# ---- design 1 ----
### Signal wires on met4, design 1

Bar = 50 um.
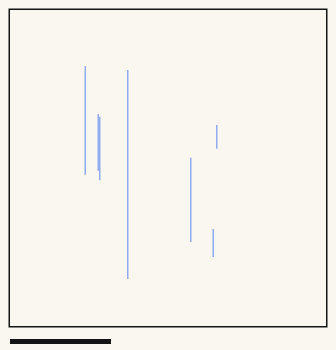

--- src/rtl/boot_fetch_unit.sv ---
// boot_fetch_unit
//   Instruction fetch stage sitting directly in front of boot_rom. It drives
//   the ROM word address from a fetch PC register, accepts a returned word
//   only when the ROM flags it valid, and queues {pc, word} pairs in a small
//   prefetch FIFO for the decode stage. A redirect flushes the FIFO and
//   restarts fetching from a new PC.
//
// Optional feature (macro BOOT_FETCH_STATS_EN):
//   When defined, adds saturating 16-bit counters fetch_count (instructions
//   handed to the consumer) and stall_count (cycles spent in FULL). Both
//   clear on reset only. When undefined, the ports and counters are absent.
//
// Ports:
//   CLK            in   system clock
//   RSTb           in   asynchronous active-low reset
//   run            in   fetch enable; low freezes fetching, FIFO still drains
//   rom_addr       out  word address to boot_rom (registered fetch PC)
//   rom_data       in   boot_rom registered read data
//   rom_data_valid in   rom_data matches the current rom_addr
//   redirect       in   flush and refetch request
//   redirect_pc    in   new fetch address
//   instr          out  FIFO head instruction (0 when empty)
//   instr_pc       out  PC of FIFO head (0 when empty)
//   instr_valid    out  FIFO not empty
//   instr_ready    in   consumer accepts the head this cycle
//   fsm_state      out  debug view of the fetch FSM (0 START, 1 FETCH, 2 FULL)
//   fetch_count    out  [BOOT_FETCH_STATS_EN] saturating pop count
//   stall_count    out  [BOOT_FETCH_STATS_EN] saturating FULL-cycle count
//
// Handshake: the consumer takes the head on any rising edge where
// instr_valid and instr_ready are both high (and no redirect is being
// applied); instr_valid never depends on instr_ready.

module boot_fetch_unit #(
  parameter int          BITS            = 32,
  parameter int          ADDRESS_BITS    = 10,
  parameter int          FIFO_DEPTH_LOG2 = 2,
  parameter int unsigned RESET_PC        = 0
) (
  input  logic                    CLK,
  input  logic                    RSTb,
  input  logic                    run,
  output logic [ADDRESS_BITS-1:0] rom_addr,
  input  logic [BITS-1:0]         rom_data,
  input  logic                    rom_data_valid,
  input  logic                    redirect,
  input  logic [ADDRESS_BITS-1:0] redirect_pc,
  output logic [BITS-1:0]         instr,
  output logic [ADDRESS_BITS-1:0] instr_pc,
  output logic                    instr_valid,
  input  logic                    instr_ready,
  output logic [1:0]              fsm_state
`ifdef BOOT_FETCH_STATS_EN
  ,
  output logic [15:0]             fetch_count,
  output logic [15:0]             stall_count
`endif
);

  localparam int DEPTH = 1 << FIFO_DEPTH_LOG2;
  localparam int PW    = FIFO_DEPTH_LOG2;
  localparam int CW    = FIFO_DEPTH_LOG2 + 1;

  localparam logic [CW-1:0]           DEPTH_C    = CW'(DEPTH);
  localparam logic [CW-1:0]           DEPTH_M1   = CW'(DEPTH - 1);
  localparam logic [ADDRESS_BITS-1:0] RESET_PC_W = ADDRESS_BITS'(RESET_PC);

  typedef enum logic [1:0] {
    S_START = 2'd0,
    S_FETCH = 2'd1,
    S_FULL  = 2'd2
  } state_t;

  state_t state_q, state_d;

  logic [ADDRESS_BITS-1:0] fetch_pc_q;
  logic [PW-1:0]           wr_ptr_q, rd_ptr_q;
  logic [CW-1:0]           count_q;
  // Set for one cycle after a redirect so a rom_data_valid still belonging
  // to the pre-redirect address can never be captured.
  logic                    skip_q;

  logic [BITS-1:0]         fifo_instr [DEPTH];
  logic [ADDRESS_BITS-1:0] fifo_pc    [DEPTH];

  logic push, pop, full;

  assign full        = (count_q == DEPTH_C);
  assign instr_valid = (count_q != '0);
  assign pop         = instr_valid & instr_ready;
  assign rom_addr    = fetch_pc_q;
  assign fsm_state   = state_q;

  // Head is presented straight from storage; forced to zero when empty so
  // the outputs are defined after reset.
  assign instr    = instr_valid ? fifo_instr[rd_ptr_q] : '0;
  assign instr_pc = instr_valid ? fifo_pc[rd_ptr_q]    : '0;

  // ---------------------------------------------------------------------------
  // FSM: state register
  // ---------------------------------------------------------------------------
  always_ff @(posedge CLK or negedge RSTb) begin
    if (!RSTb) begin
      state_q <= S_START;
    end else begin
      state_q <= state_d;
    end
  end

  // ---------------------------------------------------------------------------
  // FSM: next state
  // ---------------------------------------------------------------------------
  always_comb begin
    state_d = state_q;
    if (redirect) begin
      state_d = S_FETCH;
    end else begin
      case (state_q)
        S_START: state_d = S_FETCH;
        S_FETCH: if (push && !pop && (count_q == DEPTH_M1)) state_d = S_FULL;
        S_FULL:  if (pop) state_d = S_FETCH;
        default: state_d = S_START;
      endcase
    end
  end

  // ---------------------------------------------------------------------------
  // FSM: outputs
  // ---------------------------------------------------------------------------
  // A push is allowed in FETCH when a slot is free now or is being freed by a
  // pop on the same edge. The redirect override happens in the datapath.
  always_comb begin
    push = 1'b0;
    case (state_q)
      S_FETCH: push = run & rom_data_valid & ~skip_q & (~full | pop);
      default: push = 1'b0;
    endcase
  end

  // ---------------------------------------------------------------------------
  // Fetch PC, pointers and occupancy
  // ---------------------------------------------------------------------------
  always_ff @(posedge CLK or negedge RSTb) begin
    if (!RSTb) begin
      fetch_pc_q <= RESET_PC_W;
      wr_ptr_q   <= '0;
      rd_ptr_q   <= '0;
      count_q    <= '0;
      skip_q     <= 1'b0;
    end else if (redirect) begin
      fetch_pc_q <= redirect_pc;
      wr_ptr_q   <= '0;
      rd_ptr_q   <= '0;
      count_q    <= '0;
      skip_q     <= 1'b1;
    end else begin
      skip_q <= 1'b0;
      if (push) begin
        wr_ptr_q   <= wr_ptr_q + 1'b1;
        fetch_pc_q <= fetch_pc_q + 1'b1;
      end
      if (pop) begin
        rd_ptr_q <= rd_ptr_q + 1'b1;
      end
      case ({push, pop})
        2'b10:   count_q <= count_q + 1'b1;
        2'b01:   count_q <= count_q - 1'b1;
        default: count_q <= count_q;
      endcase
    end
  end

  // Storage needs no reset: nothing is read from a slot until it is written.
  always_ff @(posedge CLK) begin
    if (push && !redirect) begin
      fifo_instr[wr_ptr_q] <= rom_data;
      fifo_pc[wr_ptr_q]    <= fetch_pc_q;
    end
  end

`ifdef BOOT_FETCH_STATS_EN
  // ---------------------------------------------------------------------------
  // Statistics (saturating, survive redirects)
  // ---------------------------------------------------------------------------
  always_ff @(posedge CLK or negedge RSTb) begin
    if (!RSTb) begin
      fetch_count <= '0;
      stall_count <= '0;
    end else begin
      if (pop && !redirect && (fetch_count != 16'hFFFF)) begin
        fetch_count <= fetch_count + 16'd1;
      end
      if ((state_q == S_FULL) && (stall_count != 16'hFFFF)) begin
        stall_count <= stall_count + 16'd1;
      end
    end
  end
`endif

endmodule

--- config.mk ---
export PLATFORM = sky130hd
export DESIGN_NAME = boot_fetch_unit
export DESIGN_NICKNAME = d
export VERILOG_FILES = /design/src/rtl/boot_fetch_unit.sv
export SDC_FILE = /design/constraint.sdc
export NUM_CORES = 1
export LEC_CHECK = 0
export CAP_MARGIN = 30
export CORE_UTILIZATION = 32
export DETAILED_ROUTE_END_ITERATION = 6
export HOLD_SLACK_MARGIN = 0.15
export SLEW_MARGIN = 20
export SYNTH_ARGS = -nofsm -noshare
export SYNTH_HDL_FRONTEND = slang
export SYNTH_SLANG_ARGS = --single-unit
--- constraint.sdc ---
create_clock -name CLK -period 3.9 [get_ports CLK]
set_input_delay 0.39 -clock CLK [delete_from_list [all_inputs] [get_ports CLK]]
set_output_delay 0.39 -clock CLK [all_outputs]
set_load 0.01 [all_outputs]
# ---- design 2 ----
<file path="config.mk">
export PLATFORM = sky130hd
export DESIGN_NAME = padd_scheduler
export DESIGN_NICKNAME = d
export VERILOG_FILES = /design/src/rtl/padd_scheduler.sv
export SDC_FILE = /design/constraint.sdc
export NUM_CORES = 1
export LEC_CHECK = 0
export ABC_AREA = 1
export CORE_AREA = 5 5 307 309
export CTS_CLUSTER_SIZE = 16
export DETAILED_ROUTE_END_ITERATION = 8
export DIE_AREA = 0 0 312 314
export HOLD_SLACK_MARGIN = 0.12
export PLACE_DENSITY = 0.3
export SYNTH_ARGS = -nofsm -noshare
export SYNTH_HDL_FRONTEND = slang
export SYNTH_SLANG_ARGS = --single-unit
export TNS_END_PERCENT = 5
</file>
<file path="constraint.sdc">
create_clock -name clk -period 2.87 [get_ports clk]
set_clock_uncertainty 0.1 [all_clocks]
set_input_delay 0.574 -clock clk [delete_from_list [all_inputs] [get_ports clk]]
set_output_delay 0.574 -clock clk [all_outputs]
set_load 0.01 [all_outputs]
</file>
<file path="src/rtl/padd_scheduler.sv">
// Issue scheduler for the shared pipelined point adder: arbitrates the pair FIFOs,
// tracks adder credits and detects end of period. Optional PADD_SCHED_TMP_PRIO_EN gives tmp strict priority.
module padd_scheduler #(
  parameter int POINT_WIDTH  = 96,
  parameter int INDEX_WIDTH  = 4,
  parameter int MAX_INFLIGHT = 8
) (
  input  logic                     clk,
  input  logic                     rst,
  input  logic                     start,
  input  logic                     write_over,
  input  logic                     empty_u1,
  input  logic                     empty_u2,
  input  logic                     empty_tmp,
  input  logic [2*POINT_WIDTH-1:0] pout_u1,
  input  logic [2*POINT_WIDTH-1:0] pout_u2,
  input  logic [2*POINT_WIDTH-1:0] pout_tmp,
  input  logic [INDEX_WIDTH-1:0]   index_u1,
  input  logic [INDEX_WIDTH-1:0]   index_u2,
  input  logic [INDEX_WIDTH-1:0]   index_tmp,
  output logic                     re_u1,
  output logic                     re_u2,
  output logic                     re_tmp,
  output logic                     padd_valid,
  output logic [POINT_WIDTH-1:0]   padd_a,
  output logic [POINT_WIDTH-1:0]   padd_b,
  output logic [INDEX_WIDTH-1:0]   padd_index,
  input  logic                     padd_done,
  output logic                     busy,
  output logic                     stall,
  output logic                     done
);

  localparam int              CW      = $clog2(MAX_INFLIGHT + 1);
  localparam logic [CW-1:0]   MAX_CNT = CW'(MAX_INFLIGHT);

  localparam logic [1:0] S_IDLE = 2'd0;
  localparam logic [1:0] S_RUN  = 2'd1;
  localparam logic [1:0] S_DONE = 2'd2;

  localparam logic [1:0] SEL_U1  = 2'd0;
  localparam logic [1:0] SEL_U2  = 2'd1;
  localparam logic [1:0] SEL_TMP = 2'd2;

  logic [1:0]            state;
  logic [1:0]            rr_ptr;
  logic [1:0]            rr_ptr_nxt;
  logic [1:0]            sel_q;
  logic [CW-1:0]         inflight;
  logic                  wo_seen;
  logic                  quiet_q;
  logic                  re_any_q;
  logic [2:0]            elig;
  logic [2:0]            gnt;
  logic [1:0]            gnt_sel;
  logic                  grant_any;
  logic                  retire;
  logic                  drain;
  logic [2*POINT_WIDTH-1:0] pair;

  assign stall     = (inflight == MAX_CNT);
  assign busy      = (state != S_IDLE);
  assign done      = (state == S_DONE);
  assign retire    = padd_done && (inflight != '0);
  assign grant_any = |gnt;
  assign drain     = wo_seen && empty_u1 && empty_u2 && empty_tmp &&
                     !re_any_q && (inflight == '0) && !padd_done;

  // NOTE: every variable written in always_comb gets a default first so no latch is inferred.
  always_comb begin
    elig = {~empty_tmp, ~empty_u2, ~empty_u1} & {3{(state == S_RUN) && !stall}};
    gnt  = 3'b000;
`ifdef PADD_SCHED_TMP_PRIO_EN
    if (elig[2])
      gnt = 3'b100;
    else if (rr_ptr == SEL_U2)
      gnt = elig[1] ? 3'b010 : (elig[0] ? 3'b001 : 3'b000);
    else
      gnt = elig[0] ? 3'b001 : (elig[1] ? 3'b010 : 3'b000);
`else
    case (rr_ptr)
      SEL_U2:  gnt = elig[1] ? 3'b010 : elig[2] ? 3'b100 : elig[0] ? 3'b001 : 3'b000;
      SEL_TMP: gnt = elig[2] ? 3'b100 : elig[0] ? 3'b001 : elig[1] ? 3'b010 : 3'b000;
      default: gnt = elig[0] ? 3'b001 : elig[1] ? 3'b010 : elig[2] ? 3'b100 : 3'b000;
    endcase
`endif
  end

  assign re_u1  = gnt[0];
  assign re_u2  = gnt[1];
  assign re_tmp = gnt[2];

  always_comb begin
    gnt_sel    = SEL_U1;
    rr_ptr_nxt = rr_ptr;
    if (gnt[1]) gnt_sel = SEL_U2;
    if (gnt[2]) gnt_sel = SEL_TMP;
`ifdef PADD_SCHED_TMP_PRIO_EN
    // tmp grants bypass the rotation, so they leave the u1/u2 pointer alone
    if (gnt[0]) rr_ptr_nxt = SEL_U2;
    if (gnt[1]) rr_ptr_nxt = SEL_U1;
`else
    if (gnt[0]) rr_ptr_nxt = SEL_U2;
    if (gnt[1]) rr_ptr_nxt = SEL_TMP;
    if (gnt[2]) rr_ptr_nxt = SEL_U1;
`endif
  end

  // NOTE: sequential state uses non-blocking assignments so all registers update together.
  always_ff @(posedge clk or posedge rst) begin
    if (rst) begin
      state    <= S_IDLE;
      rr_ptr   <= SEL_U1;
      inflight <= '0;
      wo_seen  <= 1'b0;
      quiet_q  <= 1'b0;
      re_any_q <= 1'b0;
    end else begin
      rr_ptr   <= rr_ptr_nxt;
      re_any_q <= grant_any;
      case ({grant_any, retire})
        2'b10:   inflight <= inflight + CW'(1);
        2'b01:   inflight <= inflight - CW'(1);
        default: inflight <= inflight;
      endcase
      case (state)
        S_IDLE: begin
          quiet_q <= 1'b0;
          if (start) state <= S_RUN;
        end
        S_RUN: begin
          if (write_over) wo_seen <= 1'b1;
          if (drain) begin
            quiet_q <= 1'b1;
            if (quiet_q) begin
              state   <= S_DONE;
              quiet_q <= 1'b0;
            end
          end else begin
            quiet_q <= 1'b0;
          end
        end
        S_DONE: begin
          state   <= S_IDLE;
          wo_seen <= 1'b0;
          quiet_q <= 1'b0;
        end
        default: state <= S_IDLE;
      endcase
    end
  end

  always_ff @(posedge clk or posedge rst) begin
    if (rst) begin
      padd_valid <= 1'b0;
      sel_q      <= SEL_U1;
    end else begin
      padd_valid <= grant_any;
      sel_q      <= gnt_sel;
    end
  end

  // The FIFO read register is the operand pipeline stage; outputs are zero when not valid.
  always_comb begin
    pair       = '0;
    padd_index = '0;
    if (padd_valid) begin
      case (sel_q)
        SEL_U2:  begin pair = pout_u2;  padd_index = index_u2;  end
        SEL_TMP: begin pair = pout_tmp; padd_index = index_tmp; end
        default: begin pair = pout_u1;  padd_index = index_u1;  end
      endcase
    end
  end

  assign padd_a = pair[2*POINT_WIDTH-1:POINT_WIDTH];
  assign padd_b = pair[POINT_WIDTH-1:0];

endmodule

</file>
# ---- design 3 ----
File: config.mk
export PLATFORM = sky130hd
export DESIGN_NAME = pc_fetch
export DESIGN_NICKNAME = d
export VERILOG_FILES = /design/src/rtl/pc_fetch.sv
export SDC_FILE = /design/constraint.sdc
export NUM_CORES = 1
export LEC_CHECK = 0
export CAP_MARGIN = 20
export CORE_MARGIN = 2
export CORE_UTILIZATION = 40
export DETAILED_ROUTE_END_ITERATION = 12
export PLACE_DENSITY = 0.72
export SETUP_SLACK_MARGIN = 0.5
export SLEW_MARGIN = 20
export SYNTH_ARGS = -nofsm -noshare
export SYNTH_HDL_FRONTEND = slang
export SYNTH_SLANG_ARGS = --single-unit
export TNS_END_PERCENT = 20
File: constraint.sdc
create_clock -name clk -period 2.95 [get_ports clk]
set_input_delay 0.4425 -clock clk [delete_from_list [all_inputs] [get_ports clk]]
set_output_delay 0.4425 -clock clk [all_outputs]
set_load 0.02 [all_outputs]
File: src/rtl/pc_fetch.sv
// Instruction fetch unit: requests one instruction at pc, holds it until it
// retires, then computes the next pc (sequential, branch/jal, or jalr).
module pc_fetch #(
  parameter logic [31:0] RESET_PC = 32'h0000_0000,
  parameter logic [31:0] TRAP_PC  = 32'h0000_0100
) (
  input  logic        clk,
  input  logic        rst,
  input  logic [1:0]  CTL_PcSel,
  input  logic [31:0] imm,
  input  logic [31:0] rs1_data,
  input  logic        retire,
  output logic        imem_req,
  input  logic        imem_ready,
  output logic [31:0] imem_addr,
  input  logic        imem_rvalid,
  input  logic [31:0] imem_rdata,
  output logic [31:0] pc,
  output logic [31:0] inst,
  output logic        inst_valid,
  output logic        misaligned,
  output logic [31:0] retire_count
);

  typedef enum logic [1:0] {
    REQ  = 2'd0,
    WAIT = 2'd1,
    HOLD = 2'd2
  } state_t;

  state_t      state_q, state_d;
  logic [31:0] pc_q, pc_d;
  logic [31:0] inst_q, inst_d;
  logic [31:0] retire_count_q, retire_count_d;
  logic        misaligned_q, misaligned_d;

  logic [31:0] jalr_sum;
  logic [31:0] next_pc;

  // Target of the held instruction; only consumed in the retire cycle.
  always_comb begin
    jalr_sum = rs1_data + imm;
    case (CTL_PcSel)
      2'b01:   next_pc = pc_q + imm;
      2'b10:   next_pc = {jalr_sum[31:1], 1'b0};
      default: next_pc = pc_q + 32'd4;
    endcase
  end

  always_comb begin
    state_d        = state_q;
    pc_d           = pc_q;
    inst_d         = inst_q;
    retire_count_d = retire_count_q;
    misaligned_d   = 1'b0;
    case (state_q)
      REQ: begin
        if (imem_req && imem_ready) state_d = WAIT;
      end
      WAIT: begin
        if (imem_rvalid) begin
          inst_d  = imem_rdata;
          state_d = HOLD;
        end
      end
      HOLD: begin
        if (retire) begin
          state_d        = REQ;
          retire_count_d = retire_count_q + 32'd1;
          // A target that is not word aligned redirects to the trap handler.
          if (next_pc[1:0] != 2'b00) begin
            pc_d         = TRAP_PC;
            misaligned_d = 1'b1;
          end else begin
            pc_d = next_pc;
          end
        end
      end
      default: state_d = REQ;
    endcase
  end

  always_ff @(posedge clk) begin
    if (rst) begin
      state_q        <= REQ;
      pc_q           <= RESET_PC;
      inst_q         <= 32'd0;
      retire_count_q <= 32'd0;
      misaligned_q   <= 1'b0;
    end else begin
      state_q        <= state_d;
      pc_q           <= pc_d;
      inst_q         <= inst_d;
      retire_count_q <= retire_count_d;
      misaligned_q   <= misaligned_d;
    end
  end

  // The request is masked while reset is held so nothing is issued before release.
  assign imem_req     = (state_q == REQ) && !rst;
  assign imem_addr    = pc_q;
  assign pc           = pc_q;
  assign inst         = inst_q;
  assign inst_valid   = (state_q == HOLD);
  assign misaligned   = misaligned_q;
  assign retire_count = retire_count_q;

endmodule

# ---- design 4 ----
[src/rtl/gate_chk_pkg.sv]
// rtl/gate_chk_pkg.sv - shared gate-op encodings, FSM states and gate evaluation helper
package gate_chk_pkg;

  localparam int GATE_AND  = 0;
  localparam int GATE_OR   = 1;
  localparam int GATE_XOR  = 2;
  localparam int GATE_NAND = 3;
  localparam int GATE_NOR  = 4;
  localparam int GATE_XNOR = 5;

  typedef enum logic [1:0] {
    ST_IDLE = 2'd0,
    ST_RUN  = 2'd1,
    ST_DONE = 2'd2
  } chk_state_t;

  function automatic logic gate_eval(input int op, input logic a, input logic b);
    logic r;
    case (op)
      GATE_AND:  r = a & b;
      GATE_OR:   r = a | b;
      GATE_XOR:  r = a ^ b;
      GATE_NAND: r = ~(a & b);
      GATE_NOR:  r = ~(a | b);
      GATE_XNOR: r = ~(a ^ b);
      default:   r = a & b;
    endcase
    return r;
  endfunction

endpackage

[src/rtl/gate_cov_tracker.sv]
// rtl/gate_cov_tracker.sv - input-combination coverage mask and saturating pass/fail counters
module gate_cov_tracker
  import gate_chk_pkg::*;
#(
  parameter int CNT_W = 8
) (
  input  logic             clk,
  input  logic             rst_n,
  input  logic             clear,
  input  logic             sample,
  input  logic             match,
  input  logic [1:0]       sel,
  output logic [CNT_W-1:0] pass_cnt,
  output logic [CNT_W-1:0] fail_cnt,
  output logic [3:0]       cov_mask,
  output logic [3:0]       cov_next
);

  localparam logic [CNT_W-1:0] CNT_MAX = '1;

  // Mask as it will look after this edge, so the caller can finish on the completing sample
  always_comb begin
    cov_next = cov_mask;
    if (sample) cov_next = cov_mask | (4'b0001 << sel);
  end

  always_ff @(posedge clk) begin
    if (!rst_n || clear) begin
      pass_cnt <= '0;
      fail_cnt <= '0;
      cov_mask <= 4'b0000;
    end else if (sample) begin
      cov_mask <= cov_next;
      if (match) begin
        if (pass_cnt != CNT_MAX) pass_cnt <= pass_cnt + 1'b1;
      end else begin
        if (fail_cnt != CNT_MAX) fail_cnt <= fail_cnt + 1'b1;
      end
    end
  end

endmodule

[config.mk]
export PLATFORM = sky130hd
export DESIGN_NAME = gate_cov_tracker
export DESIGN_NICKNAME = d
export VERILOG_FILES = /design/src/rtl/gate_chk_pkg.sv /design/src/rtl/gate_cov_tracker.sv
export SDC_FILE = /design/constraint.sdc
export NUM_CORES = 1
export LEC_CHECK = 0
export CAP_MARGIN = 25
export CELL_PAD_IN_SITES_DETAIL_PLACEMENT = 2
export CELL_PAD_IN_SITES_GLOBAL_PLACEMENT = 2
export CORE_UTILIZATION = 27
export CTS_CLUSTER_SIZE = 25
export DETAILED_ROUTE_END_ITERATION = 10
export PLACE_DENSITY_LB_ADDON = 0.12
export SETUP_SLACK_MARGIN = 0.5
export SLEW_MARGIN = 20
export SYNTH_ARGS = -nofsm -noshare
export SYNTH_HDL_FRONTEND = slang
export SYNTH_SLANG_ARGS = --single-unit
[constraint.sdc]
create_clock -name clk -period 3.6 [get_ports clk]
set_input_delay 0.54 -clock clk [delete_from_list [all_inputs] [get_ports clk]]
set_output_delay 0.54 -clock clk [all_outputs]
set_load 0.03 [all_outputs]
# ---- design 5 ----
$ cat src/rtl/retospect_lif_neuron.sv
// Leaky integrate-and-fire neuron: signed dendrite weights, a serial configuration chain,
// threshold firing with a refractory period, and leak selected from the clockbox decay bus.
module retospect_lif_neuron #(
    parameter int N_DEND   = 4,
    parameter int W_BITS   = 4,
    parameter int V_BITS   = 8,
    parameter int R_BITS   = 3,
    parameter int CLKBUS_W = 8
) (
    input  logic                clk,
    input  logic                reset,
    input  logic                config_en,
    input  logic                bs_in,
    output logic                bs_out,
    input  logic                reset_nn,
    input  logic [CLKBUS_W-1:0] clockbus,
    input  logic [N_DEND-1:0]   dendrite,
    output logic                axon,
    output logic [V_BITS-1:0]   potential,
    output logic                refractory
);
    localparam int S_BITS = $clog2(CLKBUS_W);
    localparam int C_BITS = $clog2(N_DEND);
    localparam int SUM_W  = W_BITS + C_BITS + 1;
    localparam int RAW_W  = V_BITS + W_BITS + C_BITS + 2;
    localparam int L      = N_DEND * W_BITS + V_BITS + S_BITS + R_BITS;
    localparam int W_OFF  = V_BITS + S_BITS + R_BITS;

    typedef enum logic {INTEGRATE = 1'b0, REFRAC = 1'b1} state_t;

    state_t             state_q, state_d;
    logic [L-1:0]       chain_q;
    logic [V_BITS-1:0]  pot_q, pot_d;
    logic [R_BITS-1:0]  cnt_q, cnt_d;
    logic               axon_q, axon_d;

    // Chain is one flat vector: w[0] occupies the top bits, refrac_len the bottom, so a
    // right shift moves each field's LSB into the next field's MSB.
    logic signed [W_BITS-1:0] weight [N_DEND];
    logic [V_BITS-1:0]        thresh;
    logic [S_BITS-1:0]        leak_sel;
    logic [R_BITS-1:0]        refrac_len;

    for (genvar gi = 0; gi < N_DEND; gi++) begin : g_weight
        assign weight[gi] = chain_q[W_OFF + (N_DEND-1-gi)*W_BITS +: W_BITS];
    end
    assign thresh     = chain_q[R_BITS+S_BITS +: V_BITS];
    assign leak_sel   = chain_q[R_BITS +: S_BITS];
    assign refrac_len = chain_q[R_BITS-1:0];

    logic signed [SUM_W-1:0] dend_sum;
    logic [V_BITS-1:0]       lv;
    logic signed [RAW_W-1:0] raw;
    logic [V_BITS-1:0]       nv;
    logic                    fire;

    always_comb begin
        dend_sum = '0;
        for (int i = 0; i < N_DEND; i++) begin
            if (dendrite[i]) dend_sum = dend_sum + SUM_W'(weight[i]);
        end
    end

    // Leak is applied before the dendrite sum is added.
    always_comb begin
        lv  = clockbus[leak_sel] ? (pot_q >> 1) : pot_q;
        raw = RAW_W'($signed({1'b0, lv})) + RAW_W'(dend_sum);
        if (raw[RAW_W-1])
            nv = '0;
        else if (|raw[RAW_W-2:V_BITS])
            nv = '1;
        else
            nv = raw[V_BITS-1:0];
        fire = (thresh != '0) && (nv >= thresh);
    end

    // State register.
    always_ff @(posedge clk or posedge reset) begin
        if (reset) state_q <= INTEGRATE;
        else       state_q <= state_d;
    end

    // Next-state logic: firing is the INTEGRATE->REFRAC edge, skipped for a zero-length period.
    always_comb begin
        state_d = state_q;
        if (reset_nn) begin
            state_d = INTEGRATE;
        end else if (!config_en) begin
            case (state_q)
                INTEGRATE: if (fire && refrac_len != '0) state_d = REFRAC;
                REFRAC:    if (cnt_q <= R_BITS'(1))      state_d = INTEGRATE;
                default:   state_d = INTEGRATE;
            endcase
        end
    end

    // Datapath next values; config_en freezes potential and counter.
    always_comb begin
        pot_d  = pot_q;
        cnt_d  = cnt_q;
        axon_d = 1'b0;
        if (reset_nn) begin
            pot_d = V_BITS'(1);
            cnt_d = '0;
        end else if (!config_en) begin
            case (state_q)
                INTEGRATE: begin
                    if (fire) begin
                        axon_d = 1'b1;
                        pot_d  = '0;
                        cnt_d  = refrac_len;
                    end else begin
                        pot_d  = nv;
                    end
                end
                REFRAC: begin
                    pot_d = '0;
                    cnt_d = cnt_q - R_BITS'(1);
                end
                default: pot_d = '0;
            endcase
        end
    end

    always_ff @(posedge clk or posedge reset) begin
        if (reset) begin
            chain_q <= '0;
            pot_q   <= '0;
            cnt_q   <= '0;
            axon_q  <= 1'b0;
        end else begin
            pot_q  <= pot_d;
            cnt_q  <= cnt_d;
            axon_q <= axon_d;
            if (!reset_nn && config_en) chain_q <= {bs_in, chain_q[L-1:1]};
        end
    end

    assign axon       = axon_q;
    assign potential  = pot_q;
    assign refractory = (state_q == REFRAC);
    assign bs_out     = chain_q[0];

endmodule

$ cat config.mk
export PLATFORM = sky130hd
export DESIGN_NAME = retospect_lif_neuron
export DESIGN_NICKNAME = d
export VERILOG_FILES = /design/src/rtl/retospect_lif_neuron.sv
export SDC_FILE = /design/constraint.sdc
export NUM_CORES = 1
export LEC_CHECK = 0
export ABC_AREA = 1
export CAP_MARGIN = 20
export CORE_MARGIN = 2
export CORE_UTILIZATION = 40
export CTS_BUF_LIST = sky130_fd_sc_hd__clkbuf_8 sky130_fd_sc_hd__clkbuf_16
export DETAILED_ROUTE_END_ITERATION = 10
export GPL_TIMING_DRIVEN = 0
export REMOVE_ABC_BUFFERS = 1
export SKIP_LAST_GASP = 1
export SLEW_MARGIN = 20
export SYNTH_ARGS = -nofsm -noshare
export SYNTH_HDL_FRONTEND = slang
export SYNTH_SLANG_ARGS = --single-unit
$ cat constraint.sdc
create_clock -name clk -period 5.7 [get_ports clk]
set_input_delay 1.71 -clock clk [delete_from_list [all_inputs] [get_ports clk]]
set_output_delay 1.71 -clock clk [all_outputs]
set_load 0.02 [all_outputs]

==> notes/layouts.md <==
Pictures saved along the way, in no particular order.

The metal 1 layer.
Plate I
Bar = 50 um.
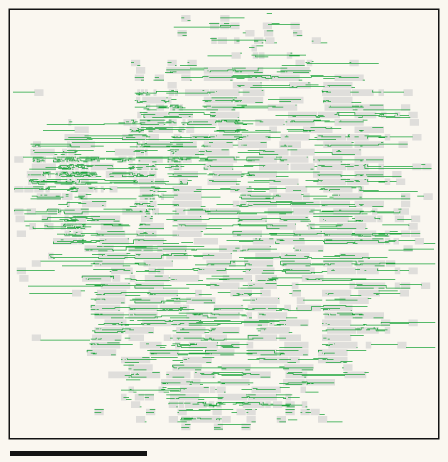
Plate II
Bar = 100 um.
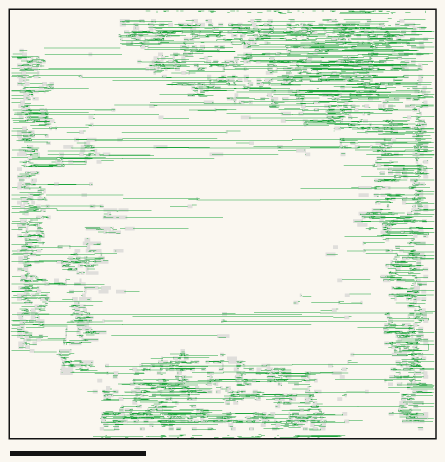
Plate III
Bar = 50 um.
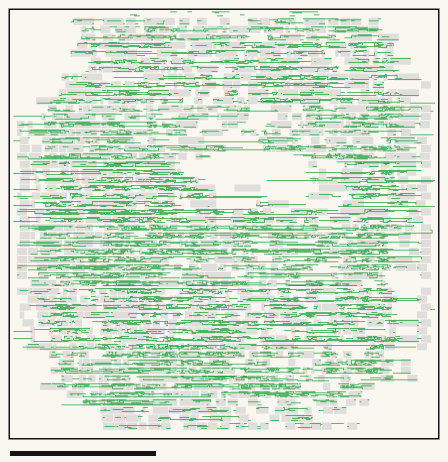
Plate IV
Bar = 20 um.
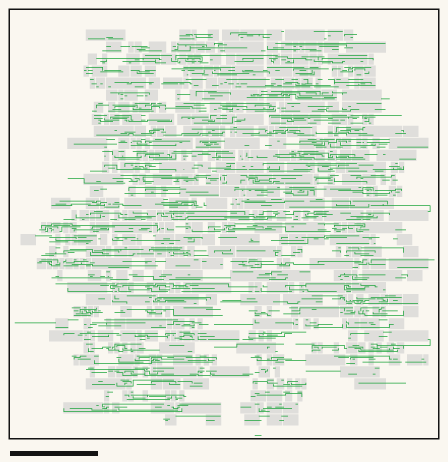
Plate V
Bar = 20 um.
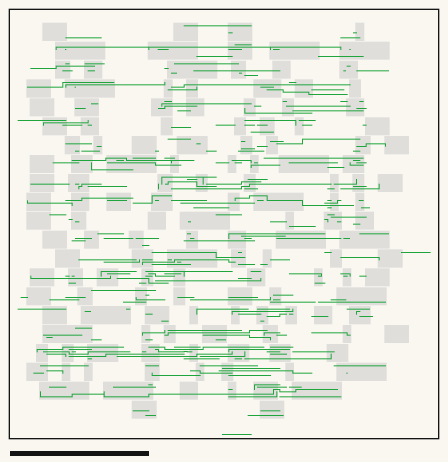
Of these, largest die: Plate II
Of these, smallest die: Plate V
Plate V: design 4
Plate IV: design 5
Plate III: design 3
Plate II: design 2
Plate I: design 1

### M3 wires, design 4

Bar = 20 um.
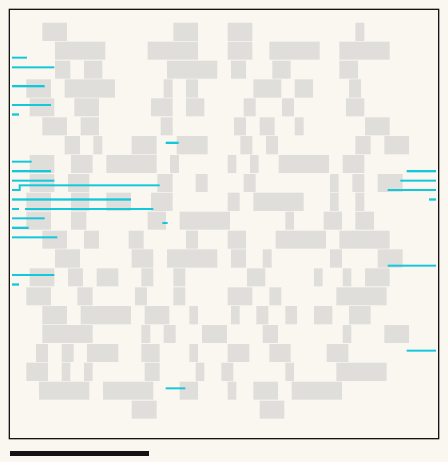
longest straight run: 20.0 um
main direction: horizontal
nets with wire on the layer: 23
share of all routed wire: 4.9%
wire length on this layer: 139 um

### Ports around the boundary, design 4

Bar = 20 um. Pins as bars across the die edge, other pins in gray.
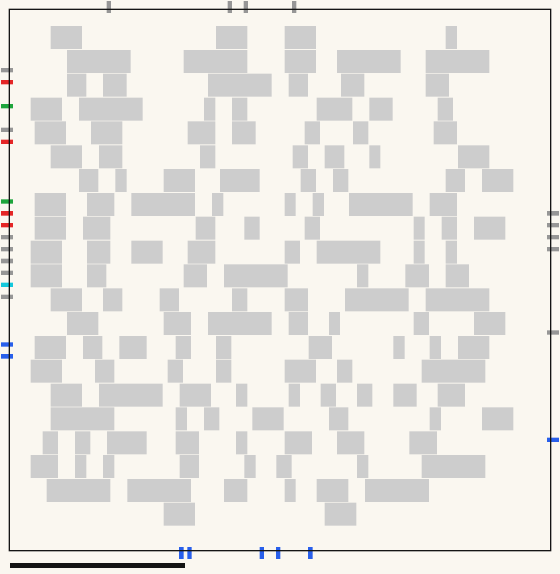
| color | port | pins | direction | edge |
|---|---|---|---|---|
| blue | fail_cnt | 8 | output | 5 bottom, 2 left, 1 right |
| green | sel | 2 | input | left |
| cyan | sample | 1 | input | left |
| red | cov_next | 4 | output | left |
all pins by edge: 16 left, 6 right, 5 bottom, 4 top
horizontal extent of the die: 61.62 um
IO buf count: 30
Die Span Y: 61.62 um

==> impl_metrics.tcl, design 4 <==
# place-and-route summary
set metrics [dict create \
    worstPathRequired_ns 3.06 \
    area_leaders "sky130_fd_sc_hd__dfxtp_1, sky130_fd_sc_hd__nor2_1, sky130_fd_sc_hd__nor3_1, sky130_fd_sc_hd__and2_1, sky130_fd_sc_hd__nand3_1" \
    cpMostUsedCell "sky130_fd_sc_hd__clkdlybuf4s50_1" \
    path_max_fanout 8 \
    synth_largest_type_area_fraction_pct 41.72 \
    run_status "completed" \
    ys_sh_xor_pct 3.651 \
    cp_top_family "buffers and inverters" \
    initial_core_util_pct 28.53 \
    global_route.peak_usage_layer "met2" \
    met3_usage_pct 2.311 \
    fraction_of_final_layout_cells_sized_beyond_drive_strength_1_pct 4.828 \
    post-cts-setup-buffers 0 \
    chipArea_um2 3797 \
    netlist-cell-type-count 32 \
    mappedNetlistNets 123 \
    grt_use_met2_pct 27.96 \
    wirelength_um 2833 \
    p_int_w 0.0002816 \
    cts_max_level 1 \
    timing.final.hold_violations 0 \
    critical_path.n_buffers_inverters 2 \
    final_critical_path_setup_slack_ns 0.7698 \
    slowest_stage "sky130_fd_sc_hd__clkdlybuf4s50_1" \
    area.sequential_um2 400.4 \
]
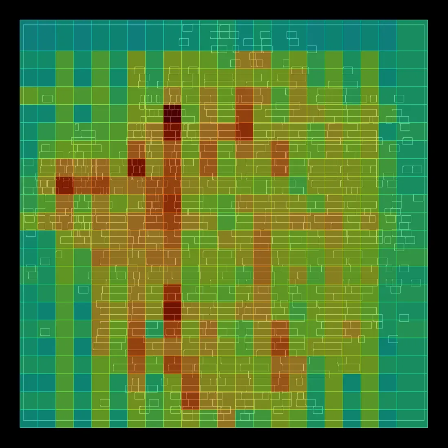
*Congestion heat map, design 1*
global-route met2 utilization: 23.87%
GR met1 Demand/Resource: 17.33%

### M3 wires, design 1

Bar = 50 um.
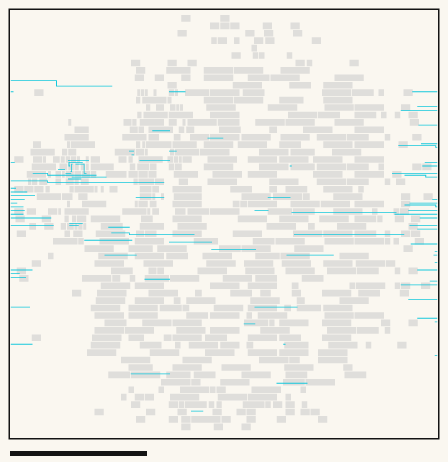
nets with wire on the layer: 67
share of all routed wire: 5.0%
longest straight run: 42.6 um
main direction: horizontal
wire length on this layer: 798 um

Notes on 'Signal wires on met4' of design 1 above:
nets with wire on the layer: 4
main direction: vertical
share of all routed wire: 1.8%
wire length on this layer: 283 um

==> impl_metrics.tcl, design 1 <==
# place-and-route summary
set metrics [dict create \
    postSynth.topFlopCell "sky130_fd_sc_hd__edfxtp_1" \
    portBuffers 102 \
    run_status "completed" \
    r2r_setup_slack_ns 1.07 \
    wirelength_um 16020 \
    timing.final.crit_share_pct 81.75 \
    comb_area_share_pct 20.44 \
    powerSeq_w 0.00228 \
    seq_share_pct 57.05 \
    nonClockBufferCount 116 \
    fin_tns_setup_ns 0 \
    antenna_violating_nets_remaining 0 \
    detailroute.wirelength.met3_um 798 \
    antenna_found_initial 0 \
    wire_per_inst_um 18.81 \
    postSynthSeqShare_pct 72.36 \
    critPathCapture "instr[22]" \
    met2_length_um 8149 \
    route.top_layer_used "met4" \
    ys_sh_simple_pct 8.310 \
    syn_avg_cell_area_um2 18.83 \
    endpoint_kind "output port" \
    synthTopCellsByCount "sky130_fd_sc_hd__edfxtp_1, sky130_fd_sc_hd__and2_1, sky130_fd_sc_hd__mux4_2" \
    cts_inserted_buffers 17 \
    rsz0062_at_grt "false" \
    detail_route.vias_per_cell 4.749 \
    largest_reg_flops 128 \
]
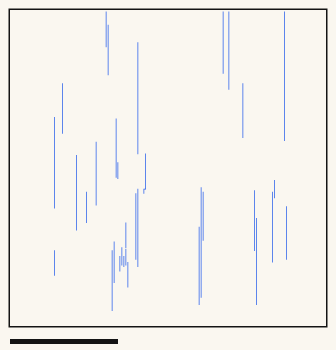
*Signal wires on met4, design 3*
Bar = 50 um.
main direction: vertical
wire length on this layer: 856 um
routed wire length: 29620 um
total number of vias: 9545

### Congestion heat map, design 3

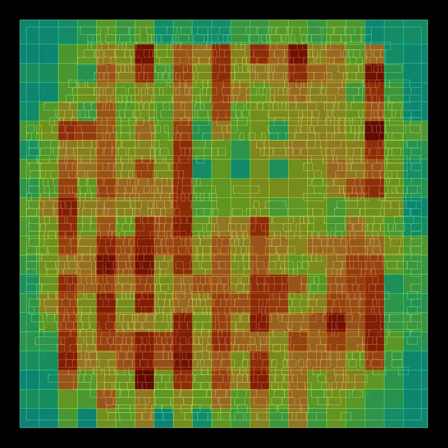
GR met1 Demand/Resource: 34.19%
WL per Instance: 17.13 um
GRT Overall Usage: 26.22%

==> impl_metrics.tcl, design 3 <==
# place-and-route summary
set metrics [dict create \
    run_status "completed" \
    power.share.clock_pct 30.5 \
    detailroute.wirelength.met3_um 2090 \
    die_h_um 146.7 \
    relSlewSlack_pct 53.93 \
    max_slew.worst_pin.slew_ns 0.6910 \
    synth_async_sr_flop_share_pct 0 \
    netlist-cell-type-count 66 \
    synthesized_cell_area_um2 8147 \
    final_layout_top_logic_cells "sky130_fd_sc_hd__clkdlybuf4s50_1, sky130_fd_sc_hd__buf_4, sky130_fd_sc_hd__nand2_1" \
    max_stage_delay_ns 0.37 \
    ys_cells 1097 \
    synth_largest_type_area_fraction_pct 24.33 \
    detail_route.vias_per_cell 5.521 \
    synthDominantAreaCellType "sky130_fd_sc_hd__dfxtp_1" \
    core_um2 20100 \
    warnings 30 \
    area_leaders "sky130_fd_sc_hd__dfxtp_1, sky130_fd_sc_hd__ha_1, sky130_fd_sc_hd__a21oi_1, sky130_fd_sc_hd__nand2_1, sky130_fd_sc_hd__xnor2_1" \
    slowest_stage "sky130_fd_sc_hd__dfxtp_4" \
    timing.final.crit_share_pct 91.23 \
    rsz0062_at_grt "true" \
    nonClockBufferCount 427 \
]
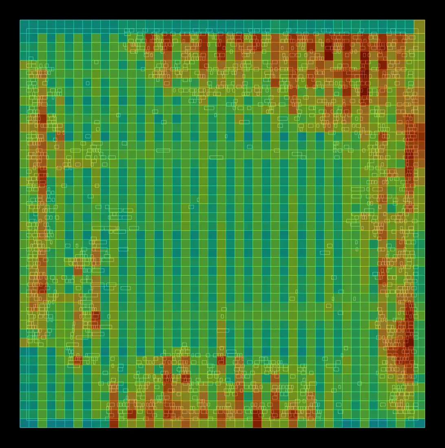
*Congestion heat map, design 2*
met3 track demand over resource: 3.877%
gr busiest metal: met2
GRT Overall Usage: 12.53%

### M3 wires, design 2

Bar = 100 um.
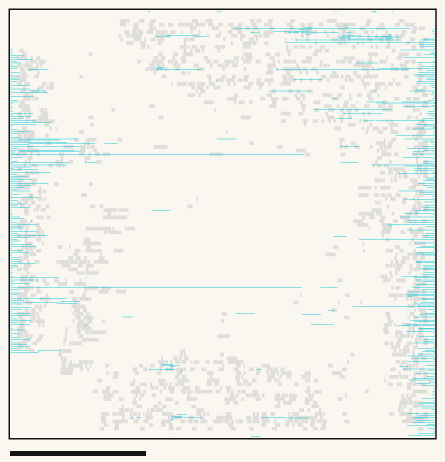
longest straight run: 215 um
main direction: horizontal
wire length on this layer: 5610 um
nets with wire on the layer: 452
total number of vias: 10770
routed wire length: 66920 um

==> impl_metrics.tcl, design 2 <==
# place-and-route summary
set metrics [dict create \
    run_status "finished with violations" \
    violations "setup timing" \
    postSynthSeqShare_pct 6.485 \
    synth_flop_count 13 \
    synth_largest_type_area_fraction_pct 39.21 \
    path_max_fanout 32 \
    drt_pass1_iterations 5 \
    placementRows 111 \
    clock.latency.late_pin_ns 0.25 \
    largest_reg_flops 4 \
    die_h_um 314 \
    post-cts-setup-buffers 0 \
    seq_share_pct 2.119 \
    synth.most_common_cell "sky130_fd_sc_hd__a21oi_1" \
    cap_viol_max_count 0 \
    leakage_nw 6.342 \
    achievable-frequency_ghz 0.3319 \
    slowest_stage "sky130_fd_sc_hd__clkdlybuf4s50_1" \
    clock_sink_count 13 \
    rsz0062_at_grt "true" \
    final-setup-viol-count 25 \
    postSynth.topFlopCell "sky130_fd_sc_hd__dfrtp_1" \
    final_critical_path_setup_slack_ns -0.1434 \
    antenna_found_initial 28 \
    power_combinational_w 0.0164 \
    worstPathRequired_ns 2.20 \
    ys_cells 1001 \
    drcViolationCount 0 \
    cts_clk_pin_slew_worst_paths_ns 0.05 \
]
### M3 wires, design 5

Bar = 20 um.
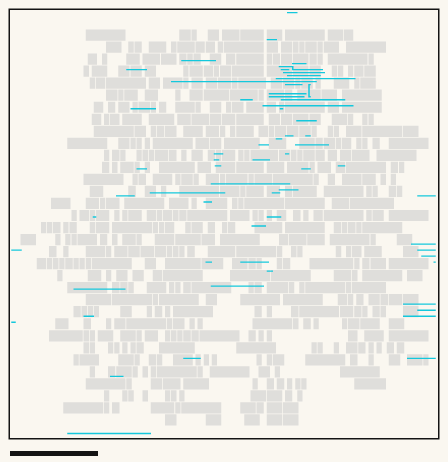
wire length on this layer: 349 um
share of all routed wire: 3.5%

==> impl_metrics.tcl, design 5 <==
# place-and-route summary
set metrics [dict create \
    synth_async_sr_flop_share_pct 100.0 \
    rsz0062_at_grt "true" \
    final-setup-viol-count 13 \
    endpoint_kind "flip-flop" \
    ys_sh_xor_pct 3.560 \
    worst_hold_path.num_cells 2 \
    route.top_layer_used "met4" \
    layout_clock_area_share_pct 1.824 \
    final_critical_path_setup_slack_ns -1.443 \
    cp_num_cells 41 \
    slowest_stage "sky130_fd_sc_hd__fa_2" \
    violations "setup timing" \
    post_layout_nonfiller_instances 668 \
    run_status "finished with violations" \
    antenna_found_initial 0 \
    seq_share_pct 21.20 \
    grt_start_max_net_pins 34 \
    syn_avg_cell_area_um2 7.221 \
]

# ---- design 6 ----
### Met2 routing, design 6

Bar = 20 um.
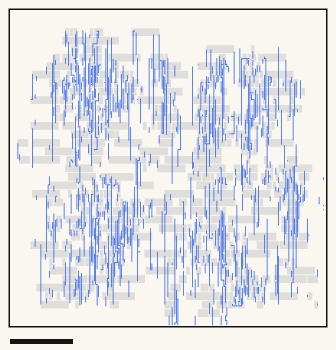

### src/rtl/vga_scene_sequencer.sv
// Scene selector for the VGA pattern demo: debounced next/prev buttons or an auto
// timer request a scene change, which is applied on a frame boundary and optionally followed by blank frames.

module vga_scene_btn_db #(
  parameter logic [15:0] DEBOUNCE_CYCLES = 16'd50000
) (
  input  logic clk,
  input  logic rst_n,
  input  logic i_btn,
  output logic o_press
);
  logic [1:0]  r_sync;
  logic        r_stable;
  logic        r_press;
  logic [15:0] r_cnt;
  logic        w_synced;

  assign w_synced = r_sync[1];
  assign o_press  = r_press;

  // The press pulse is registered together with the stable flip so it lines up with the new level.
  always_ff @(posedge clk or negedge rst_n) begin
    if (!rst_n) begin
      r_sync   <= 2'b00;
      r_stable <= 1'b0;
      r_press  <= 1'b0;
      r_cnt    <= '0;
    end else begin
      r_sync  <= {r_sync[0], i_btn};
      r_press <= 1'b0;
      if (w_synced == r_stable) begin
        r_cnt <= '0;
      end else if (r_cnt == DEBOUNCE_CYCLES - 16'd1) begin
        r_stable <= w_synced;
        r_press  <= w_synced;
        r_cnt    <= '0;
      end else begin
        r_cnt <= r_cnt + 16'd1;
      end
    end
  end
endmodule

module vga_scene_sequencer #(
  parameter int                      NUM_SCENES      = 8,
  parameter logic [NUM_SCENES*8-1:0] SCENE_TABLE     = {8'h06, 8'h05, 8'h4C, 8'h8B,
                                                        8'h13, 8'h52, 8'h09, 8'hC8},
  parameter logic [15:0]             DEBOUNCE_CYCLES = 16'd50000,
  parameter logic [9:0]              HOLD_FRAMES     = 10'd300,
  parameter logic [3:0]              BLANK_FRAMES    = 4'd2
) (
  input  logic       clk,
  input  logic       rst_n,
  input  logic       frame_start,
  input  logic       btn_next,
  input  logic       btn_prev,
  input  logic       auto_en,
  output logic [3:0] scene_idx,
  output logic [2:0] patmode,
  output logic [2:0] inymode,
  output logic [1:0] timemode,
  output logic       blank,
  output logic       scene_change
);
  typedef enum logic [1:0] {S_SHOW, S_ARMED, S_BLANK} state_t;

  state_t      r_state, w_state_nxt;
  logic        r_dir, w_dir_nxt;
  logic [9:0]  r_timer, w_timer_nxt;
  logic [3:0]  r_bcnt, w_bcnt_nxt;
  logic [3:0]  r_idx, w_idx_nxt;
  logic [7:0]  r_cfg, w_cfg_nxt;
  logic        r_blank, w_blank_nxt;
  logic        r_chg, w_chg_nxt;

  logic [1:0]  w_btn, w_press;
  logic        w_req_up, w_req_dn, w_auto, w_req;
  logic [3:0]  w_idx_up, w_idx_dn, w_idx_load;
  logic [7:0]  w_tbl [16];

  assign w_btn = {btn_prev, btn_next};

  for (genvar g = 0; g < 2; g++) begin : g_db
    vga_scene_btn_db #(.DEBOUNCE_CYCLES(DEBOUNCE_CYCLES)) u_db (
      .clk    (clk),
      .rst_n  (rst_n),
      .i_btn  (w_btn[g]),
      .o_press(w_press[g])
    );
  end

  // Pad the table to 16 entries so a 4-bit index is always in range.
  for (genvar k = 0; k < 16; k++) begin : g_tbl
    if (k < NUM_SCENES) begin : g_use
      assign w_tbl[k] = SCENE_TABLE[8*k +: 8];
    end else begin : g_pad
      assign w_tbl[k] = 8'h00;
    end
  end

  // Simultaneous presses cancel; any button request suppresses the auto request.
  assign w_req_up = w_press[0] & ~w_press[1];
  assign w_req_dn = w_press[1] & ~w_press[0];
  assign w_auto   = auto_en & frame_start & (r_timer == HOLD_FRAMES - 10'd1);
  assign w_req    = w_req_up | w_req_dn | w_auto;

  assign w_idx_up   = (r_idx == 4'(NUM_SCENES - 1)) ? 4'd0 : r_idx + 4'd1;
  assign w_idx_dn   = (r_idx == 4'd0) ? 4'(NUM_SCENES - 1) : r_idx - 4'd1;
  assign w_idx_load = r_dir ? w_idx_dn : w_idx_up;

  always_comb begin
    w_state_nxt = r_state;
    w_dir_nxt   = r_dir;
    w_timer_nxt = r_timer;
    w_bcnt_nxt  = r_bcnt;
    w_idx_nxt   = r_idx;
    w_cfg_nxt   = r_cfg;
    w_blank_nxt = r_blank;
    w_chg_nxt   = 1'b0;
    case (r_state)
      S_SHOW: begin
        if (auto_en && frame_start && (r_timer != HOLD_FRAMES - 10'd1))
          w_timer_nxt = r_timer + 10'd1;
        if (w_req) begin
          w_state_nxt = S_ARMED;
          w_dir_nxt   = w_req_dn;
        end
      end
      S_ARMED: begin
        if (frame_start) begin
          w_idx_nxt   = w_idx_load;
          w_cfg_nxt   = w_tbl[w_idx_load];
          w_chg_nxt   = 1'b1;
          w_timer_nxt = '0;
          if (BLANK_FRAMES != 4'd0) begin
            w_blank_nxt = 1'b1;
            w_bcnt_nxt  = '0;
            w_state_nxt = S_BLANK;
          end else begin
            w_state_nxt = S_SHOW;
          end
        end
      end
      S_BLANK: begin
        if (frame_start) begin
          if (r_bcnt == BLANK_FRAMES - 4'd1) begin
            w_blank_nxt = 1'b0;
            w_state_nxt = S_SHOW;
          end else begin
            w_bcnt_nxt = r_bcnt + 4'd1;
          end
        end
      end
      default: w_state_nxt = S_SHOW;
    endcase
  end

  always_ff @(posedge clk or negedge rst_n) begin
    if (!rst_n) begin
      r_state <= S_SHOW;
      r_dir   <= 1'b0;
      r_timer <= '0;
      r_bcnt  <= '0;
      r_idx   <= '0;
      r_cfg   <= SCENE_TABLE[7:0];
      r_blank <= 1'b0;
      r_chg   <= 1'b0;
    end else begin
      r_state <= w_state_nxt;
      r_dir   <= w_dir_nxt;
      r_timer <= w_timer_nxt;
      r_bcnt  <= w_bcnt_nxt;
      r_idx   <= w_idx_nxt;
      r_cfg   <= w_cfg_nxt;
      r_blank <= w_blank_nxt;
      r_chg   <= w_chg_nxt;
    end
  end

  assign scene_idx    = r_idx;
  assign patmode      = r_cfg[2:0];
  assign inymode      = r_cfg[5:3];
  assign timemode     = r_cfg[7:6];
  assign blank        = r_blank;
  assign scene_change = r_chg;
endmodule

### config.mk
export PLATFORM = sky130hd
export DESIGN_NAME = vga_scene_sequencer
export DESIGN_NICKNAME = d
export VERILOG_FILES = /design/src/rtl/vga_scene_sequencer.sv
export SDC_FILE = /design/constraint.sdc
export NUM_CORES = 1
export LEC_CHECK = 0
export ABC_AREA = 1
export CORE_MARGIN = 2
export CORE_UTILIZATION = 42
export CTS_CLUSTER_SIZE = 24
export DETAILED_ROUTE_END_ITERATION = 16
export PLACE_DENSITY = 0.6
export SLEW_MARGIN = 20
export SYNTH_ARGS = -nofsm -noshare
export SYNTH_HDL_FRONTEND = slang
export SYNTH_HIERARCHICAL = 1
export SYNTH_SLANG_ARGS = --single-unit
### constraint.sdc
create_clock -name clk -period 2.4 [get_ports clk]
set_input_delay 0.6 -clock clk [delete_from_list [all_inputs] [get_ports clk]]
set_output_delay 0.6 -clock clk [all_outputs]
set_load 0.005 [all_outputs]
# ---- design 7 ----
**src/rtl/imem_ctrl_pkg.sv**
```systemverilog
// imem_ctrl_pkg: shared states and constants for the instruction-memory boot controller
package imem_ctrl_pkg;
  typedef enum logic [1:0] {IDLE, LOAD, RUN} state_t;
  localparam int IMEM_WORDS = 4096;
  localparam logic [31:0] NOP_WORD = 32'h0000_0000;
  localparam int BYTE_SHIFT = 2;
endpackage

```
**src/rtl/imem_boot_controller.sv**
```systemverilog
// imem_boot_controller: shares instruction memory between a host program-load stream and the CPU fetch port
//   load_*   : valid/ready program stream written to consecutive words from address 0
//   cpu_*    : fetch address in, instruction out, stall held until the image is in place
//   mem_*    : single memory port, write strobe only during accepted load beats
//   word_count / load_done / load_error : status of the current or most recent load
module imem_boot_controller
  import imem_ctrl_pkg::*;
#(
  parameter int WORDS = IMEM_WORDS,
  parameter int CW = $clog2(WORDS) + 1
) (
  input  logic          clk,
  input  logic          reset,
  input  logic          load_start,
  input  logic          boot_run,
  input  logic          load_valid,
  input  logic [31:0]   load_data,
  input  logic          load_last,
  output logic          load_ready,
  input  logic [31:0]   cpu_address,
  output logic [31:0]   cpu_read_data,
  output logic          cpu_stall,
  output logic [31:0]   mem_address,
  output logic          mem_write_enable,
  output logic [31:0]   mem_write_data,
  input  logic [31:0]   mem_read_data,
  output logic [CW-1:0] word_count,
  output logic          load_done,
  output logic          load_error
);
  state_t r_state, w_next;
  logic [CW-1:0] r_word_count;
  logic r_load_done, r_load_error;
  logic w_accept, w_full, w_run;
  assign w_run = r_state == RUN;
  // load_start in LOAD restarts, so the beat of that cycle must not land
  assign load_ready = r_state == LOAD && !load_start;
  assign w_accept = load_ready && load_valid;
  assign w_full = r_word_count == CW'(WORDS - 1);
  always_comb begin
    w_next = load_start ? LOAD :
             (r_state == IDLE && boot_run) ? RUN :
             (w_accept && load_last) ? RUN :
             (w_accept && w_full) ? IDLE : r_state;
  end
  assign mem_write_enable = w_accept;
  assign mem_write_data = w_accept ? load_data : '0;
  assign mem_address = w_run ? cpu_address :
                       w_accept ? (32'(r_word_count) << BYTE_SHIFT) : '0;
  assign cpu_stall = !w_run;
  assign cpu_read_data = w_run ? mem_read_data : NOP_WORD;
  assign word_count = r_word_count;
  assign load_done = r_load_done;
  assign load_error = r_load_error;
  always_ff @(posedge clk or posedge reset) begin
    if (reset) begin
      r_state <= IDLE;
      r_word_count <= '0;
      r_load_done <= 1'b0;
      r_load_error <= 1'b0;
    end else begin
      r_state <= w_next;
      if (load_start) begin
        r_word_count <= '0;
        r_load_done <= 1'b0;
        r_load_error <= 1'b0;
      end else if (w_accept) begin
        r_word_count <= r_word_count + 1'b1;
        if (load_last) r_load_done <= 1'b1;
        else if (w_full) r_load_error <= 1'b1;
      end
    end
  end
endmodule

```
**config.mk**
```make
export PLATFORM = sky130hd
export DESIGN_NAME = imem_boot_controller
export DESIGN_NICKNAME = d
export VERILOG_FILES = /design/src/rtl/imem_ctrl_pkg.sv /design/src/rtl/imem_boot_controller.sv
export SDC_FILE = /design/constraint.sdc
export NUM_CORES = 1
export LEC_CHECK = 0
export ABC_AREA = 0
export CORE_ASPECT_RATIO = 0.8
export CORE_MARGIN = 1.5
export CORE_UTILIZATION = 25
export CTS_BUF_LIST = sky130_fd_sc_hd__clkbuf_2
export DETAILED_ROUTE_END_ITERATION = 10
export MAX_ROUTING_LAYER = met4
export PLACE_DENSITY = 0.87
export SETUP_SLACK_MARGIN = 0.02
export SYNTH_ARGS = -nofsm -noshare
export SYNTH_HDL_FRONTEND = slang
export SYNTH_SLANG_ARGS = --single-unit
```
**constraint.sdc**
```tcl
create_clock -name clk -period 2 [get_ports clk]
set_input_delay 0.4 -clock clk [delete_from_list [all_inputs] [get_ports clk]]
set_output_delay 0.4 -clock clk [all_outputs]
set_load 0.1 [all_outputs]
```
# ---- design 8 ----
[config.mk]
export PLATFORM = sky130hd
export DESIGN_NAME = cond_branch_engine_flat
export DESIGN_NICKNAME = d
export VERILOG_FILES = /design/src/rtl/cond_branch_engine_pkg.sv /design/src/rtl/cond_branch_engine_if.sv /design/src/rtl/cond_branch_engine_alu.sv /design/src/rtl/cond_branch_engine.sv /design/src/flat_wrapper.sv
export SDC_FILE = /design/constraint.sdc
export NUM_CORES = 1
export LEC_CHECK = 0
export CAP_MARGIN = 30
export CELL_PAD_IN_SITES_DETAIL_PLACEMENT = 1
export CELL_PAD_IN_SITES_GLOBAL_PLACEMENT = 2
export CORE_MARGIN = 2
export CORE_UTILIZATION = 25
export CTS_CLUSTER_DIAMETER = 50
export DETAILED_ROUTE_END_ITERATION = 10
export PLACE_DENSITY_LB_ADDON = 0.1
export SYNTH_ARGS = -nofsm -noshare
export SYNTH_HDL_FRONTEND = slang
export SYNTH_HIERARCHICAL = 1
export SYNTH_SLANG_ARGS = --single-unit
[constraint.sdc]
create_clock -name clk -period 9.1 [get_ports clk]
set_input_delay 0.91 -clock clk [delete_from_list [all_inputs] [get_ports clk]]
set_output_delay 0.91 -clock clk [all_outputs]
set_load 0.01 [all_outputs]
[src/rtl/cond_branch_engine_pkg.sv]
// cond_branch_pkg: shared state and ALU-op types for the conditional branch engine
package cond_branch_pkg;
  localparam int STATE_W = 3;
  typedef enum logic [STATE_W-1:0] {IDLE, CMP, BR, THEN, ELSE, JOIN, DONE} state_e;
  typedef enum logic [1:0] {ADD, SUB, EQ} alu_op_e;
endpackage

[src/rtl/cond_branch_engine_if.sv]
// cond_branch_engine_if: host start/done handshake; carries branch counters when SYNTHE_BRANCH_STATS_EN is defined
interface cond_branch_engine_if #(parameter int WIDTH = 64);
  logic r_enable;
  logic [WIDTH-1:0] init_a;
  logic [WIDTH-1:0] init_b;
  logic busy;
  logic w_enable;
  logic [WIDTH-1:0] result;
`ifdef SYNTHE_BRANCH_STATS_EN
  logic [15:0] then_cnt;
  logic [15:0] else_cnt;
  modport master (output r_enable, init_a, init_b, input busy, w_enable, result, then_cnt, else_cnt);
  modport slave (input r_enable, init_a, init_b, output busy, w_enable, result, then_cnt, else_cnt);
`else
  modport master (output r_enable, init_a, init_b, input busy, w_enable, result);
  modport slave (input r_enable, init_a, init_b, output busy, w_enable, result);
`endif
endinterface

[src/rtl/cond_branch_engine_alu.sv]
// shared_alu: the single combinational adder/subtractor plus CMP_W-bit equality used by every engine state
module shared_alu
  import cond_branch_pkg::*;
#(
  parameter int WIDTH = 64,
  parameter int CMP_W = WIDTH
) (
  input  alu_op_e          op,
  input  logic [WIDTH-1:0] x,
  input  logic [WIDTH-1:0] y,
  output logic [WIDTH-1:0] r,
  output logic             eq
);
  always_comb begin
    r = op == SUB ? x - y : x + y;
    eq = x[CMP_W-1:0] == y[CMP_W-1:0];
  end
endmodule

[src/rtl/cond_branch_engine.sv]
// cond_branch_engine: start/compare/branch/join FSM over one shared ALU; SYNTHE_BRANCH_STATS_EN adds branch counters
module cond_branch_engine
  import cond_branch_pkg::*;
#(
  parameter int WIDTH  = 64,
  parameter int CMP_W  = WIDTH,
  parameter int THEN_K = 1,
  parameter int JOIN_K = 2
) (
  input logic clk,
  input logic rst_n,
  cond_branch_engine_if.slave bus
);
  localparam logic [WIDTH-1:0] THEN_KW = WIDTH'(THEN_K);
  localparam logic [WIDTH-1:0] JOIN_KW = WIDTH'(JOIN_K);
  state_e state;
  alu_op_e op;
  logic [WIDTH-1:0] a, b, acc, res, alu_x, alu_y, alu_r;
  logic cond, alu_eq, busy, w_en, start;
  assign start = bus.r_enable && (state == IDLE || state == DONE);
  assign bus.busy = busy;
  assign bus.w_enable = w_en;
  assign bus.result = res;
  // ALU steering depends only on state; EQ/ELSE reuse the raw a/b operands
  always_comb begin
    op = (state == THEN || state == JOIN) ? ADD : state == ELSE ? SUB : EQ;
    alu_x = state == JOIN ? acc : a;
    alu_y = state == THEN ? THEN_KW : state == JOIN ? JOIN_KW : b;
  end
  shared_alu #(.WIDTH(WIDTH), .CMP_W(CMP_W)) u_alu (
    .op(op), .x(alu_x), .y(alu_y), .r(alu_r), .eq(alu_eq)
  );
  always_ff @(posedge clk or negedge rst_n) begin
    if (!rst_n) begin
      state <= IDLE;
      a <= '0;
      b <= '0;
      acc <= '0;
      res <= '0;
      cond <= 1'b0;
      busy <= 1'b0;
      w_en <= 1'b0;
    end else if (start) begin
      a <= bus.init_a;
      b <= bus.init_b;
      w_en <= 1'b0;
      busy <= 1'b1;
      state <= CMP;
    end else begin
      case (state)
        CMP: begin
          cond <= alu_eq;
          state <= BR;
        end
        BR: state <= cond ? THEN : ELSE;
        THEN, ELSE: begin
          acc <= alu_r;
          state <= JOIN;
        end
        JOIN: begin
          res <= alu_r;
          w_en <= 1'b1;
          busy <= 1'b0;
          state <= DONE;
        end
        default: ;
      endcase
    end
  end
`ifdef SYNTHE_BRANCH_STATS_EN
  logic [15:0] then_cnt, else_cnt;
  assign bus.then_cnt = then_cnt;
  assign bus.else_cnt = else_cnt;
  always_ff @(posedge clk or negedge rst_n) begin
    if (!rst_n) begin
      then_cnt <= '0;
      else_cnt <= '0;
    end else if (state == BR) begin
      then_cnt <= (cond && then_cnt != 16'hFFFF) ? then_cnt + 16'd1 : then_cnt;
      else_cnt <= (!cond && else_cnt != 16'hFFFF) ? else_cnt + 16'd1 : else_cnt;
    end
  end
`endif
endmodule

[src/flat_wrapper.sv]
// flat-port wrapper written by rule: the top's interface ports become plain ports
module cond_branch_engine_flat import cond_branch_pkg::*;
#(
  parameter int WIDTH  = 64,
  parameter int CMP_W  = WIDTH,
  parameter int THEN_K = 1,
  parameter int JOIN_K = 2
)
  (clk, rst_n, bus_r_enable, bus_init_a, bus_init_b, bus_busy, bus_w_enable, bus_result);
  cond_branch_engine_if #(.WIDTH(WIDTH)) bus_i ();
  input logic clk;
  input logic rst_n;
  input wire logic [$bits(bus_i.r_enable)-1:0] bus_r_enable;
  input wire logic [$bits(bus_i.init_a)-1:0] bus_init_a;
  input wire logic [$bits(bus_i.init_b)-1:0] bus_init_b;
  output wire logic [$bits(bus_i.busy)-1:0] bus_busy;
  output wire logic [$bits(bus_i.w_enable)-1:0] bus_w_enable;
  output wire logic [$bits(bus_i.result)-1:0] bus_result;
  assign bus_i.r_enable = bus_r_enable;
  assign bus_i.init_a = bus_init_a;
  assign bus_i.init_b = bus_init_b;
  assign bus_busy = bus_i.busy;
  assign bus_w_enable = bus_i.w_enable;
  assign bus_result = bus_i.result;
  cond_branch_engine #(.WIDTH(WIDTH), .CMP_W(CMP_W), .THEN_K(THEN_K), .JOIN_K(JOIN_K)) u_core (.clk(clk), .rst_n(rst_n), .bus(bus_i));
endmodule
# ---- design 9 ----
`src/rtl/pipelined_alu_stage_if.sv`:
```
// Handshake bundle for the pipelined execute-stage ALU: operand channel in, result/flag channel out.
interface pipelined_alu_stage_if #(
   parameter int unsigned WIDTH = 16,
   parameter int unsigned OPW   = 4
) ();
   logic             in_valid;
   logic             in_ready;
   logic [OPW-1:0]   operation;
   logic [WIDTH-1:0] readData0;
   logic [WIDTH-1:0] readData1;
   logic             out_valid;
   logic             out_ready;
   logic [WIDTH-1:0] result;
   logic             taken;
   logic             carry;
   logic             overflow;
   logic             illegal;

   modport master (
      output in_valid, operation, readData0, readData1, out_ready,
      input  in_ready, out_valid, result, taken, carry, overflow, illegal
   );

   modport slave (
      input  in_valid, operation, readData0, readData1, out_ready,
      output in_ready, out_valid, result, taken, carry, overflow, illegal
   );
endinterface

```
`src/rtl/pipelined_alu_stage.sv`:
```
// Two-stage pipelined execute ALU: S1 registers op+operands, S2 registers result and flags.
// Valid/ready on both sides; outputs stay bit-stable while the consumer stalls.
module pipelined_alu_stage #(
   parameter int unsigned WIDTH = 16,
   parameter int unsigned OPW   = 4
) (
   input logic                clk,
   input logic                rst,
   pipelined_alu_stage_if.slave bus
);
   localparam int unsigned MSB  = WIDTH - 1;
   localparam int unsigned HALF = WIDTH / 2;
   localparam int unsigned SHW  = $clog2(WIDTH);

   localparam logic [OPW-1:0] OP_ADD = OPW'(0);
   localparam logic [OPW-1:0] OP_SUB = OPW'(1);
   localparam logic [OPW-1:0] OP_EVU = OPW'(2);
   localparam logic [OPW-1:0] OP_EVL = OPW'(3);
   localparam logic [OPW-1:0] OP_GTE = OPW'(4);
   localparam logic [OPW-1:0] OP_LTZ = OPW'(5);
   localparam logic [OPW-1:0] OP_EZ  = OPW'(6);
   localparam logic [OPW-1:0] OP_EQ  = OPW'(7);
   localparam logic [OPW-1:0] OP_NE  = OPW'(8);
   localparam logic [OPW-1:0] OP_AND = OPW'(9);
   localparam logic [OPW-1:0] OP_OR  = OPW'(10);
   localparam logic [OPW-1:0] OP_XOR = OPW'(11);
   localparam logic [OPW-1:0] OP_SRA = OPW'(12);

   logic             s1_valid;
   logic [OPW-1:0]   s1_op;
   logic [WIDTH-1:0] s1_a;
   logic [WIDTH-1:0] s1_b;
   logic             s2_ready;

   logic             out_valid_q;
   logic [WIDTH-1:0] result_q;
   logic             taken_q;
   logic             carry_q;
   logic             overflow_q;
   logic             illegal_q;

   logic [WIDTH:0]   sum_c;
   logic [WIDTH-1:0] diff_c;
   logic [WIDTH-1:0] res_c;
   logic             taken_c;
   logic             carry_c;
   logic             ovf_c;
   logic             ill_c;

   // Ready depends only on pipeline occupancy, never on in_valid.
   assign s2_ready     = !out_valid_q || bus.out_ready;
   assign bus.in_ready = !s1_valid || s2_ready;

   // Stage 1: capture operation and operands.
   always_ff @(posedge clk) begin
      if (rst) begin
         s1_valid <= 1'b0;
      end else if (bus.in_ready) begin
         s1_valid <= bus.in_valid;
         if (bus.in_valid) begin
            s1_op <= bus.operation;
            s1_a  <= bus.readData0;
            s1_b  <= bus.readData1;
         end
      end
   end

   // Execute: every output gets a defined value for every op, illegal codes included.
   always_comb begin
      res_c   = '0;
      taken_c = 1'b0;
      carry_c = 1'b0;
      ovf_c   = 1'b0;
      ill_c   = 1'b0;
      sum_c   = {1'b0, s1_a} + {1'b0, s1_b};
      diff_c  = s1_a - s1_b;
      case (s1_op)
         OP_ADD: begin
            res_c   = sum_c[WIDTH-1:0];
            carry_c = sum_c[WIDTH];
            ovf_c   = (s1_a[MSB] == s1_b[MSB]) && (sum_c[MSB] != s1_a[MSB]);
         end
         OP_SUB: begin
            res_c   = diff_c;
            carry_c = s1_a < s1_b;
            ovf_c   = (s1_a[MSB] != s1_b[MSB]) && (diff_c[MSB] != s1_a[MSB]);
         end
         OP_EVU:  res_c   = WIDTH'(~^s1_a[WIDTH-1:HALF]);
         OP_EVL:  res_c   = WIDTH'(~^s1_a[HALF-1:0]);
         OP_GTE:  taken_c = s1_a >= s1_b;
         OP_LTZ:  taken_c = s1_a[MSB];
         OP_EZ:   taken_c = s1_a == '0;
         OP_EQ:   taken_c = s1_a == s1_b;
         OP_NE:   taken_c = s1_a != s1_b;
         OP_AND:  res_c   = s1_a & s1_b;
         OP_OR:   res_c   = s1_a | s1_b;
         OP_XOR:  res_c   = s1_a ^ s1_b;
         OP_SRA:  res_c   = WIDTH'($signed(s1_a) >>> s1_b[SHW-1:0]);
         default: ill_c   = 1'b1;
      endcase
   end

   // Stage 2: register outputs; hold everything while the consumer stalls.
   always_ff @(posedge clk) begin
      if (rst) begin
         out_valid_q <= 1'b0;
         result_q    <= '0;
         taken_q     <= 1'b0;
         carry_q     <= 1'b0;
         overflow_q  <= 1'b0;
         illegal_q   <= 1'b0;
      end else if (s2_ready) begin
         out_valid_q <= s1_valid;
         if (s1_valid) begin
            result_q   <= res_c;
            taken_q    <= taken_c;
            carry_q    <= carry_c;
            overflow_q <= ovf_c;
            illegal_q  <= ill_c;
         end
      end
   end

   assign bus.out_valid = out_valid_q;
   assign bus.result    = result_q;
   assign bus.taken     = taken_q;
   assign bus.carry     = carry_q;
   assign bus.overflow  = overflow_q;
   assign bus.illegal   = illegal_q;
endmodule
```
`src/flat_wrapper.sv`:
```
// flat-port wrapper written by rule: the top's interface ports become plain ports
module pipelined_alu_stage_flat 
#(
   parameter int unsigned WIDTH = 16,
   parameter int unsigned OPW   = 4
)
  (clk, rst, bus_in_valid, bus_operation, bus_readData0, bus_readData1, bus_out_ready, bus_in_ready, bus_out_valid, bus_result, bus_taken, bus_carry, bus_overflow, bus_illegal);
  pipelined_alu_stage_if #(.WIDTH(WIDTH), .OPW(OPW)) bus_i ();
  input logic clk;
  input logic rst;
  input wire logic [$bits(bus_i.in_valid)-1:0] bus_in_valid;
  input wire logic [$bits(bus_i.operation)-1:0] bus_operation;
  input wire logic [$bits(bus_i.readData0)-1:0] bus_readData0;
  input wire logic [$bits(bus_i.readData1)-1:0] bus_readData1;
  input wire logic [$bits(bus_i.out_ready)-1:0] bus_out_ready;
  output wire logic [$bits(bus_i.in_ready)-1:0] bus_in_ready;
  output wire logic [$bits(bus_i.out_valid)-1:0] bus_out_valid;
  output wire logic [$bits(bus_i.result)-1:0] bus_result;
  output wire logic [$bits(bus_i.taken)-1:0] bus_taken;
  output wire logic [$bits(bus_i.carry)-1:0] bus_carry;
  output wire logic [$bits(bus_i.overflow)-1:0] bus_overflow;
  output wire logic [$bits(bus_i.illegal)-1:0] bus_illegal;
  assign bus_i.in_valid = bus_in_valid;
  assign bus_i.operation = bus_operation;
  assign bus_i.readData0 = bus_readData0;
  assign bus_i.readData1 = bus_readData1;
  assign bus_i.out_ready = bus_out_ready;
  assign bus_in_ready = bus_i.in_ready;
  assign bus_out_valid = bus_i.out_valid;
  assign bus_result = bus_i.result;
  assign bus_taken = bus_i.taken;
  assign bus_carry = bus_i.carry;
  assign bus_overflow = bus_i.overflow;
  assign bus_illegal = bus_i.illegal;
  pipelined_alu_stage #(.WIDTH(WIDTH), .OPW(OPW)) u_core (.clk(clk), .rst(rst), .bus(bus_i));
endmodule
```
`config.mk`:
```
export PLATFORM = sky130hd
export DESIGN_NAME = pipelined_alu_stage_flat
export DESIGN_NICKNAME = d
export VERILOG_FILES = /design/src/rtl/pipelined_alu_stage_if.sv /design/src/rtl/pipelined_alu_stage.sv /design/src/flat_wrapper.sv
export SDC_FILE = /design/constraint.sdc
export NUM_CORES = 1
export LEC_CHECK = 0
export ABC_CLOCK_PERIOD_IN_PS = 8400
export CAP_MARGIN = 40
export CELL_PAD_IN_SITES_DETAIL_PLACEMENT = 0
export CELL_PAD_IN_SITES_GLOBAL_PLACEMENT = 1
export CORE_UTILIZATION = 54
export DETAILED_ROUTE_END_ITERATION = 10
export DONT_BUFFER_PORTS = 1
export PLACE_DENSITY = 0.85
export SYNTH_ARGS = -nofsm -noshare
export SYNTH_HDL_FRONTEND = slang
export SYNTH_SLANG_ARGS = --single-unit
```
`constraint.sdc`:
```
create_clock -name clk -period 8.4 [get_ports clk]
set_input_delay 0.84 -clock clk [delete_from_list [all_inputs] [get_ports clk]]
set_output_delay 0.84 -clock clk [all_outputs]
set_load 0.1 [all_outputs]
```
### Met2 routing, design 8

Bar = 100 um.
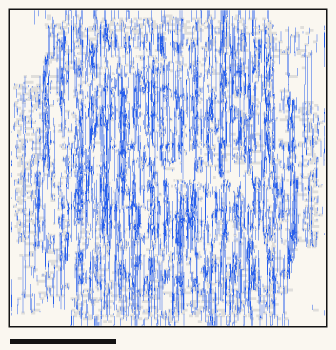
main direction: vertical
share of all routed wire: 49%
routed wire length: 83810 um
global-route met2 utilization: 32.28%
total number of vias: 19150

==> impl_metrics.tcl, design 8 <==
# place-and-route summary
set metrics [dict create \
    run_status "completed" \
    syn2layout_area_growth_pct 20.35 \
    critical_path.n_buffers_inverters 2 \
    edf_count 0 \
    cts_max_level 2 \
    fraction_of_final_layout_cells_sized_beyond_drive_strength_1_pct 11.26 \
    clock_buffer_count 52 \
    critPathCapture "u_core/acc[58]" \
    post-cts-setup-buffers 0 \
    nNonClkInverters 134 \
    syn_inst 2488 \
    r2r-end "u_core/acc[58]" \
    worst_hold_slack_ns 0.3080 \
    syn_avg_cell_area_um2 8.686 \
    critical_path.startpoint_type "flip-flop" \
    cts_root_buf "sky130_fd_sc_hd__clkbuf_16" \
    clock_sink_count 262 \
    placement.cell_area_um2 24430 \
    chipArea_um2 88810 \
    max_slew.worst_pin.slew_ns 1.069 \
    initial_core_util_pct 25.30 \
    synthesized_cell_area_um2 21610 \
    cp_top_family "AND-OR/OR-AND gates" \
    antenna_found_initial 1 \
    relSlewSlack_pct 28.07 \
    cts_inserted_buffers 45 \
]
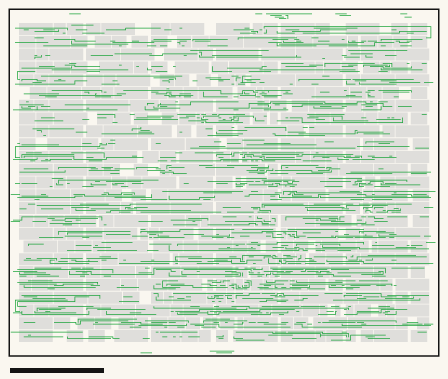
*The metal 1 layer, design 7*
Bar = 20 um.
main direction: horizontal
longest straight run: 35.4 um
nets with wire on the layer: 455
GR met1 Demand/Resource: 31.24%
routed wire length: 14500 um

==> impl_metrics.tcl, design 7 <==
# place-and-route summary
set metrics [dict create \
    area.sequential_um2 447.9 \
    seq_share_pct 7.901 \
    final_util_pct 95.39 \
    syn2layout_area_growth_pct 266.0 \
    violations "setup timing" \
    post-route-min-period_ns 2.310 \
    cts_root_buf "sky130_fd_sc_hd__clkbuf_2" \
    synth.most_common_cell "sky130_fd_sc_hd__and2_1" \
    final-setup-viol-count 102 \
    relSlewSlack_pct 51.68 \
    critPathCapture "mem_address[7]" \
    multi_input_comb_cells 161 \
    synthTopCellsByCount "sky130_fd_sc_hd__and2_1, sky130_fd_sc_hd__dfrtp_1, sky130_fd_sc_hd__clkbuf_1" \
    final_layout_top_logic_cells "sky130_fd_sc_hd__buf_12, sky130_fd_sc_hd__clkdlybuf4s50_1, sky130_fd_sc_hd__and2_4" \
    rsz0062_at_grt "true" \
    routabilityCongestion 0.7753 \
    dpl.cell_count 491 \
    largest_reg_flops 13 \
    syn_avg_cell_area_um2 7.823 \
    worst_r2r_path_depth 6 \
    worstPathRequired_ns 1.60 \
    run_status "finished with violations" \
    final_critical_path_setup_slack_ns -0.3101 \
]
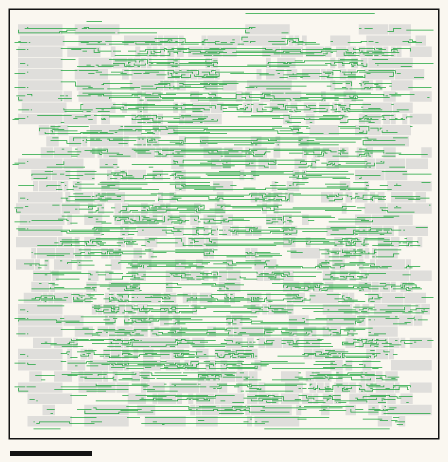
*The metal 1 layer, design 9*
Bar = 20 um.
wire length on this layer: 7970 um
share of all routed wire: 42%
nets with wire on the layer: 678
main direction: horizontal
longest straight run: 46.5 um
routed wire length: 18750 um
total number of vias: 5444

==> impl_metrics.tcl, design 9 <==
# place-and-route summary
set metrics [dict create \
    io_pins 62 \
    rsz0062_at_grt "false" \
    post-cts-setup-buffers 0 \
    fa_ha_area_share_pct 13.63 \
    clock_buffer_count 11 \
    detail_route.vias_per_cell 6.917 \
    final_critical_path_setup_slack_ns 4.917 \
    final_layout_top_logic_cells "sky130_fd_sc_hd__nand2_1, sky130_fd_sc_hd__ha_1, sky130_fd_sc_hd__inv_1" \
    syn_inst 650 \
    area_fraction_in_mux_cells_pct 9.131 \
    r2r-end "u_core.bus.result[12]" \
    slowest_stage "sky130_fd_sc_hd__edfxtp_1" \
    run_status "completed" \
    synthTopCellsByCount "sky130_fd_sc_hd__nand2_1, sky130_fd_sc_hd__ha_1, sky130_fd_sc_hd__inv_1" \
]
### The metal 1 layer, design 6

Bar = 20 um.
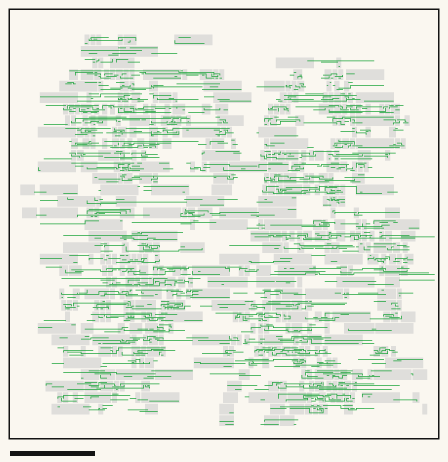
share of all routed wire: 50%
nets with wire on the layer: 512

## Picture notes: 'Met2 routing' of design 6
wire length on this layer: 3500 um
longest straight run: 37.0 um
share of all routed wire: 46%
nets with wire on the layer: 395
global-route met2 utilization: 26.41%
routed wire length: 7663 um
total number of vias: 3146

==> impl_metrics.tcl, design 6 <==
# place-and-route summary
set metrics [dict create \
    dpl.cell_count 631 \
    ys_sh_aoi_pct 3.967 \
    final_critical_path_setup_slack_ns 0.3578 \
    seq_share_pct 39.49 \
    critical_path.n_buffers_inverters 1 \
    resized_cells_post_cts 0 \
    drcViolationCount 0 \
    synth.most_common_cell "sky130_fd_sc_hd__nand2_1" \
    clock_tree_from_tritoncts "yes" \
    post-route-min-period_ns 2.042 \
    ys_sh_xor_pct 5.712 \
    skew_ns 0.01002 \
    synthesized_cell_area_um2 3943 \
    detail_route.vias_per_cell 4.862 \
    postCtsHoldBufs 0 \
    final-setup-viol-count 0 \
    run_status "completed" \
    crit_start "scene_idx[2]" \
    synth_largest_type_area_fraction_pct 42.53 \
    worst_hold_slack_ns 0.1719 \
]

==> screenshots <==
Congestion heat map.
image #1
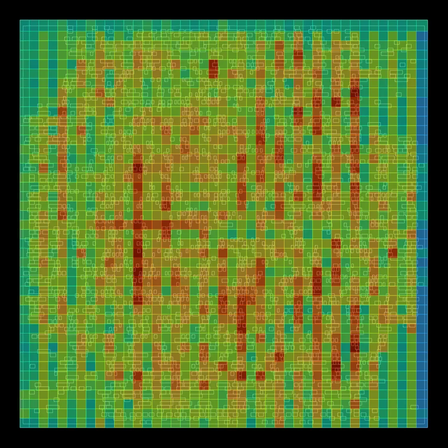
image #2
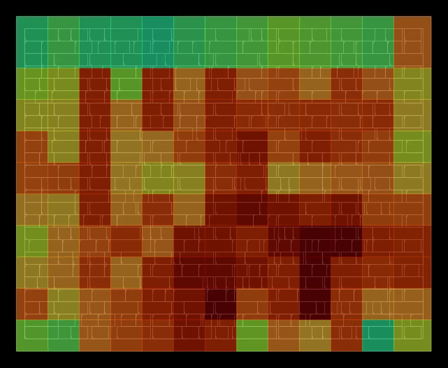
image #3
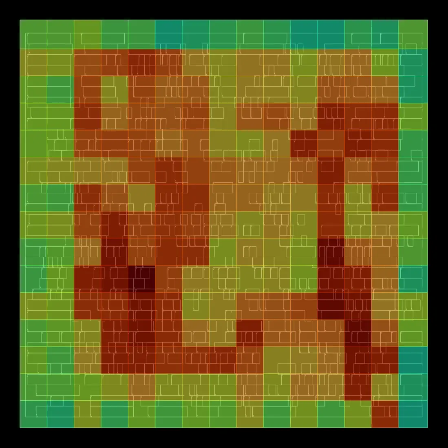
image #4
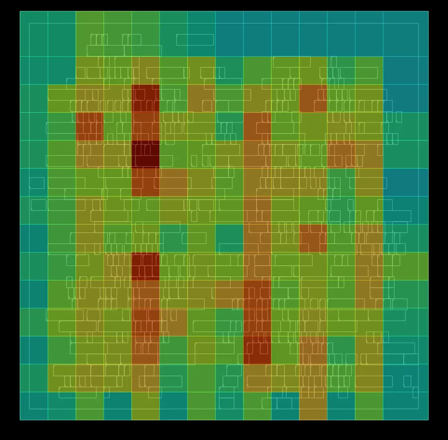
The one with the least wire per cell is image #4.
The one with the highest utilization is image #2.
Design 9 is image #3.
Design 8 is image #1.
Design 7 is image #2.
Design 6 is image #4.



==> screenshots <==
M3 wires.
shot_01.png
Bar = 20 um.
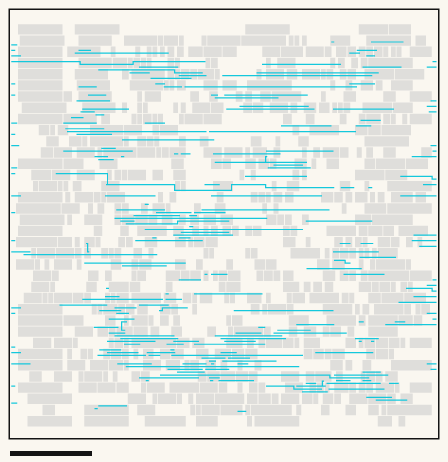
shot_02.png
Bar = 20 um.
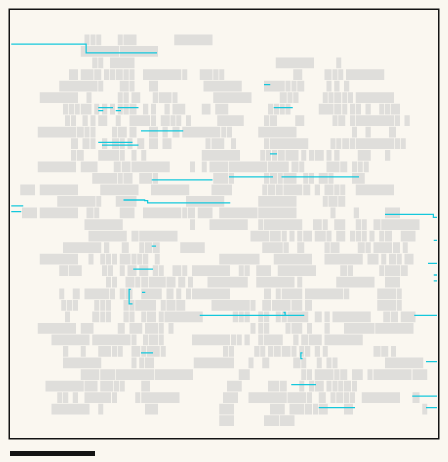
shot_03.png
Bar = 50 um.
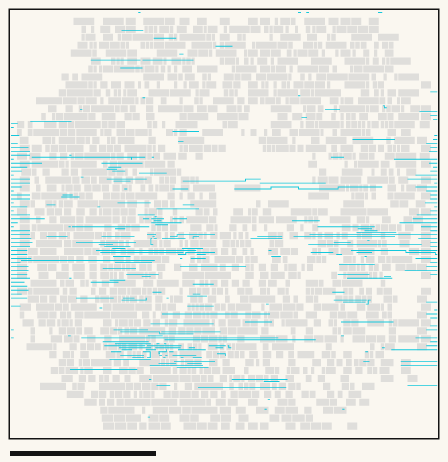
shot_04.png
Bar = 100 um.
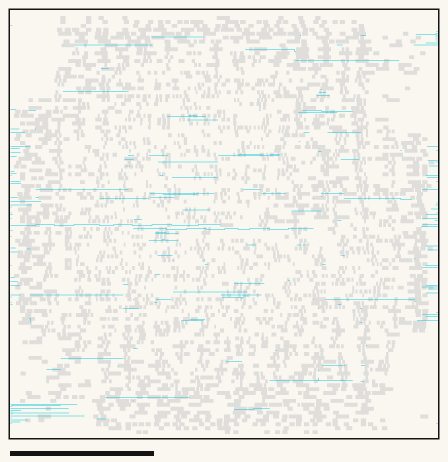
shot_05.png
Bar = 20 um.
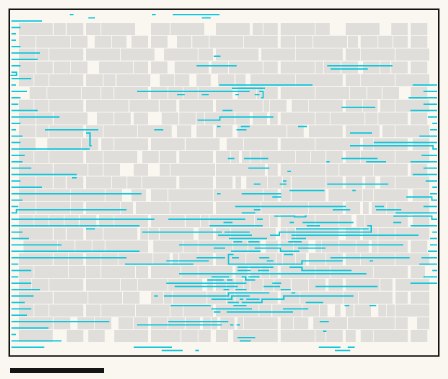
- design 7 = shot_05.png
- design 6 = shot_02.png
- design 3 = shot_03.png
- design 9 = shot_01.png
- design 8 = shot_04.png
- smallest die: shot_05.png
- largest die: shot_04.png

Key to shot_03.png:
nets with wire on the layer: 212
main direction: horizontal
wire length on this layer: 2090 um
longest straight run: 67.2 um
share of all routed wire: 7.1%


## Gallery

Met2 routing.
panel A
Bar = 100 um.
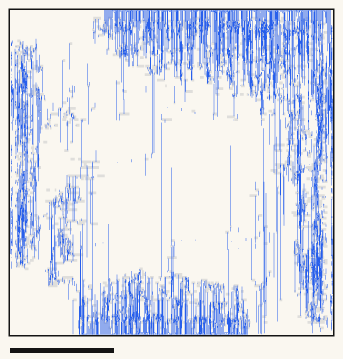
panel B
Bar = 20 um.
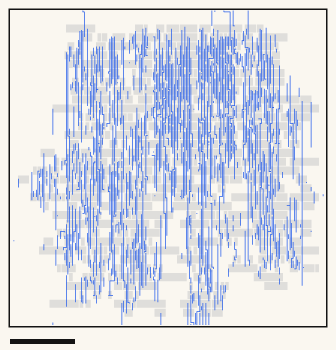
panel C
Bar = 50 um.
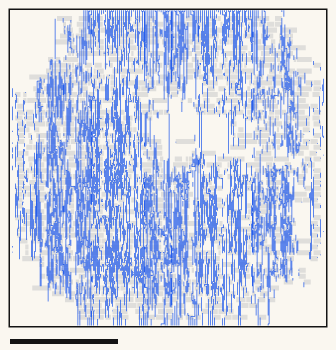
panel D
Bar = 20 um.
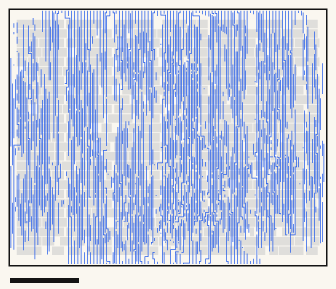
panel E
Bar = 20 um.
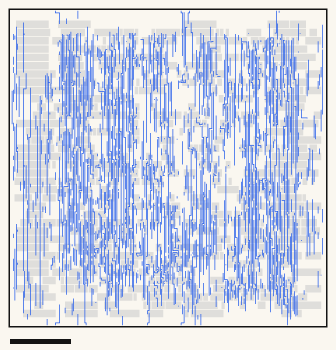
panel F
Bar = 50 um.
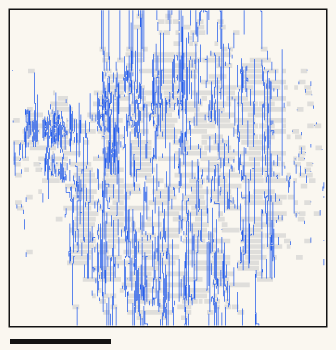
- smallest die: panel D
- largest die: panel A
| picture | from |
|---|---|
| panel A | design 2 |
| panel F | design 1 |
| panel B | design 5 |
| panel D | design 7 |
| panel C | design 3 |
| panel E | design 9 |

